# ---- design 1 ----
Figure 1. Sequential cells colored by netlist name (design 1).
Scale: 4 px per um.
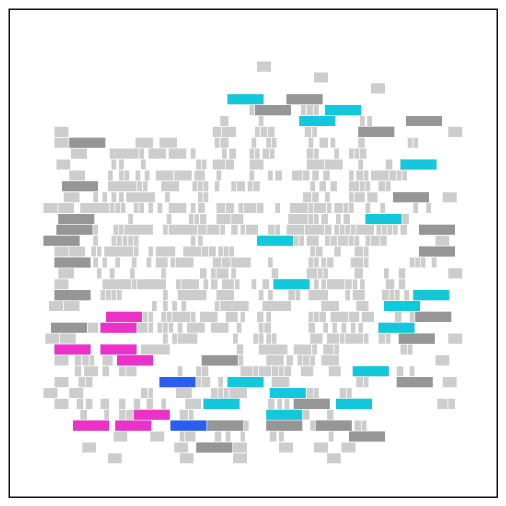

[config.mk]
export PLATFORM = sky130hd
export DESIGN_NAME = mult_iterative_flat
export DESIGN_NICKNAME = d
export VERILOG_FILES = /design/src/rtl/mult_iterative_if.sv /design/src/rtl/mult_iterative.sv /design/src/flat_wrapper.sv
export SDC_FILE = /design/constraint.sdc
export NUM_CORES = 1
export LEC_CHECK = 0
export ABC_AREA = 1
export CAP_MARGIN = 20
export CORE_MARGIN = 8
export CORE_UTILIZATION = 35
export CTS_BUF_LIST = sky130_fd_sc_hd__clkbuf_8 sky130_fd_sc_hd__clkbuf_16
export DETAILED_ROUTE_END_ITERATION = 8
export GPL_TIMING_DRIVEN = 1
export PLACE_DENSITY = 0.56
export SKIP_CTS_REPAIR_TIMING = 1
export SYNTH_ARGS = -nofsm -noshare
export SYNTH_HDL_FRONTEND = slang
export SYNTH_SLANG_ARGS = --single-unit
export TNS_END_PERCENT = 20
[constraint.sdc]
create_clock -name clk -period 5.4 [get_ports clk]
set_input_delay 1.08 -clock clk [delete_from_list [all_inputs] [get_ports clk]]
set_output_delay 1.08 -clock clk [all_outputs]
set_load 0.005 [all_outputs]
[src/rtl/mult_iterative_if.sv]
// mult_iterative_if
// Handshake bundle for the iterative multiplier.
//   in_valid/in_ready  : operand handshake (a, b)
//   out_valid/out_ready: product handshake (product)
// master modport = operand producer / product consumer, slave modport = multiplier.
interface mult_iterative_if #(
  parameter int WIDTH = 8
);
  logic                   in_valid;
  logic                   in_ready;
  logic [WIDTH-1:0]       a;
  logic [WIDTH-1:0]       b;
  logic                   out_valid;
  logic                   out_ready;
  logic [2*WIDTH-1:0]     product;

  modport master (
    output in_valid, a, b, out_ready,
    input  in_ready, out_valid, product
  );

  modport slave (
    input  in_valid, a, b, out_ready,
    output in_ready, out_valid, product
  );
endinterface

[src/rtl/mult_iterative.sv]
// mult_iterative
// Iterative WIDTH x WIDTH -> 2*WIDTH multiplier. Each CALC cycle consumes one
// DIGIT-wide slice of the multiplier, so a product takes N = WIDTH/DIGIT cycles.
// Ports:
//   clk    : rising-edge clock
//   rst_n  : asynchronous active-low reset
//   bus    : mult_iterative_if.slave (in_valid/in_ready/a/b, out_valid/out_ready/product)
// Build option:
//   MULT_SIGNED_EN : two's-complement operands/product (sign-magnitude internally).
//                    Undefined -> unsigned, no sign logic.
//
// state  | meaning
// -------+----------------------------------------------------------
// IDLE   | in_ready=1, waiting for operands
// CALC   | accumulating one multiplier digit per cycle (k = 0..N-1)
// DONE   | out_valid=1, product held until out_ready
module mult_iterative #(
  parameter int WIDTH = 8,
  parameter int DIGIT = 4
) (
  input logic            clk,
  input logic            rst_n,
  mult_iterative_if.slave bus
);

  localparam int N  = WIDTH / DIGIT;
  localparam int KW = (N > 1) ? $clog2(N) : 1;

  localparam logic [1:0] S_IDLE = 2'd0;
  localparam logic [1:0] S_CALC = 2'd1;
  localparam logic [1:0] S_DONE = 2'd2;

  logic [1:0]           state_q, state_d;
  logic [KW-1:0]        k_q, k_d;
  logic [WIDTH-1:0]     a_q, a_d;
  logic [WIDTH-1:0]     b_q, b_d;
  logic [2*WIDTH-1:0]   acc_q, acc_d;
  logic [2*WIDTH-1:0]   product_q, product_d;

  logic [WIDTH+DIGIT-1:0] pp;
  logic [2*WIDTH-1:0]     pp_shift;
  logic [2*WIDTH-1:0]     acc_next;
  logic [2*WIDTH-1:0]     result;
  logic [WIDTH-1:0]       a_in;
  logic [WIDTH-1:0]       b_in;

`ifdef MULT_SIGNED_EN
  logic sign_q, sign_d;

  // Magnitudes fit in WIDTH bits unsigned, including -2^(WIDTH-1).
  always_comb begin
    a_in = bus.a[WIDTH-1] ? (~bus.a + WIDTH'(1)) : bus.a;
    b_in = bus.b[WIDTH-1] ? (~bus.b + WIDTH'(1)) : bus.b;
  end
`else
  always_comb begin
    a_in = bus.a;
    b_in = bus.b;
  end
`endif

  // b_q shifts right each step, so the current digit is always its low slice.
  always_comb begin
    pp       = {{DIGIT{1'b0}}, a_q} * {{WIDTH{1'b0}}, b_q[DIGIT-1:0]};
    pp_shift = (2*WIDTH)'(pp) << (DIGIT * int'(k_q));
    acc_next = acc_q + pp_shift;
`ifdef MULT_SIGNED_EN
    result   = sign_q ? (~acc_next + (2*WIDTH)'(1)) : acc_next;
`else
    result   = acc_next;
`endif
  end

  always_comb begin
    state_d   = state_q;
    k_d       = k_q;
    a_d       = a_q;
    b_d       = b_q;
    acc_d     = acc_q;
    product_d = product_q;
`ifdef MULT_SIGNED_EN
    sign_d    = sign_q;
`endif
    case (state_q)
      S_IDLE: begin
        // in_ready is 1 throughout IDLE, so in_valid alone completes the handshake.
        if (bus.in_valid) begin
          a_d     = a_in;
          b_d     = b_in;
          acc_d   = '0;
          k_d     = '0;
          state_d = S_CALC;
`ifdef MULT_SIGNED_EN
          sign_d  = bus.a[WIDTH-1] ^ bus.b[WIDTH-1];
`endif
        end
      end
      S_CALC: begin
        acc_d = acc_next;
        b_d   = b_q >> DIGIT;
        k_d   = k_q + KW'(1);
        if (k_q == KW'(N - 1)) begin
          k_d       = '0;
          product_d = result;
          state_d   = S_DONE;
        end
      end
      S_DONE: begin
        if (bus.out_ready) begin
          state_d = S_IDLE;
        end
      end
      default: state_d = S_IDLE;
    endcase
  end

  always_ff @(posedge clk or negedge rst_n) begin
    if (!rst_n) begin
      state_q   <= S_IDLE;
      k_q       <= '0;
      a_q       <= '0;
      b_q       <= '0;
      acc_q     <= '0;
      product_q <= '0;
`ifdef MULT_SIGNED_EN
      sign_q    <= 1'b0;
`endif
    end else begin
      state_q   <= state_d;
      k_q       <= k_d;
      a_q       <= a_d;
      b_q       <= b_d;
      acc_q     <= acc_d;
      product_q <= product_d;
`ifdef MULT_SIGNED_EN
      sign_q    <= sign_d;
`endif
    end
  end

  // Outputs come straight from state/registers; no input-to-output paths.
  assign bus.in_ready  = (state_q == S_IDLE);
  assign bus.out_valid = (state_q == S_DONE);
  assign bus.product   = product_q;

endmodule

[src/flat_wrapper.sv]
// flat-port wrapper written by rule: the top's interface ports become plain ports
module mult_iterative_flat 
#(
  parameter int WIDTH = 8,
  parameter int DIGIT = 4
)
  (clk, rst_n, bus_in_valid, bus_a, bus_b, bus_out_ready, bus_in_ready, bus_out_valid, bus_product);
  mult_iterative_if #(.WIDTH(WIDTH)) bus_i ();
  input logic clk;
  input logic rst_n;
  input wire logic [$bits(bus_i.in_valid)-1:0] bus_in_valid;
  input wire logic [$bits(bus_i.a)-1:0] bus_a;
  input wire logic [$bits(bus_i.b)-1:0] bus_b;
  input wire logic [$bits(bus_i.out_ready)-1:0] bus_out_ready;
  output wire logic [$bits(bus_i.in_ready)-1:0] bus_in_ready;
  output wire logic [$bits(bus_i.out_valid)-1:0] bus_out_valid;
  output wire logic [$bits(bus_i.product)-1:0] bus_product;
  assign bus_i.in_valid = bus_in_valid;
  assign bus_i.a = bus_a;
  assign bus_i.b = bus_b;
  assign bus_i.out_ready = bus_out_ready;
  assign bus_in_ready = bus_i.in_ready;
  assign bus_out_valid = bus_i.out_valid;
  assign bus_product = bus_i.product;
  mult_iterative #(.WIDTH(WIDTH), .DIGIT(DIGIT)) u_core (.clk(clk), .rst_n(rst_n), .bus(bus_i));
endmodule
# ---- design 2 ----
[config.mk]
export PLATFORM = sky130hd
export DESIGN_NAME = qubit_gate_sequencer_flat
export DESIGN_NICKNAME = d
export VERILOG_FILES = /design/src/rtl/qubit_gate_sequencer_if.sv /design/src/rtl/qubit_gate_sequencer.sv /design/src/flat_wrapper.sv
export SDC_FILE = /design/constraint.sdc
export NUM_CORES = 1
export LEC_CHECK = 0
export CAP_MARGIN = 20
export CORE_UTILIZATION = 46
export DETAILED_ROUTE_END_ITERATION = 10
export PLACE_DENSITY = 0.69
export SLEW_MARGIN = 20
export SYNTH_ARGS = -nofsm -noshare
export SYNTH_HDL_FRONTEND = slang
export SYNTH_SLANG_ARGS = --single-unit
[constraint.sdc]
create_clock -name clock -period 3 [get_ports clock]
set_input_delay 0.45 -clock clock [delete_from_list [all_inputs] [get_ports clock]]
set_output_delay 0.45 -clock clock [all_outputs]
set_load 0.03 [all_outputs]
[src/rtl/qubit_gate_sequencer_if.sv]
// Bundle of the command, gate-strobe, measurement and status signals that
// connect a host and the qubit controller to the gate sequencer.
interface qubit_gate_sequencer_if #(
    parameter int DEPTH = 8,
    parameter int CNTW  = 16
);
    localparam int CW = $clog2(DEPTH) + 1;

    logic            cmd_valid;
    logic            cmd_ready;
    logic [1:0]      cmd_op;
    logic            apply_X_gate;
    logic            apply_Hadamard_gate;
    logic [1:0]      qubit_state;
    logic            meas_valid;
    logic [1:0]      meas_data;
    logic            meas_ready;
    logic            busy;
    logic [CW-1:0]   fifo_count;
    logic [CNTW-1:0] ops_issued;

    // Host and qubit-controller side of the bundle.
    modport master (
        output cmd_valid, cmd_op, qubit_state, meas_ready,
        input  cmd_ready, apply_X_gate, apply_Hadamard_gate,
               meas_valid, meas_data, busy, fifo_count, ops_issued
    );

    // Sequencer side of the bundle.
    modport slave (
        input  cmd_valid, cmd_op, qubit_state, meas_ready,
        output cmd_ready, apply_X_gate, apply_Hadamard_gate,
               meas_valid, meas_data, busy, fifo_count, ops_issued
    );
endinterface

[src/rtl/qubit_gate_sequencer.sv]
// Gate sequencer: buffers X/H/NOP/MEASURE opcodes in a FIFO, issues one-cycle
// gate strobes separated by a settle gap, and returns sampled qubit state
// over a valid/ready result channel.
module qubit_gate_sequencer #(
    parameter int DEPTH = 8,
    parameter int GAP   = 2,
    parameter int CNTW  = 16
) (
    input  logic                    clock,
    input  logic                    reset,
    qubit_gate_sequencer_if.slave   bus
);
    localparam int AW = $clog2(DEPTH);
    localparam int CW = AW + 1;
    localparam int GW = (GAP > 0) ? $clog2(GAP + 1) : 1;

    localparam logic [1:0] OP_NOP  = 2'b00;
    localparam logic [1:0] OP_X    = 2'b01;
    localparam logic [1:0] OP_H    = 2'b10;
    localparam logic [1:0] OP_MEAS = 2'b11;

    typedef enum logic [2:0] {
        ST_IDLE    = 3'd0,
        ST_ISSUE   = 3'd1,
        ST_GAP     = 3'd2,
        ST_MSAMPLE = 3'd3,
        ST_MHOLD   = 3'd4
    } state_e;

    logic [1:0]      mem_q [DEPTH];
    logic [AW-1:0]   wr_ptr_q, rd_ptr_q;
    logic [CW-1:0]   count_q;
    state_e          state_q, state_d;
    logic [GW-1:0]   gap_cnt_q, gap_cnt_d;
    logic            x_q, x_d, h_q, h_d;
    logic            meas_valid_q, meas_valid_d;
    logic [1:0]      meas_data_q, meas_data_d;
    logic [CNTW-1:0] ops_q, ops_d;

    logic            full_s;
    logic            push_s;
    logic            pop_s;
    logic [1:0]      head_s;

    assign full_s = (count_q == CW'(DEPTH));
    assign push_s = bus.cmd_valid && !full_s;
    assign head_s = mem_q[rd_ptr_q];

    // Command FIFO storage, pointers and occupancy; the count only reflects a
    // push after the edge, so a fresh entry is poppable one cycle later.
    always_ff @(posedge clock or negedge reset) begin
        if (!reset) begin
            for (int i = 0; i < DEPTH; i++) begin
                mem_q[i] <= 2'b00;
            end
            wr_ptr_q <= {AW{1'b0}};
            rd_ptr_q <= {AW{1'b0}};
            count_q  <= {CW{1'b0}};
        end else begin
            if (push_s) begin
                mem_q[wr_ptr_q] <= bus.cmd_op;
                wr_ptr_q        <= wr_ptr_q + AW'(1);
            end
            if (pop_s) begin
                rd_ptr_q <= rd_ptr_q + AW'(1);
            end
            case ({push_s, pop_s})
                2'b10:   count_q <= count_q + CW'(1);
                2'b01:   count_q <= count_q - CW'(1);
                default: count_q <= count_q;
            endcase
        end
    end

    // Sequencer state and registered outputs; async reset drops strobes at once.
    always_ff @(posedge clock or negedge reset) begin
        if (!reset) begin
            state_q      <= ST_IDLE;
            gap_cnt_q    <= {GW{1'b0}};
            x_q          <= 1'b0;
            h_q          <= 1'b0;
            meas_valid_q <= 1'b0;
            meas_data_q  <= 2'b00;
            ops_q        <= {CNTW{1'b0}};
        end else begin
            state_q      <= state_d;
            gap_cnt_q    <= gap_cnt_d;
            x_q          <= x_d;
            h_q          <= h_d;
            meas_valid_q <= meas_valid_d;
            meas_data_q  <= meas_data_d;
            ops_q        <= ops_d;
        end
    end

    // Next-state logic: pop in IDLE, strobe during ISSUE, settle in GAP,
    // sample then hold a measurement until the consumer takes it.
    always_comb begin
        state_d      = state_q;
        gap_cnt_d    = gap_cnt_q;
        x_d          = 1'b0;
        h_d          = 1'b0;
        meas_valid_d = meas_valid_q;
        meas_data_d  = meas_data_q;
        ops_d        = ops_q;
        pop_s        = 1'b0;
        case (state_q)
            ST_IDLE: begin
                if (count_q != {CW{1'b0}}) begin
                    pop_s = 1'b1;
                    case (head_s)
                        OP_X: begin
                            state_d = ST_ISSUE;
                            x_d     = 1'b1;
                        end
                        OP_H: begin
                            state_d = ST_ISSUE;
                            h_d     = 1'b1;
                        end
                        OP_MEAS: state_d = ST_MSAMPLE;
                        OP_NOP:  state_d = ST_IDLE;
                        default: state_d = ST_IDLE;
                    endcase
                end else begin
                    state_d = ST_IDLE;
                end
            end
            ST_ISSUE: begin
                ops_d = ops_q + CNTW'(1);
                if (GAP > 0) begin
                    state_d   = ST_GAP;
                    gap_cnt_d = GW'(GAP);
                end else begin
                    state_d = ST_IDLE;
                end
            end
            ST_GAP: begin
                if (gap_cnt_q <= GW'(1)) begin
                    state_d = ST_IDLE;
                end else begin
                    gap_cnt_d = gap_cnt_q - GW'(1);
                end
            end
            ST_MSAMPLE: begin
                meas_data_d  = bus.qubit_state;
                meas_valid_d = 1'b1;
                state_d      = ST_MHOLD;
            end
            ST_MHOLD: begin
                if (bus.meas_ready) begin
                    meas_valid_d = 1'b0;
                    state_d      = ST_IDLE;
                end else begin
                    state_d = ST_MHOLD;
                end
            end
            default: state_d = ST_IDLE;
        endcase
    end

    assign bus.cmd_ready           = !full_s;
    assign bus.apply_X_gate        = x_q;
    assign bus.apply_Hadamard_gate = h_q;
    assign bus.meas_valid          = meas_valid_q;
    assign bus.meas_data           = meas_data_q;
    assign bus.busy                = (state_q != ST_IDLE) || (count_q != {CW{1'b0}});
    assign bus.fifo_count          = count_q;
    assign bus.ops_issued          = ops_q;
endmodule

[src/flat_wrapper.sv]
// flat-port wrapper written by rule: the top's interface ports become plain ports
module qubit_gate_sequencer_flat 
#(
    parameter int DEPTH = 8,
    parameter int GAP   = 2,
    parameter int CNTW  = 16
)
  (clock, reset, bus_cmd_valid, bus_cmd_op, bus_qubit_state, bus_meas_ready, bus_cmd_ready, bus_apply_X_gate, bus_apply_Hadamard_gate, bus_meas_valid, bus_meas_data, bus_busy, bus_fifo_count, bus_ops_issued);
  qubit_gate_sequencer_if #(.DEPTH(DEPTH), .CNTW(CNTW)) bus_i ();
  input  logic clock;
  input  logic reset;
  input wire logic [$bits(bus_i.cmd_valid)-1:0] bus_cmd_valid;
  input wire logic [$bits(bus_i.cmd_op)-1:0] bus_cmd_op;
  input wire logic [$bits(bus_i.qubit_state)-1:0] bus_qubit_state;
  input wire logic [$bits(bus_i.meas_ready)-1:0] bus_meas_ready;
  output wire logic [$bits(bus_i.cmd_ready)-1:0] bus_cmd_ready;
  output wire logic [$bits(bus_i.apply_X_gate)-1:0] bus_apply_X_gate;
  output wire logic [$bits(bus_i.apply_Hadamard_gate)-1:0] bus_apply_Hadamard_gate;
  output wire logic [$bits(bus_i.meas_valid)-1:0] bus_meas_valid;
  output wire logic [$bits(bus_i.meas_data)-1:0] bus_meas_data;
  output wire logic [$bits(bus_i.busy)-1:0] bus_busy;
  output wire logic [$bits(bus_i.fifo_count)-1:0] bus_fifo_count;
  output wire logic [$bits(bus_i.ops_issued)-1:0] bus_ops_issued;
  assign bus_i.cmd_valid = bus_cmd_valid;
  assign bus_i.cmd_op = bus_cmd_op;
  assign bus_i.qubit_state = bus_qubit_state;
  assign bus_i.meas_ready = bus_meas_ready;
  assign bus_cmd_ready = bus_i.cmd_ready;
  assign bus_apply_X_gate = bus_i.apply_X_gate;
  assign bus_apply_Hadamard_gate = bus_i.apply_Hadamard_gate;
  assign bus_meas_valid = bus_i.meas_valid;
  assign bus_meas_data = bus_i.meas_data;
  assign bus_busy = bus_i.busy;
  assign bus_fifo_count = bus_i.fifo_count;
  assign bus_ops_issued = bus_i.ops_issued;
  qubit_gate_sequencer #(.DEPTH(DEPTH), .GAP(GAP), .CNTW(CNTW)) u_core (.clock(clock), .reset(reset), .bus(bus_i));
endmodule
# ---- design 3 ----
[src/rtl/adc_emu_pkg.sv]
// Shared types and constants for the dual-lane serial ADC emulator.
package adc_emu_pkg;

  typedef enum logic [1:0] {
    S_IDLE,
    S_WAIT,
    S_SHIFT,
    S_QUIET
  } adc_state_e;

  localparam int unsigned ADC_BITS_DEF = 12;
  localparam int unsigned NUM_LANES    = 2;

endpackage

[src/rtl/adc_shift_lane.sv]
// One serial lane: parallel load, MSB-first shift with zero fill, registered bit output.
module adc_shift_lane
  import adc_emu_pkg::*;
#(
  parameter int unsigned ADC_BITS = ADC_BITS_DEF
) (
  input  logic                clk,
  input  logic                reset,
  input  logic                load,
  input  logic [ADC_BITS-1:0] value,
  input  logic                shift,
  output logic                sdata
);

  logic [ADC_BITS-1:0] shreg_q;

  always_ff @(posedge clk or posedge reset) begin
    if (reset) begin
      shreg_q <= '0;
      sdata   <= 1'b0;
    end else begin
      if (load) begin
        shreg_q <= value;
      end else if (shift) begin
        shreg_q <= {shreg_q[ADC_BITS-2:0], 1'b0};
      end
      // Line idles low whenever the lane is not actively shifting.
      sdata <= shift & shreg_q[ADC_BITS-1];
    end
  end

endmodule

[src/rtl/adc_serial_emulator.sv]
// Dual-channel serial ADC emulator: cs rising edge captures both codes and shifts them
// out MSB-first on sdata[1:0], followed by a quiet gap before the next start is accepted.
module adc_serial_emulator
  import adc_emu_pkg::*;
#(
  parameter int unsigned ADC_BITS     = ADC_BITS_DEF,
  parameter int unsigned DATA_DELAY   = 1,
  parameter int unsigned QUIET_CYCLES = 1,
  parameter int unsigned CNT_W        = 16
) (
  input  logic                clk,
  input  logic                reset,
  input  logic                cs,
  input  logic [ADC_BITS-1:0] ch0_value,
  input  logic [ADC_BITS-1:0] ch1_value,
  input  logic                overrun_clr,
  output logic [1:0]          sdata,
  output logic                sample_strobe,
  output logic                busy,
  output logic                overrun,
  output logic [CNT_W-1:0]    conv_count
);

  localparam int unsigned BIT_W   = $clog2(ADC_BITS + 1);
  localparam int unsigned DLY_MAX = (DATA_DELAY > QUIET_CYCLES) ? DATA_DELAY : QUIET_CYCLES;
  localparam int unsigned DLY_W   = (DLY_MAX > 1) ? $clog2(DLY_MAX) : 1;

  localparam logic [DLY_W-1:0] WAIT_LAST  = DLY_W'((DATA_DELAY >= 2) ? DATA_DELAY - 2 : 0);
  localparam logic [DLY_W-1:0] QUIET_LAST = DLY_W'((QUIET_CYCLES >= 1) ? QUIET_CYCLES - 1 : 0);
  localparam logic [BIT_W-1:0] BIT_END    = BIT_W'(ADC_BITS);

  adc_state_e       state_q, state_d;
  logic [BIT_W-1:0] bit_cnt_q, bit_cnt_d;
  logic [DLY_W-1:0] dly_cnt_q, dly_cnt_d;
  logic             cs_q;
  logic             start;
  logic             load;
  logic             shift;
  logic             strobe_d;
  logic             busy_d;
  logic             overrun_d;
  logic [CNT_W-1:0] count_d;

  assign start = cs & ~cs_q;

  always_comb begin
    state_d   = state_q;
    bit_cnt_d = bit_cnt_q;
    dly_cnt_d = dly_cnt_q;
    load      = 1'b0;
    shift     = 1'b0;
    strobe_d  = 1'b0;
    count_d   = conv_count;
    overrun_d = overrun;

    if (start && (state_q != S_IDLE)) begin
      overrun_d = 1'b1;
    end else if (overrun_clr) begin
      overrun_d = 1'b0;
    end

    unique case (state_q)
      S_IDLE: begin
        if (start) begin
          load      = 1'b1;
          strobe_d  = 1'b1;
          count_d   = conv_count + CNT_W'(1);
          bit_cnt_d = '0;
          dly_cnt_d = '0;
          state_d   = (DATA_DELAY > 1) ? S_WAIT : S_SHIFT;
        end
      end
      S_WAIT: begin
        if (dly_cnt_q == WAIT_LAST) begin
          state_d = S_SHIFT;
        end else begin
          dly_cnt_d = dly_cnt_q + DLY_W'(1);
        end
      end
      S_SHIFT: begin
        // One extra cycle after the LSB drives the line back to zero.
        if (bit_cnt_q == BIT_END) begin
          dly_cnt_d = '0;
          state_d   = (QUIET_CYCLES > 0) ? S_QUIET : S_IDLE;
        end else begin
          shift     = 1'b1;
          bit_cnt_d = bit_cnt_q + BIT_W'(1);
        end
      end
      S_QUIET: begin
        if (dly_cnt_q == QUIET_LAST) begin
          state_d = S_IDLE;
        end else begin
          dly_cnt_d = dly_cnt_q + DLY_W'(1);
        end
      end
      default: state_d = S_IDLE;
    endcase

    busy_d = (state_d != S_IDLE);
  end

  // cs_q resets high so a cs held across reset release is not taken as a start.
  always_ff @(posedge clk or posedge reset) begin
    if (reset) begin
      state_q       <= S_IDLE;
      bit_cnt_q     <= '0;
      dly_cnt_q     <= '0;
      cs_q          <= 1'b1;
      sample_strobe <= 1'b0;
      busy          <= 1'b0;
      overrun       <= 1'b0;
      conv_count    <= '0;
    end else begin
      state_q       <= state_d;
      bit_cnt_q     <= bit_cnt_d;
      dly_cnt_q     <= dly_cnt_d;
      cs_q          <= cs;
      sample_strobe <= strobe_d;
      busy          <= busy_d;
      overrun       <= overrun_d;
      conv_count    <= count_d;
    end
  end

  logic [ADC_BITS-1:0] lane_value [NUM_LANES];
  assign lane_value[0] = ch0_value;
  assign lane_value[1] = ch1_value;

  for (genvar n = 0; n < NUM_LANES; n++) begin : g_lane
    adc_shift_lane #(
      .ADC_BITS(ADC_BITS)
    ) u_lane (
      .clk  (clk),
      .reset(reset),
      .load (load),
      .value(lane_value[n]),
      .shift(shift),
      .sdata(sdata[n])
    );
  end

endmodule
[config.mk]
export PLATFORM = sky130hd
export DESIGN_NAME = adc_serial_emulator
export DESIGN_NICKNAME = d
export VERILOG_FILES = /design/src/rtl/adc_emu_pkg.sv /design/src/rtl/adc_shift_lane.sv /design/src/rtl/adc_serial_emulator.sv
export SDC_FILE = /design/constraint.sdc
export NUM_CORES = 1
export LEC_CHECK = 0
export CAP_MARGIN = 10
export CORE_MARGIN = 5
export CORE_UTILIZATION = 30
export CTS_BUF_LIST = sky130_fd_sc_hd__clkbuf_8
export DETAILED_ROUTE_END_ITERATION = 12
export SYNTH_ARGS = -nofsm -noshare
export SYNTH_HDL_FRONTEND = slang
export SYNTH_SLANG_ARGS = --single-unit
[constraint.sdc]
create_clock -name clk -period 2.4 [get_ports clk]
set_clock_uncertainty 0.2 [all_clocks]
set_input_delay 0.24 -clock clk [delete_from_list [all_inputs] [get_ports clk]]
set_output_delay 0.24 -clock clk [all_outputs]
set_load 0.01 [all_outputs]

==> notes/layouts.md <==
Pictures saved along the way, in no particular order.

Cell placement.
shot_01.png
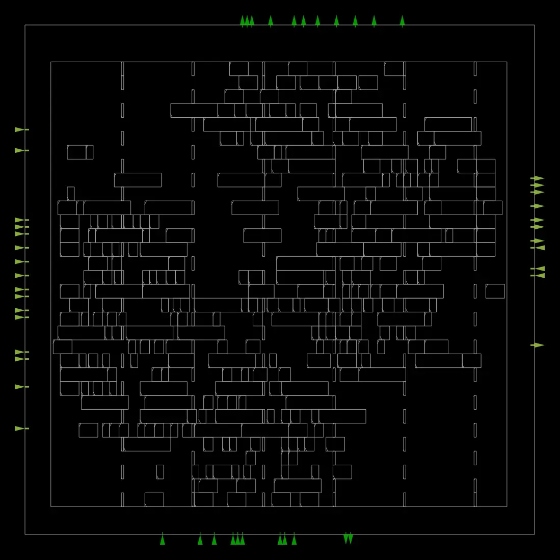
shot_02.png
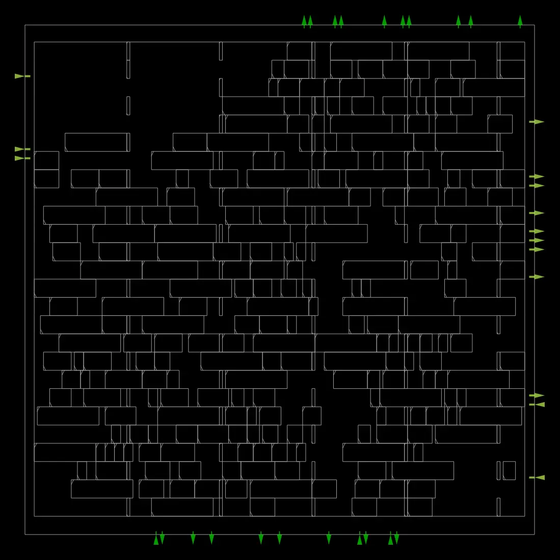
shot_03.png
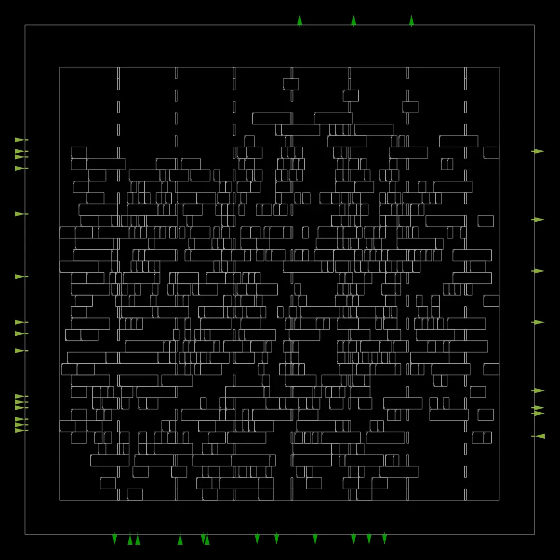
design 3: shot_01.png
design 1: shot_03.png
design 2: shot_02.png
Of these, highest utilization: shot_02.png
Of these, fewest cells: shot_02.png

Figure 2. Wires at chosen ports, followed through buffers (design 1).
Scale: 4 px per um.
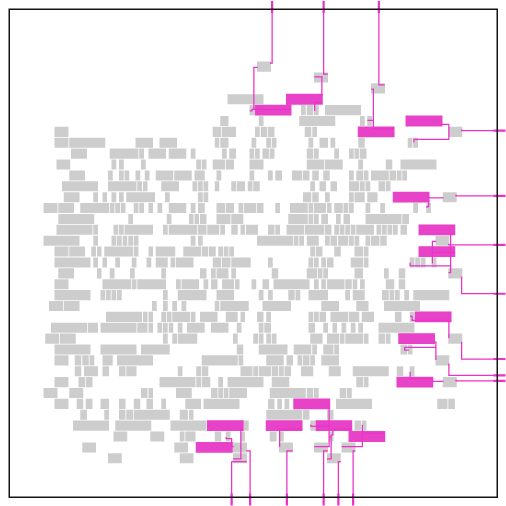
magenta -> bus_product  # direction output, edge 7 right, 6 bottom, 3 top, end cells 16, buffers 16, wire 414 um
IO Count: 38
PortBufs: 37

Notes on Figure 1 above:
magenta -> u_core.b_q  # placed flops 8
cyan -> u_core.acc_q  # placed flops 16
blue -> u_core.state_q  # placed flops 2
not colored = 25

==> deck_impl_summary.md, design 1 <==
Synthesis and Place & Route Summary

Route
  – Vias: between 3000 and 4000
  – Metal3 WL: around 270 um
  – Initial DRT Pass Iterations: 4

Hold path
  – Min-delay worst type: reg -> reg

Setup path
  – Critical Path RT: roughly 5.6 ns
  – CP endpoint: u_core.acc_q[14]
  – Delay-heaviest family, CP: adder cells
  – Critical Path End Type: register

Floorplanning
  – Num rows: 38

Timing
  – RSZ-0062 raised after global routing: no
  – Tcrit/Tclk final: between 80% and 90%

GRT
  – Largest net degree at the start of global routing: ~52
  – All-layer global routing usage: roughly an eighth
  – Total gr overflow: 0

Clock tree
  – Worst-Skew Late Latency: between 0.3 and 0.4 ns

Layout
  – Layout net count: 601
  – Count of clock buffers in the final design: 6
  – Inverters: 83

Run status
  – Outcome: finished clean

Synth
  – Distinct lib cells: 38
  – Synth Net Count: between 500 and 600
==> design 1: through the flow <==
stage	hold slack [ns]	area [sq um]	utilization, %
2_1_floorplan	0.456	3900	-
3_3_place_gp	0.463	4380	40.4
3_5_place_dp	0.470	4380	40.4
4_1_cts	0.497	4480	41.3
5_1_grt	0.506	4480	41.3
6_report	0.483	4480	41.3
Figure 3. Wires at chosen ports, followed through buffers (design 3).
Scale: 4 px per um.
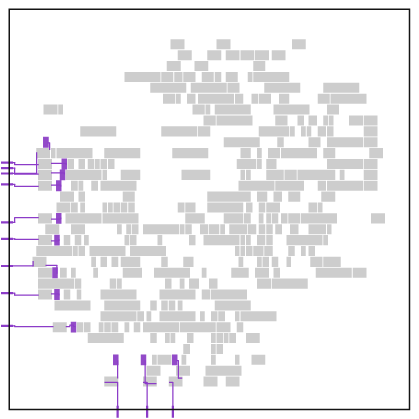
purple -> ch0_value  # direction input, edge 9 left, 3 bottom, end cells 12, buffers 12, wire 143 um
IO Count: 49
PortBufs: 48

Figure 4. Routed metal, one color a layer (design 3).
Scale: 4 px per um. Only two layers are drawn.
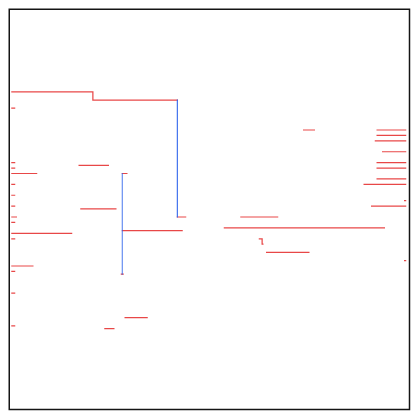
blue -> M4  # wire length 54.4 um
red -> M3  # wire length 254 um
vias: 1881
all-layer global routing usage: 10.6%
wire per inst: 12.2 um
final wirelength: 4.99 mm

==> deck_impl_summary.md, design 3 <==
Synthesis and Place & Route Summary

Layout
  – #MultiIn Comb: around 180
  – Filler-free cell count of the finished design: approximately 410
  – Inverters: 9
  – Bufs w/o clock: roughly 56
  – Top Registers: g_lane.u_lane.shreg_q x24, conv_count x16, bit_cnt_q x4
  – Most frequent cells in the layout: dfrtp_1 (51), clkdlybuf4s50_1 (48), a21oi_1 (47), nand2_1 (38), nor2_1 (29)
  – Diode count: 0

Timing
  – Fmax: between 400 and 500 MHz
  – Final Hold Viols: 0
  – Setup-failing EPs final: 0

Synth
  – Sequential cell area fraction in the yosys report: between 50% and 60%
  – FF+latch count, synth: approximately 52

Floorplanning
  – Die Ht: between 90 and 100 um
  – TAP cells: roughly 100

Route
  – DRT iter0 DRCs: 104
  – DRC Markers: 0

Placed design
  – Placed cell count: roughly 400

GRT
  – Number of global-route vias before repair: 1886

Setup path
  – CP endpoint: conv_count[9]

Run status
  – Outcome: finished clean
design 3: layer usage:
| metal | track usage (%) | up-vias | wire, um | share of wire (%) |
|---|---|---|---|---|
| li1 | - | 960 | - | - |
| met1 | 13.9 | 865 | 2360 | 47 |
| met2 | 16.8 | 51 | 2320 | 47 |
| met3 | 3.37 | 5 | 254 | 5.1 |
| met4 | 2.84 | 0 | 54 | 1.1 |
| met5 | 0 | - | 0 | 0 |
Figure 5. Sequential cells colored by netlist name (design 2).
Scale: 8 px per um.
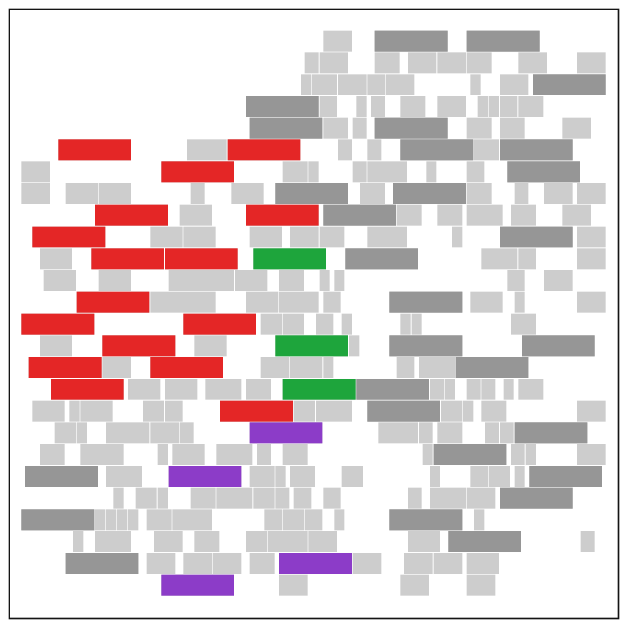
purple -> u_core.bus.fifo_count  # placed flops 4, where bottom center
red -> u_core.mem_q  # placed flops 16, where middle left
green -> u_core.rd_ptr_q  # placed flops 3
not colored = 29
Post-Route Utilization: 58.1%
Seq/total area: 43.3%
FF+latch area: 0.00130 sq mm

==> deck_impl_summary.md, design 2 <==
Synthesis and Place & Route Summary

Synth
  – Async SR Flop Fraction: 100%
  – Xor/xnor share: 8.00%
  – Simple-Gate Area Share: 17.6%
  – Cell area after synthesis: 0.00252 sq mm
  – Area reported by Yosys stat: around 0.0025 sq mm

Clock tree
  – Worst-Skew Late Latency: 0.31 ns
  – Clock Sink Count: between 50 and 60
  – Clock slew at reported path FFs: roughly 0.10 ns
  – Cts hold-fix bufs: 0

Setup path
  – Critical Path RT: 3.19 ns
  – Critical Path End Type: register
  – Setup Crit Path Kind: reg -> reg
  – Critical Path Start Type: register
  – Worst Setup SP: u_core.bus.fifo_count[1]
  – R2R depth: 10
  – Setup slack, reg-to-reg: 0.47 ns
  – RR Endpoint: u_core.bus.fifo_count[2]

Job
  – Tool warning count: 27

Timing
  – Setup-failing EPs final: 0

Run status
  – Outcome: finished clean

GRT
  – First-pass GRT wire length: 8.00 mm
  – Number of global-route vias before repair: approximately 1700
  – Largest net degree at the start of global routing: 32

Layout
  – Area delta synth->final: 19.4%
  – Cell class ranked first by area: registers

Hold path
  – Min-delay worst type: in -> async

Placed design
  – Hpwl dp: 3.22 mm
design 2: worst max-delay path, cell delays in order, from the launching register on:
cell and delay [ns]:
dfrtp_1 0.47, or4b_4 0.57, and2_4 0.21, inv_1 0.12, ha_1 0.25, xor2_1 0.10, ha_1 0.20, a21oi_1 0.14
xor2_1 0.15, nor2_1 0.06, xor2_1 0.14
design 2: per-stage QoR:
stage | area, sq um | hold slack, ns | instances
detailed placement | 2910 | 0.453 | 309
finish | 3010 | 0.0899 | 317
CTS | 3010 | 0.104 | 317
global placement | 2910 | 0.441 | 309
global route | 3010 | 0.122 | 317
floorplan | 2520 | 0.154 | 210

# ---- design 4 ----
### src/rtl/seg7_scan_drv.sv
// Time-multiplexed common-anode seven-segment driver with double-buffered value and blank gap per slot.
// Optional LEAD_ZERO_BLANK_EN: suppress leading zero digits (digit 0 always shown).
module seg7_scan_drv #(
    parameter int CLK_HZ    = 50_000_000,
    parameter int SCAN_HZ   = 1000,
    parameter int NUM_DIG   = 4,
    parameter int BLANK_CYC = 500
) (
    input  logic                   clk,
    input  logic                   rst_n,
    input  logic [4*NUM_DIG-1:0]   data_in,
    input  logic [NUM_DIG-1:0]     dp_in,
    input  logic                   load,
    output logic [7:0]             seg_n,
    output logic [NUM_DIG-1:0]     sel_n,
    output logic                   frame_done
);

    localparam int TICK = CLK_HZ / SCAN_HZ;
    localparam int CW   = (TICK > 1) ? $clog2(TICK) : 1;
    localparam int IW   = (NUM_DIG > 1) ? $clog2(NUM_DIG) : 1;
    localparam logic [CW-1:0] CNT_LAST = CW'(TICK - 1);
    localparam logic [IW-1:0] IDX_LAST = IW'(NUM_DIG - 1);

    logic [CW-1:0]          cnt;
    logic [IW-1:0]          idx;
    logic [4*NUM_DIG-1:0]   pend_val;
    logic [NUM_DIG-1:0]     pend_dp;
    logic                   pend_valid;
    logic [4*NUM_DIG-1:0]   act_val;
    logic [NUM_DIG-1:0]     act_dp;

    logic                   boundary;
    logic                   blank;
    logic [3:0]             nib;
    logic [7:0]             show_seg;
    logic [NUM_DIG-1:0]     show_sel;

    function automatic logic [6:0] hex7(input logic [3:0] v);
        logic [6:0] s;
        case (v)
            4'h0: s = 7'h40;
            4'h1: s = 7'h79;
            4'h2: s = 7'h24;
            4'h3: s = 7'h30;
            4'h4: s = 7'h19;
            4'h5: s = 7'h12;
            4'h6: s = 7'h02;
            4'h7: s = 7'h78;
            4'h8: s = 7'h00;
            4'h9: s = 7'h10;
            4'hA: s = 7'h08;
            4'hB: s = 7'h03;
            4'hC: s = 7'h46;
            4'hD: s = 7'h21;
            4'hE: s = 7'h06;
            default: s = 7'h0E;
        endcase
        return s;
    endfunction

    assign boundary = (cnt == CNT_LAST);

    // With no blank gap the comparison would be constant-false, so drop it entirely.
    generate
        if (BLANK_CYC == 0) begin : g_no_blank
            assign blank = 1'b0;
        end else begin : g_blank
            localparam logic [CW-1:0] BLANK_LIM = CW'(BLANK_CYC);
            assign blank = (cnt < BLANK_LIM);
        end
    endgenerate

    assign nib      = act_val[{idx, 2'b00} +: 4];
    assign show_sel = ~(NUM_DIG'(1) << idx);

`ifdef LEAD_ZERO_BLANK_EN
    logic [NUM_DIG-1:0] lz;
    logic               hi_zero;

    // Walk down from the top digit: a digit is leading-zero while every nibble at or above it is zero.
    always_comb begin
        hi_zero = 1'b1;
        lz      = '0;
        for (int i = NUM_DIG - 1; i >= 0; i--) begin
            hi_zero = hi_zero && (act_val[4*i +: 4] == 4'h0);
            lz[i]   = (i != 0) && hi_zero && !act_dp[i];
        end
    end

    always_comb begin
        show_seg = {~act_dp[idx], hex7(nib)};
        if (lz[idx]) show_seg = 8'hFF;
    end
`else
    always_comb begin
        show_seg = {~act_dp[idx], hex7(nib)};
    end
`endif

    always_ff @(posedge clk or negedge rst_n) begin
        if (!rst_n) begin
            cnt        <= '0;
            idx        <= '0;
            pend_val   <= '0;
            pend_dp    <= '0;
            pend_valid <= 1'b0;
            act_val    <= '0;
            act_dp     <= '0;
            seg_n      <= 8'hFF;
            sel_n      <= '1;
            frame_done <= 1'b0;
        end else begin
            if (boundary) begin
                cnt <= '0;
                idx <= (idx == IDX_LAST) ? '0 : idx + 1'b1;
            end else begin
                cnt <= cnt + 1'b1;
            end

            // act only moves on a slot boundary; a load landing on the boundary goes straight in.
            if (boundary) begin
                pend_valid <= 1'b0;
                if (load) begin
                    act_val <= data_in;
                    act_dp  <= dp_in;
                end else if (pend_valid) begin
                    act_val <= pend_val;
                    act_dp  <= pend_dp;
                end
            end else if (load) begin
                pend_val   <= data_in;
                pend_dp    <= dp_in;
                pend_valid <= 1'b1;
            end

            if (blank) begin
                seg_n <= 8'hFF;
                sel_n <= '1;
            end else begin
                seg_n <= show_seg;
                sel_n <= show_sel;
            end

            frame_done <= boundary && (idx == IDX_LAST);
        end
    end

endmodule

### config.mk
export PLATFORM = sky130hd
export DESIGN_NAME = seg7_scan_drv
export DESIGN_NICKNAME = d
export VERILOG_FILES = /design/src/rtl/seg7_scan_drv.sv
export SDC_FILE = /design/constraint.sdc
export NUM_CORES = 1
export LEC_CHECK = 0
export CAP_MARGIN = 20
export CELL_PAD_IN_SITES_DETAIL_PLACEMENT = 1
export CELL_PAD_IN_SITES_GLOBAL_PLACEMENT = 1
export CORE_MARGIN = 8
export CORE_UTILIZATION = 47
export DETAILED_ROUTE_END_ITERATION = 10
export PLACE_DENSITY = 0.89
export SYNTH_ARGS = -nofsm -noshare
export SYNTH_HDL_FRONTEND = slang
export SYNTH_SLANG_ARGS = --single-unit
### constraint.sdc
create_clock -name clk -period 2.5 [get_ports clk]
set_clock_uncertainty 0.15 [all_clocks]
set_input_delay 0.25 -clock clk [delete_from_list [all_inputs] [get_ports clk]]
set_output_delay 0.25 -clock clk [all_outputs]
set_load 0.05 [all_outputs]
# ---- design 5 ----
**src/rtl/miner_job_ctrl_pkg.sv**
```systemverilog
// Shared types and constants for the mining job controller.
package miner_ctrl_pkg;

    localparam int MID_W   = 256;
    localparam int DATA_W  = 96;
    localparam int NONCE_W = 32;
    localparam int ID_W    = 8;
    localparam int PER_W   = 34;

    typedef enum logic [2:0] {
        IDLE,
        LOAD,
        RUN,
        CAPTURE,
        REPORT
    } state_t;

    // Extra nonce periods to let the last nonces drain through the core pipeline.
    function automatic logic [PER_W-1:0] drain_periods(input int loop_log2);
        return PER_W'((1 << (7 - loop_log2)) + 2);
    endfunction

endpackage

```
**src/rtl/miner_job_ctrl_if.sv**
```systemverilog
// Host-side job and result channels of the job controller.
interface miner_job_ctrl_if;
    import miner_ctrl_pkg::*;

    logic                 job_valid;
    logic                 job_ready;
    logic [MID_W-1:0]     job_midstate;
    logic [DATA_W-1:0]    job_data;
    logic [NONCE_W-1:0]   job_nonce_min;
    logic [NONCE_W-1:0]   job_nonce_max;
    logic [ID_W-1:0]      job_id;

    logic                 res_valid;
    logic                 res_ready;
    logic                 res_found;
    logic [NONCE_W-1:0]   res_nonce;
    logic [ID_W-1:0]      res_job_id;

    // Host side: offers jobs, consumes results.
    modport master (
        output job_valid, job_midstate, job_data, job_nonce_min, job_nonce_max, job_id,
        output res_ready,
        input  job_ready, res_valid, res_found, res_nonce, res_job_id
    );

    // Controller side.
    modport slave (
        input  job_valid, job_midstate, job_data, job_nonce_min, job_nonce_max, job_id,
        input  res_ready,
        output job_ready, res_valid, res_found, res_nonce, res_job_id
    );

endinterface

```
**src/rtl/miner_job_ctrl_nonce_range_timer.sv**
```systemverilog
// Times a nonce range in core periods and masks the post-start pipeline garbage.
module nonce_range_timer
    import miner_ctrl_pkg::*;
#(
    parameter int LOOP_LOG2    = 1,
    parameter int GUARD_CYCLES = 128
) (
    input  logic               hash_clk,
    input  logic               reset_n,
    input  logic               clear,
    input  logic               enable,
    input  logic [NONCE_W-1:0] nonce_min,
    input  logic [NONCE_W-1:0] nonce_max,
    output logic               guard_done,
    output logic               exhausted
);
    localparam int GW = $clog2(GUARD_CYCLES + 1);

    logic [LOOP_LOG2-1:0] presc;
    logic [PER_W-1:0]     period_cnt;
    logic [GW-1:0]        guard_cnt;
    logic [NONCE_W-1:0]   diff;
    logic [NONCE_W:0]     range;
    logic [PER_W-1:0]     limit;

    // Range is one wider than a nonce so a full 0..FFFFFFFF sweep counts 2^32;
    // limit is another bit wider so adding the drain never overflows.
    assign diff       = nonce_max - nonce_min;
    assign range      = {1'b0, diff} + 33'd1;
    assign limit      = {1'b0, range} + drain_periods(LOOP_LOG2);
    assign exhausted  = (period_cnt == limit);
    assign guard_done = (guard_cnt >= GW'(GUARD_CYCLES));

    // Prescaler divides cycles into nonce periods; guard counter saturates.
    always_ff @(posedge hash_clk or negedge reset_n) begin
        if (!reset_n) begin
            presc      <= '0;
            period_cnt <= '0;
            guard_cnt  <= '0;
        end else if (clear) begin
            presc      <= '0;
            period_cnt <= '0;
            guard_cnt  <= '0;
        end else if (enable) begin
            presc <= presc + 1'b1;
            if (&presc)
                period_cnt <= period_cnt + 34'd1;
            if (!guard_done)
                guard_cnt <= guard_cnt + GW'(1);
        end
    end

endmodule

```
**src/rtl/miner_job_ctrl.sv**
```systemverilog
// Job controller for one hashing core: load job, start core, time range, report result.
module miner_job_ctrl
    import miner_ctrl_pkg::*;
#(
    parameter int LOOP_LOG2    = 1,
    parameter int GUARD_CYCLES = 128
) (
    input  logic               hash_clk,
    input  logic               reset_n,
    miner_job_ctrl_if.slave    host,
    input  logic               abort,
    output logic [MID_W-1:0]   core_midstate,
    output logic [DATA_W-1:0]  core_work_data,
    output logic [NONCE_W-1:0] core_nonce_min,
    output logic [NONCE_W-1:0] core_nonce_max,
    output logic               core_reset,
    input  logic               core_golden_ticket,
    input  logic [NONCE_W-1:0] core_golden_nonce,
    output logic               busy
);
    state_t             state;
    logic               live;
    logic [ID_W-1:0]    id_q;
    logic               found_q;
    logic [NONCE_W-1:0] nonce_q;
    logic               guard_done;
    logic               exhausted;

    nonce_range_timer #(
        .LOOP_LOG2    (LOOP_LOG2),
        .GUARD_CYCLES (GUARD_CYCLES)
    ) u_timer (
        .hash_clk   (hash_clk),
        .reset_n    (reset_n),
        .clear      (state == LOAD),
        .enable     (state == RUN),
        .nonce_min  (core_nonce_min),
        .nonce_max  (core_nonce_max),
        .guard_done (guard_done),
        .exhausted  (exhausted)
    );

    // live keeps job_ready low while reset is held even though state sits in IDLE.
    assign host.job_ready  = live && (state == IDLE);
    assign host.res_valid  = (state == REPORT);
    assign host.res_found  = found_q;
    assign host.res_nonce  = nonce_q;
    assign host.res_job_id = id_q;
    assign core_reset      = (state == LOAD);
    assign busy            = (state != IDLE);

    // Main sequencer; abort beats a ticket, a ticket beats exhaustion.
    always_ff @(posedge hash_clk or negedge reset_n) begin
        if (!reset_n) begin
            state          <= IDLE;
            live           <= 1'b0;
            core_midstate  <= '0;
            core_work_data <= '0;
            core_nonce_min <= '0;
            core_nonce_max <= '0;
            id_q           <= '0;
            found_q        <= 1'b0;
            nonce_q        <= '0;
        end else begin
            live <= 1'b1;
            case (state)
                IDLE: begin
                    if (host.job_valid && live) begin
                        core_midstate  <= host.job_midstate;
                        core_work_data <= host.job_data;
                        core_nonce_min <= host.job_nonce_min;
                        core_nonce_max <= host.job_nonce_max;
                        id_q           <= host.job_id;
                        state          <= LOAD;
                    end
                end
                LOAD: state <= abort ? IDLE : RUN;
                RUN: begin
                    if (abort)
                        state <= IDLE;
                    else if (core_golden_ticket && guard_done)
                        state <= CAPTURE;
                    else if (exhausted) begin
                        found_q <= 1'b0;
                        nonce_q <= '0;
                        state   <= REPORT;
                    end
                end
                CAPTURE: begin
                    if (abort)
                        state <= IDLE;
                    else begin
                        found_q <= 1'b1;
                        nonce_q <= core_golden_nonce;
                        state   <= REPORT;
                    end
                end
                REPORT: if (host.res_ready) state <= IDLE;
                default: state <= IDLE;
            endcase
        end
    end

endmodule

```
**src/flat_wrapper.sv**
```systemverilog
// flat-port wrapper written by rule: the top's interface ports become plain ports
module miner_job_ctrl_flat import miner_ctrl_pkg::*;
#(
    parameter int LOOP_LOG2    = 1,
    parameter int GUARD_CYCLES = 128
)
  (hash_clk, reset_n, abort, core_midstate, core_work_data, core_nonce_min, core_nonce_max, core_reset, core_golden_ticket, core_golden_nonce, busy, host_job_valid, host_job_midstate, host_job_data, host_job_nonce_min, host_job_nonce_max, host_job_id, host_res_ready, host_job_ready, host_res_valid, host_res_found, host_res_nonce, host_res_job_id);
  miner_job_ctrl_if host_i ();
  input  logic hash_clk;
  input  logic reset_n;
  input  logic abort;
  output logic [MID_W-1:0] core_midstate;
  output logic [DATA_W-1:0] core_work_data;
  output logic [NONCE_W-1:0] core_nonce_min;
  output logic [NONCE_W-1:0] core_nonce_max;
  output logic core_reset;
  input  logic core_golden_ticket;
  input  logic [NONCE_W-1:0] core_golden_nonce;
  output logic busy;
  input wire logic [$bits(host_i.job_valid)-1:0] host_job_valid;
  input wire logic [$bits(host_i.job_midstate)-1:0] host_job_midstate;
  input wire logic [$bits(host_i.job_data)-1:0] host_job_data;
  input wire logic [$bits(host_i.job_nonce_min)-1:0] host_job_nonce_min;
  input wire logic [$bits(host_i.job_nonce_max)-1:0] host_job_nonce_max;
  input wire logic [$bits(host_i.job_id)-1:0] host_job_id;
  input wire logic [$bits(host_i.res_ready)-1:0] host_res_ready;
  output wire logic [$bits(host_i.job_ready)-1:0] host_job_ready;
  output wire logic [$bits(host_i.res_valid)-1:0] host_res_valid;
  output wire logic [$bits(host_i.res_found)-1:0] host_res_found;
  output wire logic [$bits(host_i.res_nonce)-1:0] host_res_nonce;
  output wire logic [$bits(host_i.res_job_id)-1:0] host_res_job_id;
  assign host_i.job_valid = host_job_valid;
  assign host_i.job_midstate = host_job_midstate;
  assign host_i.job_data = host_job_data;
  assign host_i.job_nonce_min = host_job_nonce_min;
  assign host_i.job_nonce_max = host_job_nonce_max;
  assign host_i.job_id = host_job_id;
  assign host_i.res_ready = host_res_ready;
  assign host_job_ready = host_i.job_ready;
  assign host_res_valid = host_i.res_valid;
  assign host_res_found = host_i.res_found;
  assign host_res_nonce = host_i.res_nonce;
  assign host_res_job_id = host_i.res_job_id;
  miner_job_ctrl #(.LOOP_LOG2(LOOP_LOG2), .GUARD_CYCLES(GUARD_CYCLES)) u_core (.hash_clk(hash_clk), .reset_n(reset_n), .host(host_i), .abort(abort), .core_midstate(core_midstate), .core_work_data(core_work_data), .core_nonce_min(core_nonce_min), .core_nonce_max(core_nonce_max), .core_reset(core_reset), .core_golden_ticket(core_golden_ticket), .core_golden_nonce(core_golden_nonce), .busy(busy));
endmodule
```
**config.mk**
```make
export PLATFORM = sky130hd
export DESIGN_NAME = miner_job_ctrl_flat
export DESIGN_NICKNAME = d
export VERILOG_FILES = /design/src/rtl/miner_job_ctrl_pkg.sv /design/src/rtl/miner_job_ctrl_if.sv /design/src/rtl/miner_job_ctrl_nonce_range_timer.sv /design/src/rtl/miner_job_ctrl.sv /design/src/flat_wrapper.sv
export SDC_FILE = /design/constraint.sdc
export NUM_CORES = 1
export LEC_CHECK = 0
export CORE_AREA = 2 2 360 362
export DETAILED_ROUTE_END_ITERATION = 12
export DIE_AREA = 0 0 362 364
export SYNTH_ARGS = -nofsm -noshare
export SYNTH_HDL_FRONTEND = slang
export SYNTH_SLANG_ARGS = --single-unit
```
**constraint.sdc**
```tcl
create_clock -name hash_clk -period 4.8 [get_ports hash_clk]
set_input_delay 1.44 -clock hash_clk [delete_from_list [all_inputs] [get_ports hash_clk]]
set_output_delay 1.44 -clock hash_clk [all_outputs]
set_load 0.05 [all_outputs]
```
# ---- design 6 ----
`src/rtl/i2c_apb_cmd_sequencer.sv`:
```
// Converts single-byte EEPROM write/read commands into the APB register sequence of an I2C master.
// Define SEQ_POLL_TIMEOUT_EN to abort STATUS polling after POLL_MAX reads with rsp_err = 2'b11.
module i2c_apb_cmd_sequencer #(
  parameter logic [31:0] ADDR_SLV   = 32'h04,
  parameter logic [31:0] ADDR_WDATA = 32'h08,
  parameter logic [31:0] ADDR_CTRL  = 32'h00,
  parameter logic [31:0] ADDR_RDATA = 32'h0C,
  parameter logic [31:0] ADDR_STAT  = 32'h10,
  parameter int          POLL_GAP   = 8,
  parameter int          POLL_MAX   = 1024
) (
  input  logic        clk,
  input  logic        rst,
  input  logic        cmd_valid,
  output logic        cmd_ready,
  input  logic        cmd_rw,
  input  logic [6:0]  cmd_dev_addr,
  input  logic [7:0]  cmd_mem_addr,
  input  logic [7:0]  cmd_wdata,
  output logic        rsp_valid,
  output logic [7:0]  rsp_data,
  output logic [1:0]  rsp_err,
  output logic        busy,
  output logic [31:0] apb_addr,
  output logic [31:0] apb_wdata,
  output logic        apb_write,
  output logic        apb_sel,
  output logic        apb_enable,
  input  logic [31:0] apb_rdata,
  input  logic        apb_ready,
  input  logic        apb_slverr
);

  typedef enum logic [2:0] {ST_IDLE, ST_SETUP, ST_ACCESS, ST_GAP, ST_RESP} state_t;
  typedef enum logic [2:0] {STEP_SLV, STEP_WDATA, STEP_CTRL, STEP_STAT, STEP_RDATA} step_t;

  localparam logic [1:0] ERR_OK   = 2'b00;
  localparam logic [1:0] ERR_SLV  = 2'b01;
  localparam logic [1:0] ERR_NACK = 2'b10;
  localparam logic [1:0] ERR_TMO  = 2'b11;

  state_t     state, state_nxt;
  step_t      step, step_nxt;
  logic       rw_q;
  logic [6:0] dev_q;
  logic [7:0] mem_q, wdata_q;
  logic [7:0] gap_cnt;
  logic [7:0] rsp_data_q, rsp_data_nxt;
  logic [1:0] rsp_err_q, rsp_err_nxt;
  logic       rsp_load;
  logic       accept, stat_xfer, poll_timeout;

  assign accept    = cmd_valid && cmd_ready;
  assign stat_xfer = (state == ST_ACCESS) && apb_ready && (step == STEP_STAT);

  // STATUS busy flag and upper read-data bits carry nothing this sequencer needs.
  logic unused_rdata;
  assign unused_rdata = &{1'b0, apb_rdata[31:8], apb_rdata[0]};

`ifdef SEQ_POLL_TIMEOUT_EN
  logic [15:0] poll_cnt, poll_cnt_inc;
  assign poll_cnt_inc = (poll_cnt == 16'hFFFF) ? poll_cnt : poll_cnt + 16'd1;
  assign poll_timeout = (poll_cnt_inc >= 16'(POLL_MAX));

  always_ff @(posedge clk) begin
    if (rst)            poll_cnt <= '0;
    else if (accept)    poll_cnt <= '0;
    else if (stat_xfer) poll_cnt <= poll_cnt_inc;
  end
`else
  assign poll_timeout = 1'b0;
`endif

  // NOTE: state registers use non-blocking assignments so every flop samples pre-edge values.
  always_ff @(posedge clk) begin
    if (rst) begin
      state      <= ST_IDLE;
      step       <= STEP_SLV;
      rw_q       <= 1'b0;
      dev_q      <= '0;
      mem_q      <= '0;
      wdata_q    <= '0;
      gap_cnt    <= '0;
      rsp_data_q <= '0;
      rsp_err_q  <= ERR_OK;
    end else begin
      state   <= state_nxt;
      step    <= step_nxt;
      gap_cnt <= (state == ST_GAP) ? gap_cnt + 8'd1 : 8'd0;
      if (accept) begin
        rw_q    <= cmd_rw;
        dev_q   <= cmd_dev_addr;
        mem_q   <= cmd_mem_addr;
        wdata_q <= cmd_wdata;
      end
      if (rsp_load) begin
        rsp_data_q <= rsp_data_nxt;
        rsp_err_q  <= rsp_err_nxt;
      end
    end
  end

  // NOTE: every combinational output gets a default first so no path can infer a latch.
  always_comb begin
    state_nxt    = state;
    step_nxt     = step;
    rsp_load     = 1'b0;
    rsp_data_nxt = 8'h00;
    rsp_err_nxt  = ERR_OK;
    unique case (state)
      ST_IDLE: if (cmd_valid) begin
        state_nxt = ST_SETUP;
        step_nxt  = STEP_SLV;
      end
      ST_SETUP: state_nxt = ST_ACCESS;
      ST_ACCESS: if (apb_ready) begin
        if (apb_slverr) begin
          state_nxt   = ST_RESP;
          rsp_load    = 1'b1;
          rsp_err_nxt = ERR_SLV;
        end else begin
          state_nxt = ST_SETUP;
          unique case (step)
            STEP_SLV:   step_nxt = rw_q ? STEP_CTRL : STEP_WDATA;
            STEP_WDATA: step_nxt = STEP_CTRL;
            STEP_CTRL:  step_nxt = STEP_STAT;
            STEP_STAT: begin
              if (apb_rdata[1]) begin
                if (apb_rdata[2]) begin
                  state_nxt   = ST_RESP;
                  rsp_load    = 1'b1;
                  rsp_err_nxt = ERR_NACK;
                end else if (rw_q) begin
                  step_nxt = STEP_RDATA;
                end else begin
                  state_nxt = ST_RESP;
                  rsp_load  = 1'b1;
                end
              end else if (poll_timeout) begin
                state_nxt   = ST_RESP;
                rsp_load    = 1'b1;
                rsp_err_nxt = ERR_TMO;
              end else begin
                state_nxt = ST_GAP;
              end
            end
            STEP_RDATA: begin
              state_nxt    = ST_RESP;
              rsp_load     = 1'b1;
              rsp_data_nxt = apb_rdata[7:0];
            end
            default: state_nxt = ST_IDLE;
          endcase
        end
      end
      ST_GAP:  if (gap_cnt == 8'(POLL_GAP - 1)) state_nxt = ST_SETUP;
      ST_RESP: state_nxt = ST_IDLE;
      default: state_nxt = ST_IDLE;
    endcase
  end

  // Address, data and direction derive only from registered step/fields, so they hold through ACCESS.
  always_comb begin
    apb_addr  = '0;
    apb_wdata = '0;
    apb_write = 1'b0;
    if (apb_sel) begin
      unique case (step)
        STEP_SLV: begin
          apb_addr  = ADDR_SLV;
          apb_wdata = {17'b0, dev_q, mem_q};
          apb_write = 1'b1;
        end
        STEP_WDATA: begin
          apb_addr  = ADDR_WDATA;
          apb_wdata = {24'b0, wdata_q};
          apb_write = 1'b1;
        end
        STEP_CTRL: begin
          apb_addr  = ADDR_CTRL;
          apb_wdata = {30'b0, rw_q, 1'b1};
          apb_write = 1'b1;
        end
        STEP_STAT:  apb_addr = ADDR_STAT;
        STEP_RDATA: apb_addr = ADDR_RDATA;
        default:    apb_addr = '0;
      endcase
    end
  end

  assign apb_sel    = (state == ST_SETUP) || (state == ST_ACCESS);
  assign apb_enable = (state == ST_ACCESS);
  assign cmd_ready  = (state == ST_IDLE);
  assign busy       = (state != ST_IDLE);
  assign rsp_valid  = (state == ST_RESP);
  assign rsp_data   = rsp_data_q;
  assign rsp_err    = rsp_err_q;

endmodule

```
`config.mk`:
```
export PLATFORM = sky130hd
export DESIGN_NAME = i2c_apb_cmd_sequencer
export DESIGN_NICKNAME = d
export VERILOG_FILES = /design/src/rtl/i2c_apb_cmd_sequencer.sv
export SDC_FILE = /design/constraint.sdc
export NUM_CORES = 1
export LEC_CHECK = 0
export CORE_ASPECT_RATIO = 1.4
export CORE_UTILIZATION = 30
export CTS_BUF_LIST = sky130_fd_sc_hd__clkbuf_16
export CTS_CLUSTER_SIZE = 40
export DETAILED_ROUTE_END_ITERATION = 16
export GPL_TIMING_DRIVEN = 0
export PLACE_DENSITY_LB_ADDON = 0.15
export SLEW_MARGIN = 10
export SYNTH_ARGS = -nofsm -noshare
export SYNTH_HDL_FRONTEND = slang
export SYNTH_SLANG_ARGS = --single-unit
```
`constraint.sdc`:
```
create_clock -name clk -period 1.85 [get_ports clk]
set_clock_uncertainty 0.2 [all_clocks]
set_input_delay 0.185 -clock clk [delete_from_list [all_inputs] [get_ports clk]]
set_output_delay 0.185 -clock clk [all_outputs]
set_load 0.03 [all_outputs]
```
# ---- design 7 ----
### src/rtl/decode_pkg.sv
// Shared types and constants for the decode-stage control generator.
package decode_pkg;

  localparam logic [2:0] OP_ADD = 3'b000;
  localparam logic [2:0] OP_SUB = 3'b001;
  localparam logic [2:0] OP_CMP = 3'b010;
  localparam logic [2:0] OP_BEQ = 3'b011;
  localparam logic [2:0] OP_LDR = 3'b100;
  localparam logic [2:0] OP_STR = 3'b101;
  localparam logic [2:0] OP_B   = 3'b110;
  localparam logic [2:0] OP_NOP = 3'b111;

  localparam logic [1:0] ALU_ADD = 2'b00;
  localparam logic [1:0] ALU_SUB = 2'b01;

  // Width of the squash-window counter; KILL_DEPTH tops out at 3.
  localparam int KILL_W = 2;

  // Everything the execute stage needs from decode.
  typedef struct packed {
    logic [2:0] opcode;
    logic       v;
    logic       pcs;
    logic       regw;
    logic       memw;
    logic [1:0] flagw;
    logic       memtoreg;
    logic       alusrc;
    logic [1:0] alu_control;
  } ctrl_t;

  // A bubble looks like a NOP with every enable and select cleared.
  localparam ctrl_t CTRL_BUBBLE = ctrl_t'({OP_NOP, 10'b0});

endpackage

### src/rtl/control_decoder.sv
// Combinational opcode decoder: OpcodeD/VD -> ctrl_t.
// Optional feature macro: DECODE_VECTOR_EN (carry VD into the control word
// and suppress scalar flag writes for vector ops).
module control_decoder
  import decode_pkg::*;
(
  input  logic [2:0] opcode,
  input  logic       vd,
  output ctrl_t      ctrl
);

`ifndef DECODE_VECTOR_EN
  // VD has no effect without vector support.
  logic unused_vd;
  assign unused_vd = vd;
`endif

  // Map the opcode to its control fields; unused fields stay at bubble values.
  always_comb begin
    ctrl        = CTRL_BUBBLE;
    ctrl.opcode = opcode;
    case (opcode)
      OP_ADD: begin
        ctrl.regw        = 1'b1;
        ctrl.alu_control = ALU_ADD;
        ctrl.flagw       = 2'b11;
      end
      OP_SUB: begin
        ctrl.regw        = 1'b1;
        ctrl.alu_control = ALU_SUB;
        ctrl.flagw       = 2'b11;
      end
      OP_CMP: begin
        ctrl.alu_control = ALU_SUB;
        ctrl.flagw       = 2'b11;
      end
      OP_BEQ: begin
        ctrl.pcs = 1'b1;
      end
      OP_LDR: begin
        ctrl.regw     = 1'b1;
        ctrl.memtoreg = 1'b1;
        ctrl.alusrc   = 1'b1;
      end
      OP_STR: begin
        ctrl.memw   = 1'b1;
        ctrl.alusrc = 1'b1;
      end
      OP_B: begin
        ctrl.pcs = 1'b1;
      end
      default: begin
        ctrl = CTRL_BUBBLE;
      end
    endcase
`ifdef DECODE_VECTOR_EN
    ctrl.v = vd;
    if (vd) ctrl.flagw = 2'b00;
`endif
  end

endmodule

### src/rtl/decode_control_unit.sv
// Decode-stage control generator with the D->E control pipeline register.
// Inserts bubbles on flush and for KILL_DEPTH cycles after a taken branch.
// Optional feature macro: DECODE_VECTOR_EN (see control_decoder).
module decode_control_unit
  import decode_pkg::*;
#(
  parameter int unsigned KILL_DEPTH = 1
) (
  input  logic       clk,
  input  logic       rst,
  input  logic [2:0] OpcodeD,
  input  logic       VD,
  input  logic       StallE,
  input  logic       FlushE,
  input  logic       PCSrcE,
  output logic [2:0] OpcodeE,
  output logic       VE,
  output logic       PCSE,
  output logic       RegWE,
  output logic       MemWE,
  output logic [1:0] FlagWE,
  output logic       MemtoRegE,
  output logic       ALUSrcE,
  output logic [1:0] ALUControlE,
  output logic       KillActive
);

  localparam logic [KILL_W-1:0] KILL_LOAD = KILL_W'(KILL_DEPTH);

  ctrl_t             ctrl_d;
  ctrl_t             ctrl_q;
  ctrl_t             ctrl_nxt;
  logic [KILL_W-1:0] kill_cnt;
  logic [KILL_W-1:0] kill_nxt;

  control_decoder u_dec (
    .opcode (OpcodeD),
    .vd     (VD),
    .ctrl   (ctrl_d)
  );

  // Next E word and squash count, in strict priority order.
  always_comb begin
    ctrl_nxt = ctrl_q;
    kill_nxt = kill_cnt;
    if (PCSrcE) begin
      ctrl_nxt = CTRL_BUBBLE;
      kill_nxt = KILL_LOAD;
    end else if (FlushE) begin
      ctrl_nxt = CTRL_BUBBLE;
    end else if ((kill_cnt != '0) && !StallE) begin
      ctrl_nxt = CTRL_BUBBLE;
      kill_nxt = kill_cnt - 1'b1;
    end else if (!StallE) begin
      ctrl_nxt = ctrl_d;
    end
  end

  // E control register and squash counter; reset forces a bubble.
  always_ff @(posedge clk or negedge rst) begin
    if (!rst) begin
      ctrl_q   <= CTRL_BUBBLE;
      kill_cnt <= '0;
    end else begin
      ctrl_q   <= ctrl_nxt;
      kill_cnt <= kill_nxt;
    end
  end

  assign OpcodeE     = ctrl_q.opcode;
  assign VE          = ctrl_q.v;
  assign PCSE        = ctrl_q.pcs;
  assign RegWE       = ctrl_q.regw;
  assign MemWE       = ctrl_q.memw;
  assign FlagWE      = ctrl_q.flagw;
  assign MemtoRegE   = ctrl_q.memtoreg;
  assign ALUSrcE     = ctrl_q.alusrc;
  assign ALUControlE = ctrl_q.alu_control;
  assign KillActive  = (kill_cnt != '0);

endmodule

### config.mk
export PLATFORM = sky130hd
export DESIGN_NAME = decode_control_unit
export DESIGN_NICKNAME = d
export VERILOG_FILES = /design/src/rtl/decode_pkg.sv /design/src/rtl/control_decoder.sv /design/src/rtl/decode_control_unit.sv
export SDC_FILE = /design/constraint.sdc
export NUM_CORES = 1
export LEC_CHECK = 0
export CAP_MARGIN = 20
export CORE_MARGIN = 4
export CORE_UTILIZATION = 45
export DETAILED_ROUTE_END_ITERATION = 10
export PLACE_DENSITY = 0.81
export RECOVER_POWER = 50
export SYNTH_ARGS = -nofsm -noshare
export SYNTH_HDL_FRONTEND = slang
export SYNTH_SLANG_ARGS = --single-unit
export TNS_END_PERCENT = 30
### constraint.sdc
create_clock -name clk -period 3.5 [get_ports clk]
set_clock_uncertainty 0.15 [all_clocks]
set_input_delay 0.525 -clock clk [delete_from_list [all_inputs] [get_ports clk]]
set_output_delay 0.525 -clock clk [all_outputs]
set_load 0.05 [all_outputs]
Figure 6. Wire density map (design 6).
Scale: 3 px per um. The die is cut into 16 by 22 equal tiles; dark blue is low, red is high, scaled to the fullest tile. Values are wire area over tile area, all layers added.
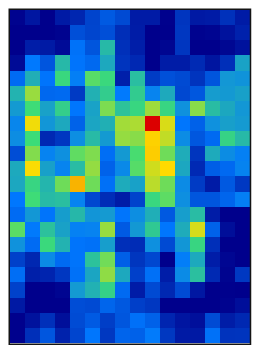
fullest tile = 0.49
mean over tiles = 0.12
densest ninth of the die = center
tiles over half the peak = 11%
wire per inst: 12.2 um
final wirelength: 6.61 mm
vias: 2357

Figure 7. Sequential cells colored by netlist name (design 6).
Scale: 4 px per um.
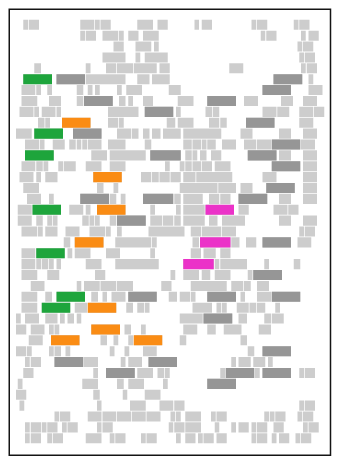
magenta -> state  # placed flops 3
orange -> mem_q  # placed flops 8
green -> dev_q  # placed flops 7
Post-Route Utilization: 49.5%
FF+latch area: 966 sq um
sequential power: 1.12 mW
Seq/total area: 23.8%

==> deck_impl_summary.md, design 6 <==
Synthesis and Place & Route Summary

Route
  – Initial DRT Pass Iterations: 4

Power
  – Pwr dens: 776 mW/mm^2
  – Seq pwr share: between 30% and 40%
  – Clock share of power: 32.4%
  – Power share of the combinational group: about a third

Clock tree
  – CTS max path bufs: 2

Setup path
  – CP Data Arrival Time: between 1.5 and 2 ns
  – Critical path depth: 6
  – CP dominant cell by count: buf_6
  – Critical Path RT: approximately 1.5 ns

Synth
  – Number of synthesis warnings: 0
  – Most common cell in the synthesized netlist: nand2_1
  – Logic family by area: simple AND/OR/NAND/NOR gates

Layout
  – Clk tree area frac: slightly above 4%
  – Filler-free cell count of the finished design: about 540

Placed design
  – Hpwl dp: about 4.8 mm

Timing
  – Final WS setup: -0.344 ns
  – Setup-failing EPs final: 20

Floorplanning
  – IO Count: roughly 140

Run status
  – Failing checks: negative setup slack
  – Outcome: finished with violations

GRT
  – Total gr overflow: 0
-- design 6: cell families after synthesis --
| group | after synthesis |
|---|---|
| adder cells (fa/ha/maj) | 1 |
| XOR/XNOR | 7 |
| multiplexers | 7 |
| other | 1 |
| flip-flops | 48 |
| AND/OR/NAND/NOR | 131 |
| AND-OR/OR-AND | 50 |
| buffers and inverters | 67 |
-- design 6: cells in the final DEF (no fill, tap or decap), drive strengths merged, types with 8 or more instances in the layout --
cell	count
nand2	55
conb	46
nand3	8
nor3	8
dfxtp	48
clkdlybuf4s50	45
buf	85
and2	8
a22o	9
a21oi	27
nor2	21
clkbuf	13
Figure 8. Wire density map (design 5).
Scale: 1 px per um. The die is cut into 36 by 36 equal tiles; dark blue is low, red is high, scaled to the fullest tile. Values are wire area over tile area, all layers added.
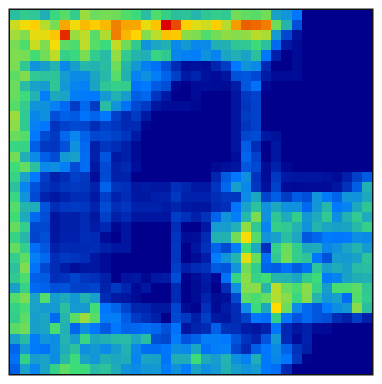
mean over tiles = 0.14
densest ninth of the die = upper left
tiles over half the peak = 12%
nearly empty tiles = 22%
fullest tile = 0.63

==> deck_impl_summary.md, design 5 <==
Synthesis and Place & Route Summary

Timing
  – Worst-margin pin slew: between 0.9 and 1 ns
  – Final WS setup: between 0.08 and 0.09 ns

GRT
  – Total gr overflow: 0

Power
  – Int Pwr: between 10 and 15 mW
  – Largest Pwr Group: combinational logic
  – Maximum vdd drop: 0.403 mV
  – Clock share of power: between 20% and 30%

Hold path
  – Min-delay worst type: reg -> reg

Layout
  – Layout net count: about 3300

Synth
  – Xor/xnor share: ~3.4%

Placed design
  – Post-DP Area: roughly 0.035 sq mm

Floorplanning
  – Die Size: about 0.13 sq mm

Run status
  – Outcome: finished clean

Clock tree
  – Worst-Skew Late Latency: 0.72 ns

Setup path
  – Reg-to-reg startpoint: u_core.core_nonce_min[0]
## design 5: area by class of cell
| type | count | area share (%) |
|---|---|---|
| sequential | 504 | 33.5 |
| clock inverter | 37 | 2.15 |
| antenna | 18 | 0.119 |
| clock buffer | 76 | 4.52 |
| tap | 1675 | 5.56 |
| timing repair buffer | 999 | 26.4 |
| multi-input combinational | 1227 | 27.3 |
| inverter | 51 | 0.508 |
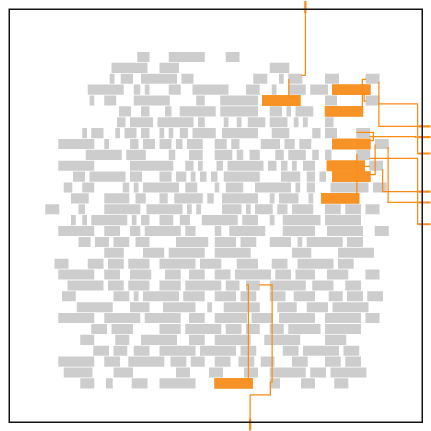
Figure 9: design 4, wires at chosen ports, followed through buffers.
Scale: 4 px per um.
orange -> seg_n  # direction output, edge 6 right, 1 top, 1 bottom, end cells 8, buffers 8, wire 256 um
IO Count: 36
PortBufs: 35

==> deck_impl_summary.md, design 4 <==
Synthesis and Place & Route Summary

Run status
  – Outcome: finished clean

Layout
  – Count of clock buffers in the final design: 14
  – Diode count: 0
  – Design Area, Final: roughly 0.0042 sq mm
  – Inverters: 8
  – Seq/total area: between 40 and 50%
  – Layout cells sized above 1: 29.0%
  – FF+latch area: about 0.0018 sq mm

Clock tree
  – Clock slew at reported path FFs: roughly 0.070 ns
  – CTS tree: built

Power
  – Comb group: roughly 160 uW
  – Largest Pwr Group: sequential cells
  – Maximum vdd drop: 0.339 mV

Setup path
  – CP Data Arrival Time: about 2.4 ns
  – Critical Path End Type: register

GRT
  – Total gr overflow: 0

Synth
  – Most common cell in the synthesized netlist: dfrtp_1
  – Logic family by area: multiplexers
  – Xor/xnor share: 3.21%

Placed design
  – Post-DP Area: roughly 0.0040 sq mm
  – Setup WS pre-CTS: 0.191 ns
==> design 4: metal layers <==
layer  vias up  wire [um]  track usage [%]
met2        39       4130             28.8
met4         0        149             8.01
li1       1006          -                -
met1      1150       3470             19.8
met5         -          0                0
met3        13        255             4.05
==> design 4: cell usage in the layout, fill, tap and decap left out, drive strengths merged, types with 5 or more instances in the layout <==
cell,count
mux2,61
dfrtp,60
clkdlybuf4s50,34
clkbuf,14
nor2,12
nand2,12
dfstp,12
ha,11
inv,8
buf,8
xnor2,7
o21ai,7
xor2,6
nand3,6
mux4,5
Figure 10. Cell placement (design 7).
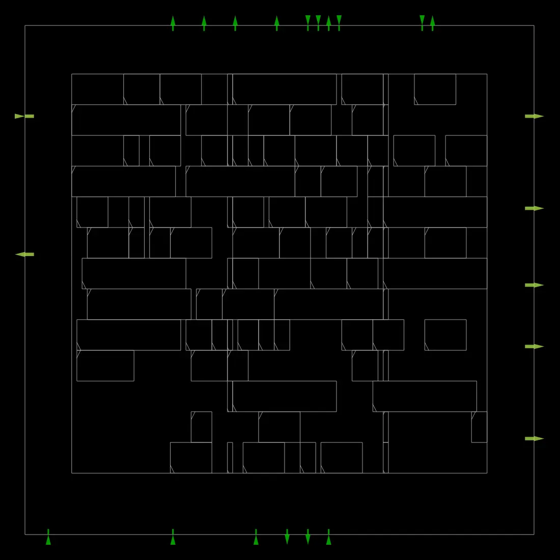
Post-Route Utilization: 61.5%
filler-free cell count of the finished design: 91
Seq Cell Count: 12
TAP cells: 15
Fillers: 112

Figure 11. Sequential cells colored by netlist name (design 7).
Scale: 12 px per um.
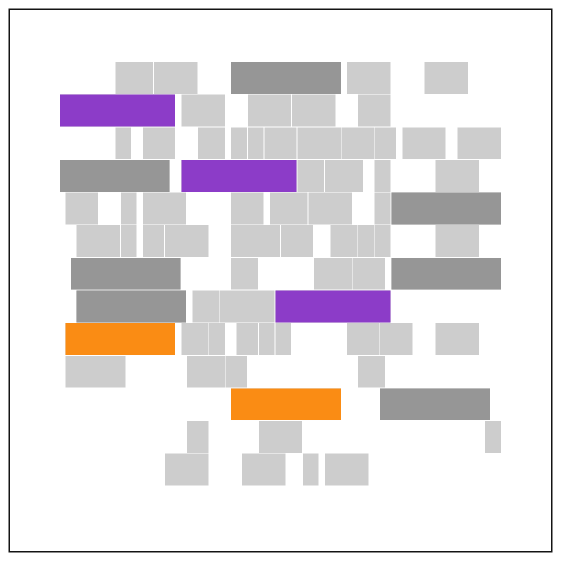
orange -> kill_cnt  # placed flops 2
purple -> OpcodeE  # placed flops 3
not colored = 7
sequential power: 145 uW
FF+latch area: 304 sq um
Seq/total area: 38.0%

==> deck_impl_summary.md, design 7 <==
Synthesis and Place & Route Summary

Synth
  – Synth top cells by count: dfrtp_1 (9), nor2_1 (9), a22oi_1 (4), nor2b_1 (4)
  – Distinct lib cells: 21
  – Simple-Gate Area Share: between 10% and 20%
  – Avg Cell Area, Syn: between 10 and 15 sq um
  – Cells after synthesis: roughly 57
  – Dominant flop cell: dfrtp_1

Placed design
  – Post-DP Area: a little under 800 sq um

Power
  – Largest Pwr Group: sequential cells
  – Seq pwr share: 46.0%
  – Static Leak: ~0.33 nW
  – Clock Power: roughly 110 uW

Hold path
  – Min-delay worst type: reg -> reg

Setup path
  – Delay-heaviest family, CP: buffers and inverters
  – CP max stage cell: clkdlybuf4s50_1
  – Critical Path RT: roughly 2.8 ns
  – CP Buf/Inv Count: 3
  – Critical path's largest stage delay: around 0.79 ns
  – CP dominant cell by count: inv_1

GRT
  – Number of global-route vias before repair: ~440
  – GR Util met2: approximately 23%

Run status
  – Outcome: finished clean

Clock tree
  – CTS tree: built
  – Cts hold-fix bufs: 0

Layout
  – Design Area, Final: approximately 800 sq um
  – Cell class ranked first by area: registers
  – Buffering overhead: 23.7%
  – Most frequent cells in the layout: clkdlybuf4s50_1 (17), dfrtp_1 (9), nor2_1 (9), nor2b_1 (4), a22oi_1 (4)
-- design 7: worst paths after layout --
kind | from | cells past startpoint | to
worst max-delay path | kill_cnt[0] | 4 | KillActive
worst min-delay path | RegWE | 2 | RegWE
worst max register to register | kill_cnt[0] | 4 | FlagWE[0]
worst min register to register | RegWE | 2 | RegWE
max in group asynchronous | rst | 1 | OpcodeE[0]
min in group asynchronous | rst | 1 | MemtoRegE
-- design 7: worst reg2reg max path: cells and delay by family (launching register included) --
kind | cells | cell delay (ns)
flops | 1 | 0.36
simple gates | 1 | 0.14
fa+ha+maj | 1 | 0.22
compound gates | 1 | 0.84
buf+inv | 1 | 0.05

# ---- design 8 ----
Figure 12. Wires at chosen ports, followed through buffers (design 8).
Scale: 6 px per um.
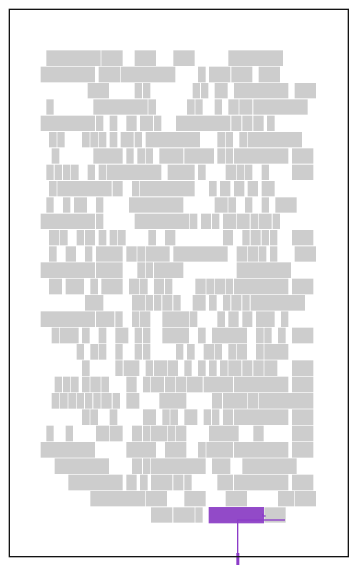

===== src/rtl/pll_step_scheduler.sv =====
// Per-time-step sequencer for the three-phase PLL datapath: issues sta, places the
// read/start strobes at fixed offsets, supervises pll_done and counts completed steps.
module pll_step_scheduler #(
    parameter int CNT_W       = 8,
    parameter int OFS_RD_PI1  = 16,
    parameter int OFS_RD_FIFO = 17,
    parameter int OFS_STA_PI1 = 31,
    parameter int OFS_RD_PI2  = 37,
    parameter int LATENCY     = 128,
    parameter int TIMEOUT     = 200,
    parameter int STEP_W      = 16
) (
    input  logic              clk,
    input  logic              rst,
    input  logic              rst_user,
    input  logic              step_req,
    input  logic              pll_done,
    input  logic              err_clr,
    output logic              sta,
    output logic              rd_pi1,
    output logic              rd_fifo,
    output logic              sta_pi1,
    output logic              rd_pi2,
    output logic              busy,
    output logic              step_done,
    output logic [STEP_W-1:0] step_count,
    output logic              overrun_err,
    output logic              seq_err,
    output logic              timeout_err
);

    typedef enum logic [1:0] {IDLE, RUN, WAIT} state_t;

    localparam logic [CNT_W-1:0] LAST_RUN_C = CNT_W'(LATENCY - 1);
    localparam logic [CNT_W-1:0] TIMEOUT_C  = CNT_W'(TIMEOUT);
    // Strobe offsets packed in output order: rd_pi1, rd_fifo, sta_pi1, rd_pi2.
    localparam logic [4*CNT_W-1:0] OFS_TAB = {CNT_W'(OFS_RD_PI2), CNT_W'(OFS_STA_PI1),
                                              CNT_W'(OFS_RD_FIFO), CNT_W'(OFS_RD_PI1)};

    state_t            state_reg, state_next;
    logic [CNT_W-1:0]  cnt_reg, cnt_next;
    logic              accept, complete, timeout_set, overrun_set, seq_set;

    logic              sta_reg, sta_next;
    logic [3:0]        strobe_reg, strobe_next;
    logic              busy_reg, busy_next;
    logic              step_done_reg, step_done_next;
    logic [STEP_W-1:0] step_count_reg, step_count_next;
    logic              overrun_reg, overrun_next;
    logic              seq_reg, seq_next;
    logic              timeout_reg, timeout_next;

    always_ff @(posedge clk or negedge rst) begin
        if (!rst) begin
            state_reg      <= IDLE;
            cnt_reg        <= '0;
            sta_reg        <= 1'b0;
            strobe_reg     <= '0;
            busy_reg       <= 1'b0;
            step_done_reg  <= 1'b0;
            step_count_reg <= '0;
            overrun_reg    <= 1'b0;
            seq_reg        <= 1'b0;
            timeout_reg    <= 1'b0;
        end else begin
            state_reg      <= state_next;
            cnt_reg        <= cnt_next;
            sta_reg        <= sta_next;
            strobe_reg     <= strobe_next;
            busy_reg       <= busy_next;
            step_done_reg  <= step_done_next;
            step_count_reg <= step_count_next;
            overrun_reg    <= overrun_next;
            seq_reg        <= seq_next;
            timeout_reg    <= timeout_next;
        end
    end

    always_comb begin
        state_next  = state_reg;
        cnt_next    = cnt_reg;
        accept      = 1'b0;
        complete    = 1'b0;
        timeout_set = 1'b0;
        overrun_set = 1'b0;
        seq_set     = 1'b0;
        if (rst_user) begin
            state_next = IDLE;
            cnt_next   = '0;
        end else begin
            case (state_reg)
                IDLE: begin
                    seq_set = pll_done;
                    if (step_req) begin
                        accept     = 1'b1;
                        state_next = RUN;
                        cnt_next   = '0;
                    end
                end
                RUN: begin
                    seq_set     = pll_done;
                    overrun_set = step_req;
                    cnt_next    = cnt_reg + CNT_W'(1);
                    if (cnt_reg == LAST_RUN_C)
                        state_next = WAIT;
                end
                WAIT: begin
                    if (pll_done) begin
                        // A request coinciding with completion chains straight into the next step.
                        complete   = 1'b1;
                        accept     = step_req;
                        state_next = step_req ? RUN : IDLE;
                        cnt_next   = '0;
                    end else begin
                        overrun_set = step_req;
                        if (cnt_reg == TIMEOUT_C) begin
                            timeout_set = 1'b1;
                            state_next  = IDLE;
                            cnt_next    = '0;
                        end else begin
                            cnt_next = cnt_reg + CNT_W'(1);
                        end
                    end
                end
                default: begin
                    state_next = IDLE;
                    cnt_next   = '0;
                end
            endcase
        end
    end

    always_comb begin
        sta_next        = accept;
        step_done_next  = complete;
        busy_next       = (state_next != IDLE);
        step_count_next = step_count_reg;
        if (complete)
            step_count_next = step_count_reg + STEP_W'(1);
        overrun_next = overrun_set | (overrun_reg & ~err_clr);
        seq_next     = seq_set | (seq_reg & ~err_clr);
        timeout_next = timeout_set | (timeout_reg & ~err_clr);
        if (rst_user) begin
            step_count_next = '0;
            overrun_next    = 1'b0;
            seq_next        = 1'b0;
            timeout_next    = 1'b0;
        end
    end

    genvar gi;
    generate
        for (gi = 0; gi < 4; gi++) begin : g_strobe
            assign strobe_next[gi] = (state_next == RUN) &&
                                     (cnt_next == OFS_TAB[gi*CNT_W +: CNT_W]);
        end
    endgenerate

    assign sta         = sta_reg;
    assign rd_pi1      = strobe_reg[0];
    assign rd_fifo     = strobe_reg[1];
    assign sta_pi1     = strobe_reg[2];
    assign rd_pi2      = strobe_reg[3];
    assign busy        = busy_reg;
    assign step_done   = step_done_reg;
    assign step_count  = step_count_reg;
    assign overrun_err = overrun_reg;
    assign seq_err     = seq_reg;
    assign timeout_err = timeout_reg;

endmodule


===== config.mk =====
export PLATFORM = sky130hd
export DESIGN_NAME = pll_step_scheduler
export DESIGN_NICKNAME = d
export VERILOG_FILES = /design/src/rtl/pll_step_scheduler.sv
export SDC_FILE = /design/constraint.sdc
export NUM_CORES = 1
export LEC_CHECK = 0
export ABC_AREA = 1
export CORE_ASPECT_RATIO = 1.75
export CORE_MARGIN = 5
export CORE_UTILIZATION = 55
export DETAILED_ROUTE_END_ITERATION = 8
export PLACE_DENSITY = 0.79
export SETUP_SLACK_MARGIN = 0.15
export SLEW_MARGIN = 20
export SYNTH_ARGS = -nofsm -noshare
export SYNTH_HDL_FRONTEND = slang
export SYNTH_SLANG_ARGS = --single-unit

===== constraint.sdc =====
create_clock -name clk -period 2.75 [get_ports clk]
set_clock_uncertainty 0.05 [all_clocks]
set_input_delay 0.55 -clock clk [delete_from_list [all_inputs] [get_ports clk]]
set_output_delay 0.55 -clock clk [all_outputs]
set_load 0.03 [all_outputs]

# ---- design 9 ----
==> config.mk <==
export PLATFORM = sky130hd
export DESIGN_NAME = mem_bus_arbiter
export DESIGN_NICKNAME = d
export VERILOG_FILES = /design/src/rtl/mem_bus_arbiter.sv
export SDC_FILE = /design/constraint.sdc
export NUM_CORES = 1
export LEC_CHECK = 0
export CORE_ASPECT_RATIO = 1.4
export CORE_MARGIN = 2
export CORE_UTILIZATION = 40
export DETAILED_ROUTE_END_ITERATION = 6
export HOLD_SLACK_MARGIN = 0.12
export PLACE_DENSITY = 0.78
export SKIP_LAST_GASP = 1
export SLEW_MARGIN = 25
export SYNTH_ARGS = -nofsm -noshare
export SYNTH_HDL_FRONTEND = slang
export SYNTH_SLANG_ARGS = --single-unit
==> constraint.sdc <==
create_clock -name clk -period 2.8 [get_ports clk]
set_input_delay 0.42 -clock clk [delete_from_list [all_inputs] [get_ports clk]]
set_output_delay 0.42 -clock clk [all_outputs]
set_load 0.02 [all_outputs]
==> src/rtl/mem_bus_arbiter.sv <==
// Round-robin arbiter sharing one single-port memory between a fetch (read-only) port and a data port.
// Each access holds the memory for LAT cycles, then a one-cycle DONE state carries the rvalid pulse.
module mem_bus_arbiter #(
  parameter int LAT    = 2,
  parameter int DATA_W = 8
) (
  input  logic              clk,
  input  logic              rst,
  input  logic              f_req,
  input  logic [7:0]        f_addr,
  output logic              f_gnt,
  output logic              f_rvalid,
  output logic [DATA_W-1:0] f_rdata,
  input  logic              d_req,
  input  logic              d_we,
  input  logic [7:0]        d_addr,
  input  logic [DATA_W-1:0] d_wdata,
  output logic              d_gnt,
  output logic              d_rvalid,
  output logic [DATA_W-1:0] d_rdata,
  output logic              mem_en,
  output logic              mem_we,
  output logic [7:0]        mem_addr,
  output logic [DATA_W-1:0] mem_wdata,
  input  logic [DATA_W-1:0] mem_rdata,
  output logic              busy
);

  typedef enum logic [1:0] {IDLE, ACCESS, DONE} state_t;
  typedef enum logic {PORT_F, PORT_D} port_t;

  localparam logic [3:0] CNT_INIT = 4'(LAT - 1);

  state_t              r_state;
  state_t              w_nextState;
  port_t               r_owner;
  port_t               r_lastGrant;
  logic [3:0]          r_cnt;
  logic                r_we;
  logic [7:0]          r_addr;
  logic [DATA_W-1:0]   r_wdata;
  logic [DATA_W-1:0]   r_fRdata;
  logic [DATA_W-1:0]   r_dRdata;
  logic                w_arb;
  logic                w_fWin;
  logic                w_dWin;
  logic                w_access;
  logic                w_done;
  logic                w_first;

  // On a tie the port that was not granted last wins, so neither side waits more than one foreign access.
  assign w_arb  = (r_state != ACCESS);
  assign w_fWin = w_arb && f_req && (!d_req || (r_lastGrant == PORT_D));
  assign w_dWin = w_arb && d_req && (!f_req || (r_lastGrant == PORT_F));

  always_ff @(posedge clk) begin
    if (rst) r_state <= IDLE;
    else     r_state <= w_nextState;
  end

  always_comb begin
    w_nextState = r_state;
    case (r_state)
      IDLE:    if (w_fWin || w_dWin) w_nextState = ACCESS;
      ACCESS:  if (r_cnt == 4'd0) w_nextState = DONE;
      DONE:    w_nextState = (w_fWin || w_dWin) ? ACCESS : IDLE;
      default: w_nextState = IDLE;
    endcase
  end

  always_ff @(posedge clk) begin
    if (rst) begin
      r_owner     <= PORT_F;
      r_lastGrant <= PORT_F;
      r_cnt       <= 4'd0;
      r_we        <= 1'b0;
      r_addr      <= 8'd0;
      r_wdata     <= '0;
      r_fRdata    <= '0;
      r_dRdata    <= '0;
    end else begin
      case (r_state)
        IDLE, DONE: begin
          if (w_dWin) begin
            r_owner     <= PORT_D;
            r_lastGrant <= PORT_D;
            r_we        <= d_we;
            r_addr      <= d_addr;
            r_wdata     <= d_wdata;
            r_cnt       <= CNT_INIT;
          end else if (w_fWin) begin
            r_owner     <= PORT_F;
            r_lastGrant <= PORT_F;
            r_we        <= 1'b0;
            r_addr      <= f_addr;
            r_cnt       <= CNT_INIT;
          end
        end
        ACCESS: begin
          // Memory data is taken on the last access cycle; writes leave the data-side read register alone.
          if (r_cnt == 4'd0) begin
            if (r_owner == PORT_F) r_fRdata <= mem_rdata;
            else if (!r_we)        r_dRdata <= mem_rdata;
          end else begin
            r_cnt <= r_cnt - 4'd1;
          end
        end
        default: ;
      endcase
    end
  end

  assign w_access = (r_state == ACCESS);
  assign w_done   = (r_state == DONE);
  assign w_first  = w_access && (r_cnt == CNT_INIT);

  assign f_gnt     = w_first && (r_owner == PORT_F);
  assign d_gnt     = w_first && (r_owner == PORT_D);
  assign f_rvalid  = w_done && (r_owner == PORT_F);
  assign d_rvalid  = w_done && (r_owner == PORT_D);
  assign f_rdata   = r_fRdata;
  assign d_rdata   = r_dRdata;
  assign mem_en    = w_access;
  assign mem_we    = w_access && r_we;
  assign mem_addr  = r_addr;
  assign mem_wdata = r_wdata;
  assign busy      = (r_state != IDLE);

endmodule


## Gallery

Sequential cells colored by netlist name.
Plate I
Scale: 8 px per um.
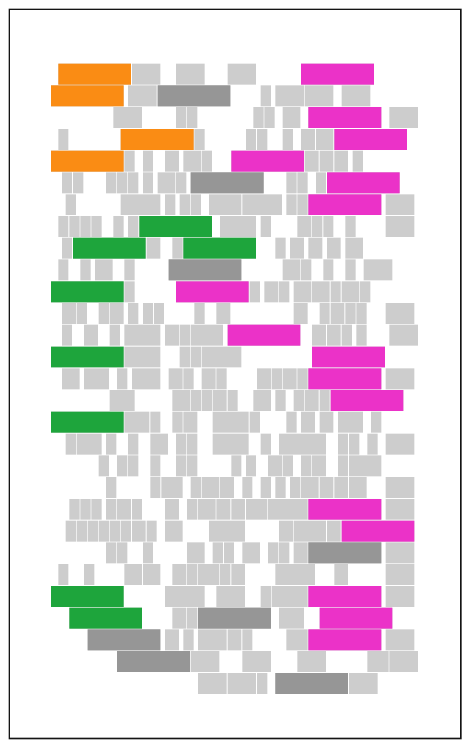
Plate II
Scale: 6 px per um.
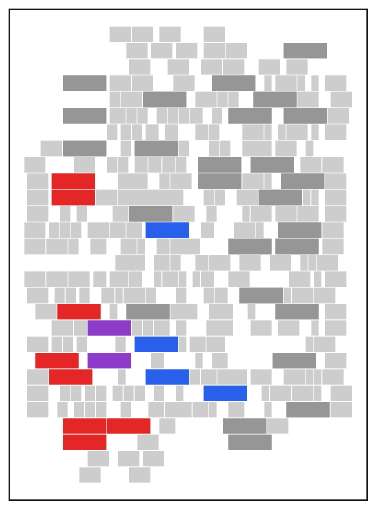
| picture | from |
|---|---|
| Plate II | design 9 |
| Plate I | design 8 |

Key to Plate I:
green -> cnt_reg  # placed flops 8
orange -> strobe_reg  # placed flops 4, where upper left
magenta -> step_count  # placed flops 16

Figure 13. Wire density map (design 9).
Scale: 4 px per um. The die is cut into 12 by 16 equal tiles; dark blue is low, red is high, scaled to the fullest tile. Values are wire area over tile area, all layers added.
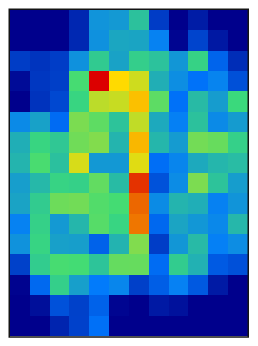
nearly empty tiles = 15%
mean over tiles = 0.15
emptiest ninth of the die = upper left
fullest tile = 0.47
tiles over half the peak = 18%
wire per inst: 13.8 um
all-layer global routing usage: 17.9%
final wirelength: 4.38 mm
vias: 1678

==> deck_impl_summary.md, design 9 <==
Synthesis and Place & Route Summary

Layout
  – Diode count: 0
  – Seq/total area: between 30% and 40%

Power
  – Sequential power: 635 uW
  – Comb group: about 340 uW
  – Maximum vdd drop: roughly 0.32 mV
  – Clock share of power: about a third

Synth
  – Sequential cell area fraction in the yosys report: a little under half
  – Synth top cells by count: dfxtp_1 (40), nand2_1 (25), o21ai_0 (25)
  – Most common cell in the synthesized netlist: dfxtp_1
  – Number of synthesis warnings: 0
  – Largest type area fraction: 46.6%
  – Avg Cell Area, Syn: 8.64 sq um

Setup path
  – Critical path depth: 5
  – Setup slack, reg-to-reg: 0.94 ns
  – R2R depth: 5
  – Delay-heaviest family, CP: buffers and inverters

Placed design
  – PortBufs: between 70 and 80
  – Post-DP Area: roughly 0.0025 sq mm

Timing
  – Skew final: roughly 0.0053 ns
  – Worst-margin pin slew: 0.577 ns
  – Worst slew margin: 61.4%

GRT
  – GR Util met3: 3.15%
  – Number of global-route vias before repair: between 1500 and 2000

Run status
  – Outcome: finished clean

Route
  – Metal3 WL: approximately 280 um
  – DRT antenna net count: 0
  – WL met1: 1.87 mm

Clock tree
  – CTS root buffer: clkbuf_8

Hold path
  – Min-delay worst type: reg -> reg
[design 9: state kept, by name (all words and copies together), names as in the netlist]
name / flops
mem_addr: 8
d_rdata: 8
f_rdata: 8
r_state: 2
r_we: 1
r_lastGrant: 1
r_cnt: 4
mem_wdata: 8
[design 9: cells in the final DEF (no fill, tap or decap), types with 2 or more instances in the layout]
cell,instances
and3_1,2
nor3_1,2
nor4_1,2
nand3_1,11
dfxtp_1,40
or3_1,2
ha_1,2
o21ai_0,25
a21oi_1,19
nand2_1,25
a31oi_1,8
clkdlybuf4s50_1,75
nor2_1,3
mux2i_1,17
inv_1,7
buf_4,7
clkbuf_8,5
Figure 14. Routed metal, one color a layer (design 8).
Scale: 6 px per um. Only two layers are drawn.
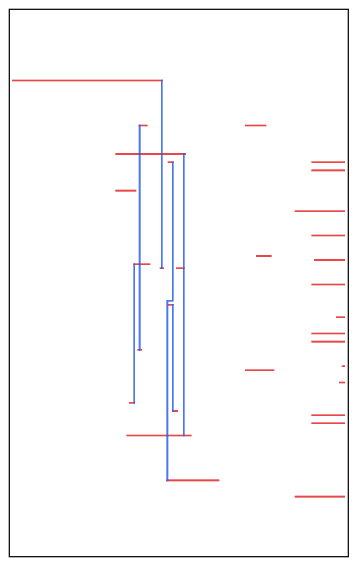
red -> M3  # wire length 142 um
blue -> M4  # wire length 210 um
all-layer global routing usage: 19.5%
final wirelength: 4.51 mm
wire per inst: 12.7 um

Figure 15. Wire density map (design 8).
Scale: 6 px per um. The die is cut into 11 by 18 equal tiles; dark blue is low, red is high, scaled to the fullest tile. Values are wire area over tile area, all layers added.
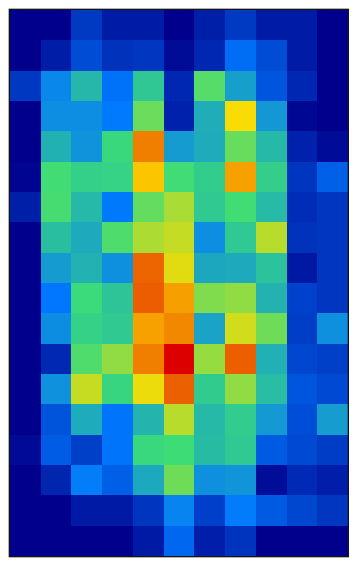
tiles over half the peak = 20%
densest ninth of the die = center
mean over tiles = 0.14
vias: 1830

About Figure 12:
purple -> sta  # direction output, edge bottom, end cells 1, buffers 1, wire 14.2 um
PortBufs: 31
IO Count: 32

==> deck_impl_summary.md, design 8 <==
Synthesis and Place & Route Summary

Run status
  – Outcome: finished clean

Power
  – Comb group: around 110 uW
  – Sequential power: around 540 uW
  – Seq pwr share: between 50% and 60%

Placed design
  – Placed cell count: 348

Layout
  – Seq Cell Count: 36
  – Layout net count: around 320
  – Count of clock buffers in the final design: 7

Synth
  – Cell area after synthesis: 0.00206 sq mm
  – FF+latch count, synth: 36
  – Largest type area fraction: 43.7%

Floorplanning
  – Die Ht: 91.0 um

Setup path
  – R2R depth: 10

Route
  – Initial DRT Pass Iterations: 4

Timing
  – Worst slew margin: between 70% and 80%
[design 8: worst min-delay path, cell delays in order, from the launching register on]
cell	delay (ns)
dfrtp_1	0.38
nand2_1	0.06
a21oi_1	0.05
[design 8: logic make-up after synthesis]
logic type	Yosys count	synth area share, %
fa+ha+maj	7	4.25
flops	36	43.7
xor+xnor	2	0.850
simple gates	146	33.0
compound gates	33	8.99
buf+inv	48	9.17

# ---- design 10 ----
**src/rtl/snn_image_sequencer_pkg.sv**
```systemverilog
// Shared types and constants for the SNN image sequencer and snn_core.
//   state_t    : sequencer FSM state encoding
//   NUM_PIXELS : 1-bit input units per image
//   NUM_BYTES  : received bytes per image (NUM_PIXELS / 8)
//   ASCII_BASE : offset added to the classified digit before transmission
package snn_pkg;

  localparam int          NUM_PIXELS = 784;
  localparam int          NUM_BYTES  = NUM_PIXELS / 8;
  localparam logic [7:0]  ASCII_BASE = 8'h30;

  typedef enum logic [2:0] {
    S_IDLE       = 3'd0,
    S_WAIT_BYTE  = 3'd1,
    S_WRITE_BITS = 3'd2,
    S_START      = 3'd3,
    S_RUN        = 3'd4,
    S_TX_REQ     = 3'd5,
    S_TX_WAIT    = 3'd6
  } state_t;

endpackage

```
**src/rtl/snn_image_sequencer_rx_byte_buffer.sv**
```systemverilog
// One-entry hold register between the UART receiver and the bit unpacker.
// Ports:
//   clk, rst_n   : system clock, async active-low reset
//   rx_rdy       : received-byte strobe
//   rx_data      : received byte
//   take_direct  : unpacker consumes rx_data itself this cycle
//   hold_en      : a byte arriving now may be parked in the hold register
//   pop          : unpacker consumes the held byte this cycle
//   flush        : image complete; any held byte is discarded
//   hold_valid   : hold register full
//   hold_data    : held byte
//   overrun      : sticky, a byte was dropped
module rx_byte_buffer (
  input  logic       clk,
  input  logic       rst_n,
  input  logic       rx_rdy,
  input  logic [7:0] rx_data,
  input  logic       take_direct,
  input  logic       hold_en,
  input  logic       pop,
  input  logic       flush,
  output logic       hold_valid,
  output logic [7:0] hold_data,
  output logic       overrun
);

  logic       full_q;
  logic [7:0] data_q;
  logic       ovr_q;
  logic       store;
  logic       drop;

  // A byte arriving in the same cycle the held one is consumed refills it.
  assign store = rx_rdy & hold_en & (~full_q | pop);
  assign drop  = (rx_rdy & ~take_direct & ~store) | (flush & full_q);

  always_ff @(posedge clk or negedge rst_n) begin
    if (!rst_n) begin
      full_q <= 1'b0;
      data_q <= 8'h00;
      ovr_q  <= 1'b0;
    end else begin
      if (store) begin
        full_q <= 1'b1;
        data_q <= rx_data;
      end else if (pop || flush) begin
        full_q <= 1'b0;
      end
      if (drop) ovr_q <= 1'b1;
    end
  end

  assign hold_valid = full_q;
  assign hold_data  = data_q;
  assign overrun    = ovr_q;

endmodule

```
**src/rtl/snn_image_sequencer.sv**
```systemverilog
// Sequencer between the UART and snn_core: unpacks a received image into the
// 1-bit input RAM, starts the core, then transmits the classified digit as ASCII.
// Ports:
//   clk, rst_n            : system clock, async active-low reset
//   rx_rdy, rx_data       : received byte strobe and data
//   core_addr             : input RAM address from snn_core while it runs
//   core_done, core_digit : classification complete and result
//   core_start            : one-cycle start pulse to snn_core
//   ram_addr, ram_d, ram_we : input RAM port
//   tx_busy               : UART transmitter busy
//   tx_start, tx_data     : transmit request and byte
//   digit_led             : last classified digit
//   busy                  : sequencer not idle
//   overrun               : sticky, a received byte was dropped
//
// state        | meaning
// -------------+---------------------------------------------------
// S_IDLE       | waiting for the first byte of an image
// S_WAIT_BYTE  | mid-image, waiting for the next byte
// S_WRITE_BITS | writing one bit per cycle, LSB first
// S_START      | one-cycle core_start pulse
// S_RUN        | core owns the RAM address port
// S_TX_REQ     | waiting for the transmitter to be free
// S_TX_WAIT    | waiting for the transmission to finish
module snn_image_sequencer
  import snn_pkg::*;
#(
  parameter int ADDR_W = 10
) (
  input  logic              clk,
  input  logic              rst_n,
  input  logic              rx_rdy,
  input  logic [7:0]        rx_data,
  input  logic [ADDR_W-1:0] core_addr,
  input  logic              core_done,
  input  logic [3:0]        core_digit,
  output logic              core_start,
  output logic [ADDR_W-1:0] ram_addr,
  output logic              ram_d,
  output logic              ram_we,
  input  logic              tx_busy,
  output logic              tx_start,
  output logic [7:0]        tx_data,
  output logic [3:0]        digit_led,
  output logic              busy,
  output logic              overrun
);

  state_t            state_q, state_d;
  logic [7:0]        shift_q;
  logic [2:0]        bit_cnt_q;
  logic [6:0]        byte_cnt_q;
  logic [ADDR_W-1:0] pix_addr_q;
  logic [3:0]        digit_q;
  logic [7:0]        tx_data_q;
  logic [1:0]        wait_cnt_q;
  logic              seen_busy_q;

  logic              last_bit;
  logic              last_byte;
  logic              image_end;
  logic              hold_valid;
  logic [7:0]        hold_data;
  logic              take_direct;
  logic              hold_en;
  logic              pop;

  assign last_bit  = (bit_cnt_q == 3'd7);
  assign last_byte = (byte_cnt_q == 7'(NUM_BYTES - 1));
  assign image_end = (state_q == S_WRITE_BITS) && last_bit && last_byte;

  // Image completion wins over a parked byte so pix_addr never passes the
  // last pixel; a byte parked at that point is dropped and flagged.
  assign take_direct = (state_q == S_IDLE) || (state_q == S_WAIT_BYTE);
  assign hold_en     = (state_q == S_WRITE_BITS) && !image_end;
  assign pop         = (state_q == S_WRITE_BITS) && last_bit && !last_byte && hold_valid;

  rx_byte_buffer u_rx_byte_buffer (
    .clk         (clk),
    .rst_n       (rst_n),
    .rx_rdy      (rx_rdy),
    .rx_data     (rx_data),
    .take_direct (take_direct),
    .hold_en     (hold_en),
    .pop         (pop),
    .flush       (image_end),
    .hold_valid  (hold_valid),
    .hold_data   (hold_data),
    .overrun     (overrun)
  );

  always_ff @(posedge clk or negedge rst_n) begin
    if (!rst_n) state_q <= S_IDLE;
    else        state_q <= state_d;
  end

  always_comb begin
    state_d = state_q;
    unique case (state_q)
      S_IDLE, S_WAIT_BYTE: if (rx_rdy) state_d = S_WRITE_BITS;
      S_WRITE_BITS: begin
        if (last_bit) begin
          if (last_byte)       state_d = S_START;
          else if (hold_valid) state_d = S_WRITE_BITS;
          else                 state_d = S_WAIT_BYTE;
        end
      end
      S_START:   state_d = S_RUN;
      S_RUN:     if (core_done) state_d = S_TX_REQ;
      S_TX_REQ:  if (!tx_busy) state_d = S_TX_WAIT;
      // Leave once busy has been seen and dropped, or if it never rose
      // within two cycles of the request.
      S_TX_WAIT: if (!tx_busy && (seen_busy_q || wait_cnt_q == 2'd1)) state_d = S_IDLE;
      default:   state_d = S_IDLE;
    endcase
  end

  always_comb begin
    core_start = (state_q == S_START);
    ram_we     = (state_q == S_WRITE_BITS);
    ram_d      = (state_q == S_WRITE_BITS) & shift_q[0];
    ram_addr   = take_direct || (state_q == S_WRITE_BITS) ? pix_addr_q : core_addr;
    tx_start   = (state_q == S_TX_REQ) && !tx_busy;
    busy       = (state_q != S_IDLE);
    tx_data    = tx_data_q;
    digit_led  = digit_q;
  end

  always_ff @(posedge clk or negedge rst_n) begin
    if (!rst_n) begin
      shift_q     <= 8'h00;
      bit_cnt_q   <= 3'd0;
      byte_cnt_q  <= 7'd0;
      pix_addr_q  <= '0;
      digit_q     <= 4'd0;
      tx_data_q   <= 8'h00;
      wait_cnt_q  <= 2'd0;
      seen_busy_q <= 1'b0;
    end else begin
      unique case (state_q)
        S_IDLE: begin
          if (rx_rdy) begin
            shift_q    <= rx_data;
            bit_cnt_q  <= 3'd0;
            byte_cnt_q <= 7'd0;
            pix_addr_q <= '0;
          end
        end
        S_WAIT_BYTE: begin
          if (rx_rdy) begin
            shift_q   <= rx_data;
            bit_cnt_q <= 3'd0;
          end
        end
        S_WRITE_BITS: begin
          bit_cnt_q <= bit_cnt_q + 3'd1;
          shift_q   <= shift_q >> 1;
          if (image_end) begin
            pix_addr_q <= '0;
            byte_cnt_q <= 7'd0;
          end else begin
            pix_addr_q <= pix_addr_q + 1'b1;
            if (last_bit) byte_cnt_q <= byte_cnt_q + 7'd1;
            if (pop)      shift_q    <= hold_data;
          end
        end
        S_RUN: begin
          if (core_done) begin
            digit_q   <= core_digit;
            tx_data_q <= ASCII_BASE + {4'h0, core_digit};
          end
        end
        S_TX_REQ: begin
          if (!tx_busy) begin
            wait_cnt_q  <= 2'd2;
            seen_busy_q <= 1'b0;
          end
        end
        S_TX_WAIT: begin
          if (tx_busy) seen_busy_q <= 1'b1;
          if (wait_cnt_q != 2'd0) wait_cnt_q <= wait_cnt_q - 2'd1;
        end
        default: ;
      endcase
    end
  end

endmodule

```
**config.mk**
```make
export PLATFORM = sky130hd
export DESIGN_NAME = snn_image_sequencer
export DESIGN_NICKNAME = d
export VERILOG_FILES = /design/src/rtl/snn_image_sequencer_pkg.sv /design/src/rtl/snn_image_sequencer_rx_byte_buffer.sv /design/src/rtl/snn_image_sequencer.sv
export SDC_FILE = /design/constraint.sdc
export NUM_CORES = 1
export LEC_CHECK = 0
export CAP_MARGIN = 25
export CORE_MARGIN = 1
export CORE_UTILIZATION = 25
export CTS_CLUSTER_DIAMETER = 80
export DETAILED_ROUTE_END_ITERATION = 6
export MAX_ROUTING_LAYER = met4
export PLACE_DENSITY = 0.44
export SYNTH_ARGS = -nofsm -noshare
export SYNTH_HDL_FRONTEND = slang
export SYNTH_SLANG_ARGS = --single-unit
```
**constraint.sdc**
```tcl
create_clock -name clk -period 1.85 [get_ports clk]
set_input_delay 0.185 -clock clk [delete_from_list [all_inputs] [get_ports clk]]
set_output_delay 0.185 -clock clk [all_outputs]
set_load 0.01 [all_outputs]
```
# ---- design 11 ----
$ cat src/rtl/msu_in_deser.sv
// Input deserializer for the MSU squaring core: packs AXI beats LSB-first into {value, end, start}.
// Define MSU_DESER_LEN_CHECK_EN to check frame length against s_axis_tlast and flag errors on o_err.
module msu_in_deser #(
  parameter int unsigned AXI_LEN  = 32,
  parameter int unsigned T_LEN    = 64,
  parameter int unsigned DAT_BITS = 1024  // mirrors redun_mont_pkg::DAT_BITS
) (
  input  logic                 clk,
  input  logic                 reset,
  input  logic                 s_axis_tvalid,
  output logic                 s_axis_tready,
  input  logic [AXI_LEN-1:0]   s_axis_tdata,
  input  logic [AXI_LEN/8-1:0] s_axis_tkeep,
  input  logic                 s_axis_tlast,
  input  logic                 ap_start,
  output logic                 o_val,
  input  logic                 i_rdy,
  output logic [T_LEN-1:0]     o_start_cnt,
  output logic [T_LEN-1:0]     o_end_cnt,
  output logic [DAT_BITS-1:0]  o_value,
  output logic                 o_err
);

  localparam int unsigned Tot      = 2 * T_LEN + DAT_BITS;
  localparam int unsigned NumWords = (Tot + AXI_LEN - 1) / AXI_LEN;
  localparam int unsigned BufW     = NumWords * AXI_LEN;
  localparam int unsigned CntW     = $clog2(NumWords + 1);
  localparam logic [CntW-1:0] LastBeat = CntW'(NumWords - 1);

  typedef enum logic [1:0] {StIdle, StRecv, StHold} state_e;

  state_e                           state_q, state_d;
  logic [CntW-1:0]                  beat_q, beat_d;
  logic [NumWords-1:0][AXI_LEN-1:0] words_q;
  logic [BufW-1:0]                  frame;
  logic                             beat_acc;
  logic                             last_beat;
  logic                             store;
  logic                             unused_in;

  assign beat_acc  = s_axis_tvalid & s_axis_tready;
  assign last_beat = (beat_q == LastBeat);

`ifdef MSU_DESER_LEN_CHECK_EN
  logic drain_q, drain_d;
  logic err_q, err_d;

  // Beats swallowed while hunting for tlast after an overlong frame never reach the outputs.
  assign store     = beat_acc & ~drain_q;
  assign o_err     = err_q;
  assign unused_in = ^s_axis_tkeep;

  always_ff @(posedge clk or posedge reset) begin
    if (reset) begin
      drain_q <= 1'b0;
      err_q   <= 1'b0;
    end else begin
      drain_q <= drain_d;
      err_q   <= err_d;
    end
  end
`else
  assign store     = beat_acc;
  assign o_err     = 1'b0;
  assign unused_in = ^{s_axis_tkeep, s_axis_tlast};
`endif

  // State register
  always_ff @(posedge clk or posedge reset) begin
    if (reset) begin
      state_q <= StIdle;
      beat_q  <= '0;
    end else begin
      state_q <= state_d;
      beat_q  <= beat_d;
    end
  end

  // Next-state logic
  always_comb begin
    state_d = state_q;
    beat_d  = beat_q;
`ifdef MSU_DESER_LEN_CHECK_EN
    drain_d = drain_q;
    err_d   = 1'b0;
`endif
    unique case (state_q)
      StIdle: begin
        if (ap_start) begin
          state_d = StRecv;
          beat_d  = '0;
        end
      end
      StRecv: begin
        if (beat_acc) begin
`ifdef MSU_DESER_LEN_CHECK_EN
          if (drain_q) begin
            if (s_axis_tlast) begin
              state_d = StIdle;
              drain_d = 1'b0;
            end
          end else if (last_beat) begin
            if (s_axis_tlast) begin
              state_d = StHold;
            end else begin
              err_d   = 1'b1;
              drain_d = 1'b1;
            end
          end else if (s_axis_tlast) begin
            err_d   = 1'b1;
            state_d = StIdle;
          end else begin
            beat_d = beat_q + 1'b1;
          end
`else
          if (last_beat) begin
            state_d = StHold;
          end else begin
            beat_d = beat_q + 1'b1;
          end
`endif
        end
      end
      StHold: begin
        if (i_rdy) begin
          state_d = StIdle;
        end
      end
      default: state_d = StIdle;
    endcase
  end

  // Output decode
  always_comb begin
    s_axis_tready = 1'b0;
    o_val         = 1'b0;
    unique case (state_q)
      StRecv:  s_axis_tready = 1'b1;
      StHold:  o_val         = 1'b1;
      default: ;
    endcase
  end

  // Frame buffer; the o_* fields are direct slices so they only move on stored beats.
  always_ff @(posedge clk or posedge reset) begin
    if (reset) begin
      words_q <= '0;
    end else if (store) begin
      words_q[beat_q] <= s_axis_tdata;
    end
  end

  assign frame       = words_q;
  assign o_start_cnt = frame[T_LEN-1:0];
  assign o_end_cnt   = frame[2*T_LEN-1:T_LEN];
  assign o_value     = frame[Tot-1:2*T_LEN];

  if (BufW > Tot) begin : g_pad
    logic unused_pad;
    assign unused_pad = ^frame[BufW-1:Tot];
  end

endmodule

$ cat config.mk
export PLATFORM = sky130hd
export DESIGN_NAME = msu_in_deser
export DESIGN_NICKNAME = d
export VERILOG_FILES = /design/src/rtl/msu_in_deser.sv
export SDC_FILE = /design/constraint.sdc
export NUM_CORES = 2
export LEC_CHECK = 0
export CORE_AREA = 2 2 467 469
export CTS_CLUSTER_DIAMETER = 50
export CTS_CLUSTER_SIZE = 16
export DETAILED_ROUTE_END_ITERATION = 16
export DIE_AREA = 0 0 469 471
export GPL_TIMING_DRIVEN = 0
export MAX_ROUTING_LAYER = met4
export PLACE_DENSITY = 0.5
export RECOVER_POWER = 100
export SYNTH_ARGS = -nofsm -noshare
export SYNTH_HDL_FRONTEND = slang
export SYNTH_SLANG_ARGS = --single-unit
$ cat constraint.sdc
create_clock -name clk -period 85.8 [get_ports clk]
set_input_delay 17.16 -clock clk [delete_from_list [all_inputs] [get_ports clk]]
set_output_delay 17.16 -clock clk [all_outputs]
set_load 0.05 [all_outputs]
Figure 16. Routed metal, one color a layer (design 11).
Scale: 1 px per um. Only two layers are drawn.
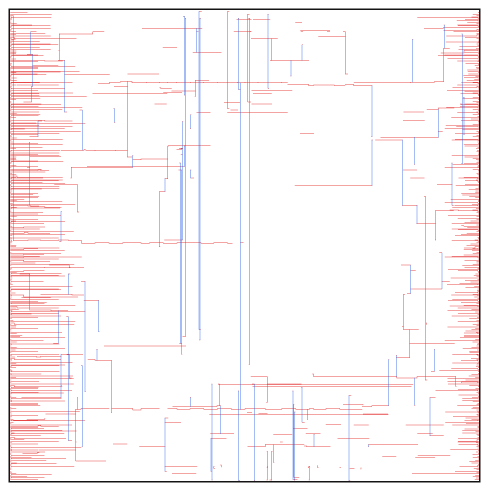
blue -> M4  # wire length 6050 um
red -> M3  # wire length 17200 um
wire per inst: 27.6 um
all-layer global routing usage: 17.6%

Figure 17. Wires at chosen ports, followed through buffers (design 11).
Scale: 1 px per um.
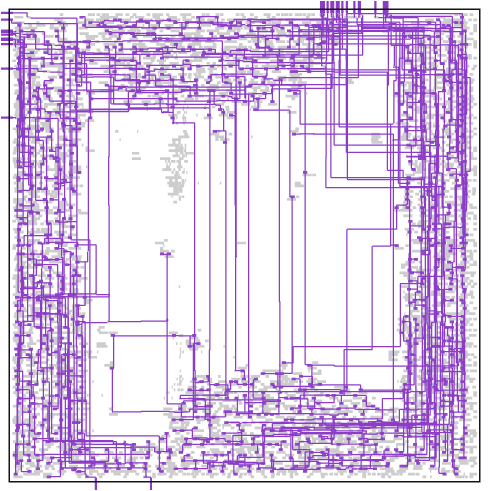
purple -> s_axis_tdata  # direction input, edge 20 top, 10 left, 2 bottom, end cells 1152, buffers 128, wire 41.6 mm
PortBufs: 1190
IO Count: 1197

==> deck_impl_summary.md, design 11 <==
Synthesis and Place & Route Summary

Route
  – DRT antenna net count: 0
  – DRT iter0 DRCs: around 1200
  – Initial DRT Pass Iterations: 5

Hold path
  – Hold EP: o_value[585]

Job
  – Max Cap Violations: 22

Power
  – Int Pwr: ~1.5 mW
  – Clock share of power: approximately a quarter
  – Clock Power: about 700 uW
  – Power share of the combinational group: 45.6%

Synth
  – Cell area after synthesis: 0.0435 sq mm
  – Most common cell in the synthesized netlist: dfrtp_1
  – Distinct lib cells: 37
  – Number of synthesis warnings: 0
  – Yosys cell count: between 2000 and 3000

Setup path
  – Worst Setup SP: reset
  – Critical Path Start Type: input pin
  – Critical path depth: 6
  – Crit-path max FO: approximately 110

Timing
  – Tmin final: 35.80 ns
  – Fmax: ~28 MHz
  – Worst slew margin: -322%
  – Final Hold Viols: 0
  – Skew final: ~0.03 ns
  – Fin. max-slew vios: 1260

Layout
  – Filler-free cell count of the finished design: between 6000 and 7000

Run status
  – Outcome: finished with violations
  – Failing checks: max-capacitance violations, max-slew violations

Clock tree
  – Worst-Skew Late Latency: a little under 0.8 ns
  – Cts hold-fix bufs: 0
==> design 11: layer usage <==
layer	track usage, %	vias to the layer above	share of wire [%]	wire [um]
met3	6.22	226	9.0	17200
met5	-	-	0	0
met4	5.44	0	3.1	6050
li1	-	12000	-	-
met1	19.9	15000	39	75200
met2	28.9	1075	49	93700
==> design 11: cell type report <==
type | instances | area share (%)
multi-input cells | 1241 | 20.9
clock inverters | 98 | 1.99
repair buffers | 1204 | 18.6
inverters | 5 | 0.0311
diodes | 15 | 0.0584
flip-flops and latches | 1160 | 45.1
plain buffers | 211 | 1.24
clock buffers | 181 | 6.51
well taps | 2854 | 5.55
Figure 18. Wires at chosen ports, followed through buffers (design 10).
Scale: 4 px per um.
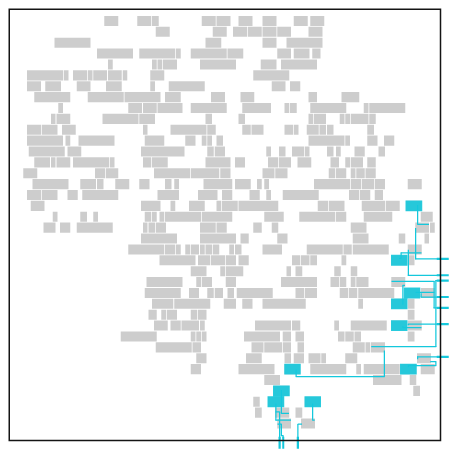
cyan -> core_addr  # direction input, edge 7 right, 3 bottom, end cells 10, buffers 10, wire 204 um

Figure 19. Sequential cells colored by netlist name (design 10).
Scale: 6 px per um.
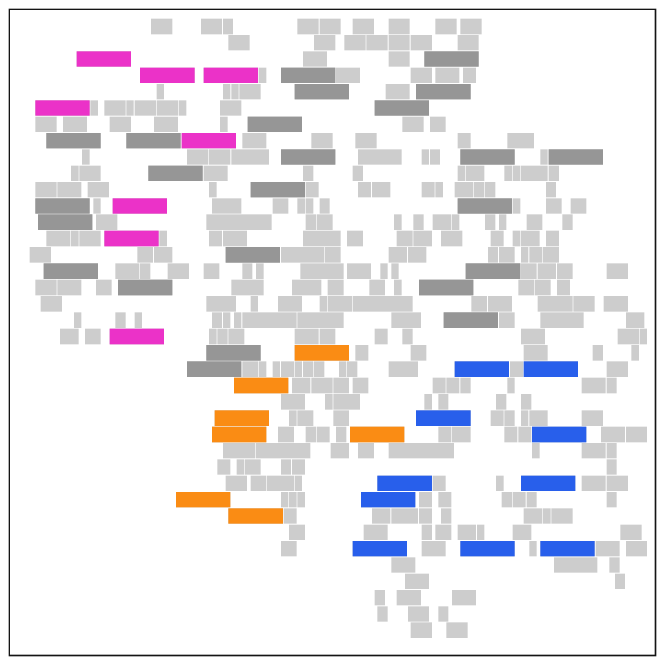
orange -> byte_cnt_q  # placed flops 7
blue -> pix_addr_q  # placed flops 10
magenta -> shift_q  # placed flops 8, where upper left

==> deck_impl_summary.md, design 10 <==
Synthesis and Place & Route Summary

Synth
  – Number of synthesis warnings: 0
  – Distinct lib cells: ~56

Timing
  – Final WS setup: approximately 0.067 ns
  – Skew final: ~0.0096 ns

Route
  – Highest metal used: met4
  – DRT antenna net count: 0

Setup path
  – RR Endpoint: byte_cnt_q[6]
  – CP Buf/Inv Count: 3
  – Delay-heaviest family, CP: buffers and inverters
  – Worst Setup SP: state_q[1]
  – Critical Path Start Type: register

Layout
  – Layout net count: between 300 and 400
  – Fillers: between 1000 and 1500
  – Seq/total area: 31.6%

Run status
  – Outcome: finished clean

Power
  – Largest Pwr Group: combinational logic
  – Static Leak: 1.73 nW
  – Power after layout: between 6 and 7 mW

GRT
  – First-pass GRT wire length: 10.6 mm
  – Number of global-route vias before repair: between 2000 and 2500

Placed design
  – Hpwl dp: around 4.5 mm

Floorplanning
  – TAP cells: approximately 140
==> design 10: layout by cell type (no fill, tap or decap), types with 3 or more instances in the layout <==
master / n
a21oi_1: 13
nand2b_1: 4
inv_1: 19
nor3_1: 6
buf_6: 8
nand3_1: 7
o21ai_0: 7
ha_1: 4
mux2i_1: 8
buf_2: 10
a221o_1: 6
a31oi_1: 8
nor2_1: 13
nand2_1: 25
buf_4: 27
o22ai_1: 3
or3_1: 3
mux2_2: 15
and3_1: 5
a22o_1: 3
a21o_1: 3
buf_12: 3
clkdlybuf4s50_1: 36
dfrtp_1: 49
o211ai_1: 3
mux2_1: 8
clkbuf_8: 5


==> notes/layouts.md <==
Pictures saved along the way, in no particular order.

Routed metal, one color a layer.
(a)
Scale: 4 px per um. Only two layers are drawn.
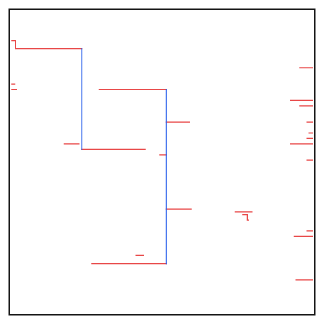
(b)
Scale: 3 px per um. Only two layers are drawn.
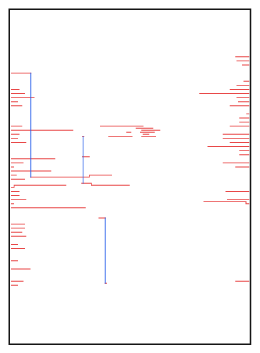
(c)
Scale: 8 px per um. Only two layers are drawn.
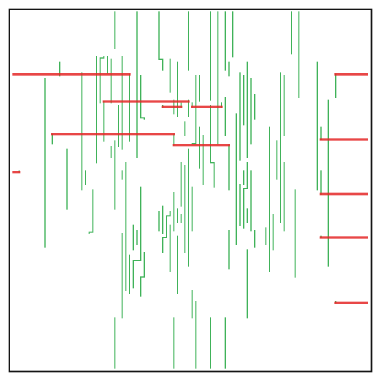
(d)
Scale: 3 px per um. Only two layers are drawn.
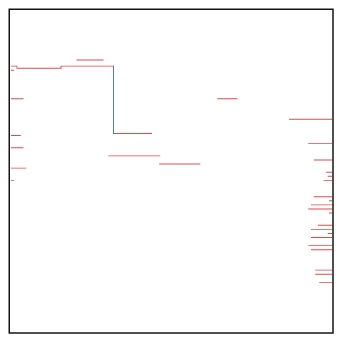
(e)
Scale: 4 px per um. Only two layers are drawn.
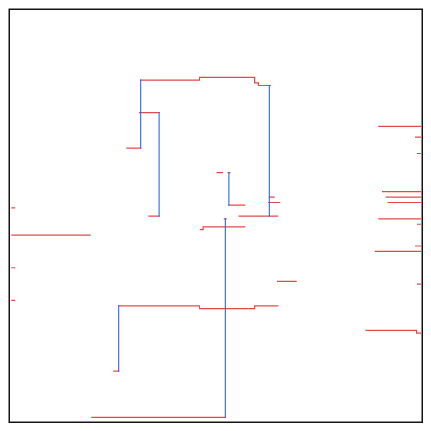
(f)
Scale: 3 px per um. Only two layers are drawn.
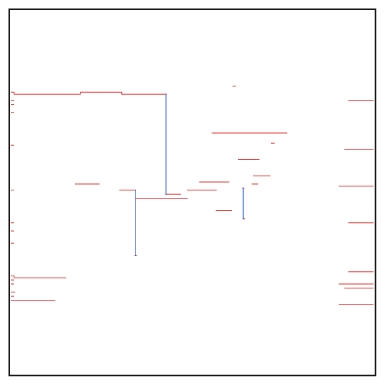
Design 1 is (f).
Design 10 is (d).
Design 6 is (b).
Design 2 is (a).
Design 4 is (e).
Design 7 is (c).
Of these, least wire: (c)
Of these, largest die: (f)

Key to (d):
blue -> M4  # wire length 22.4 um
red -> M3  # wire length 212 um


==> screenshots <==
Wires at chosen ports, followed through buffers.
panel A
Scale: 6 px per um.
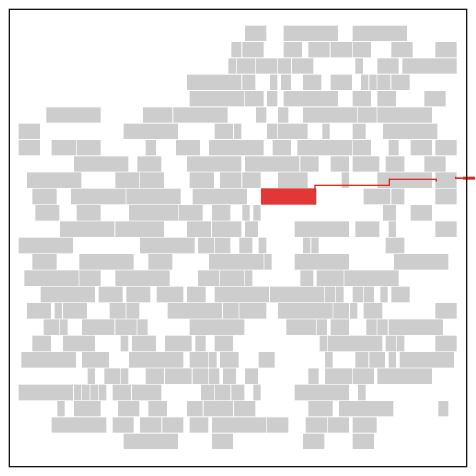
panel B
Scale: 1 px per um.
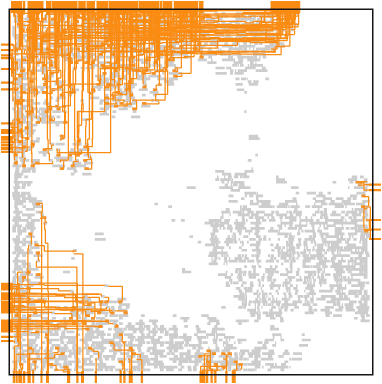
panel C
Scale: 10 px per um.
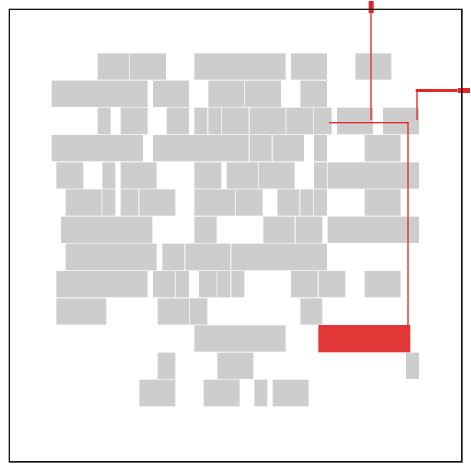
panel D
Scale: 6 px per um.
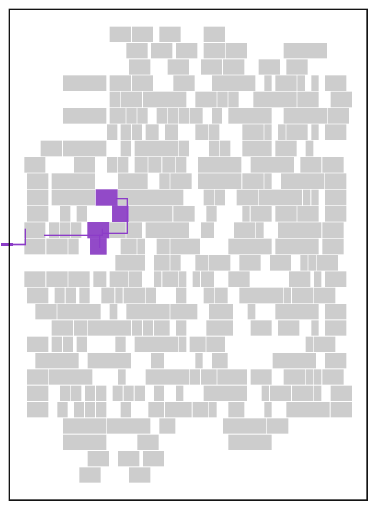
panel E
Scale: 4 px per um.
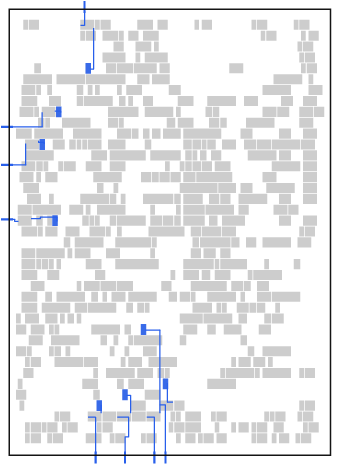
For design 5, see panel B.
For design 9, see panel D.
For design 7, see panel C.
For design 2, see panel A.
For design 6, see panel E.

No activity file was given, so power comes from the tool's default toggle rates.
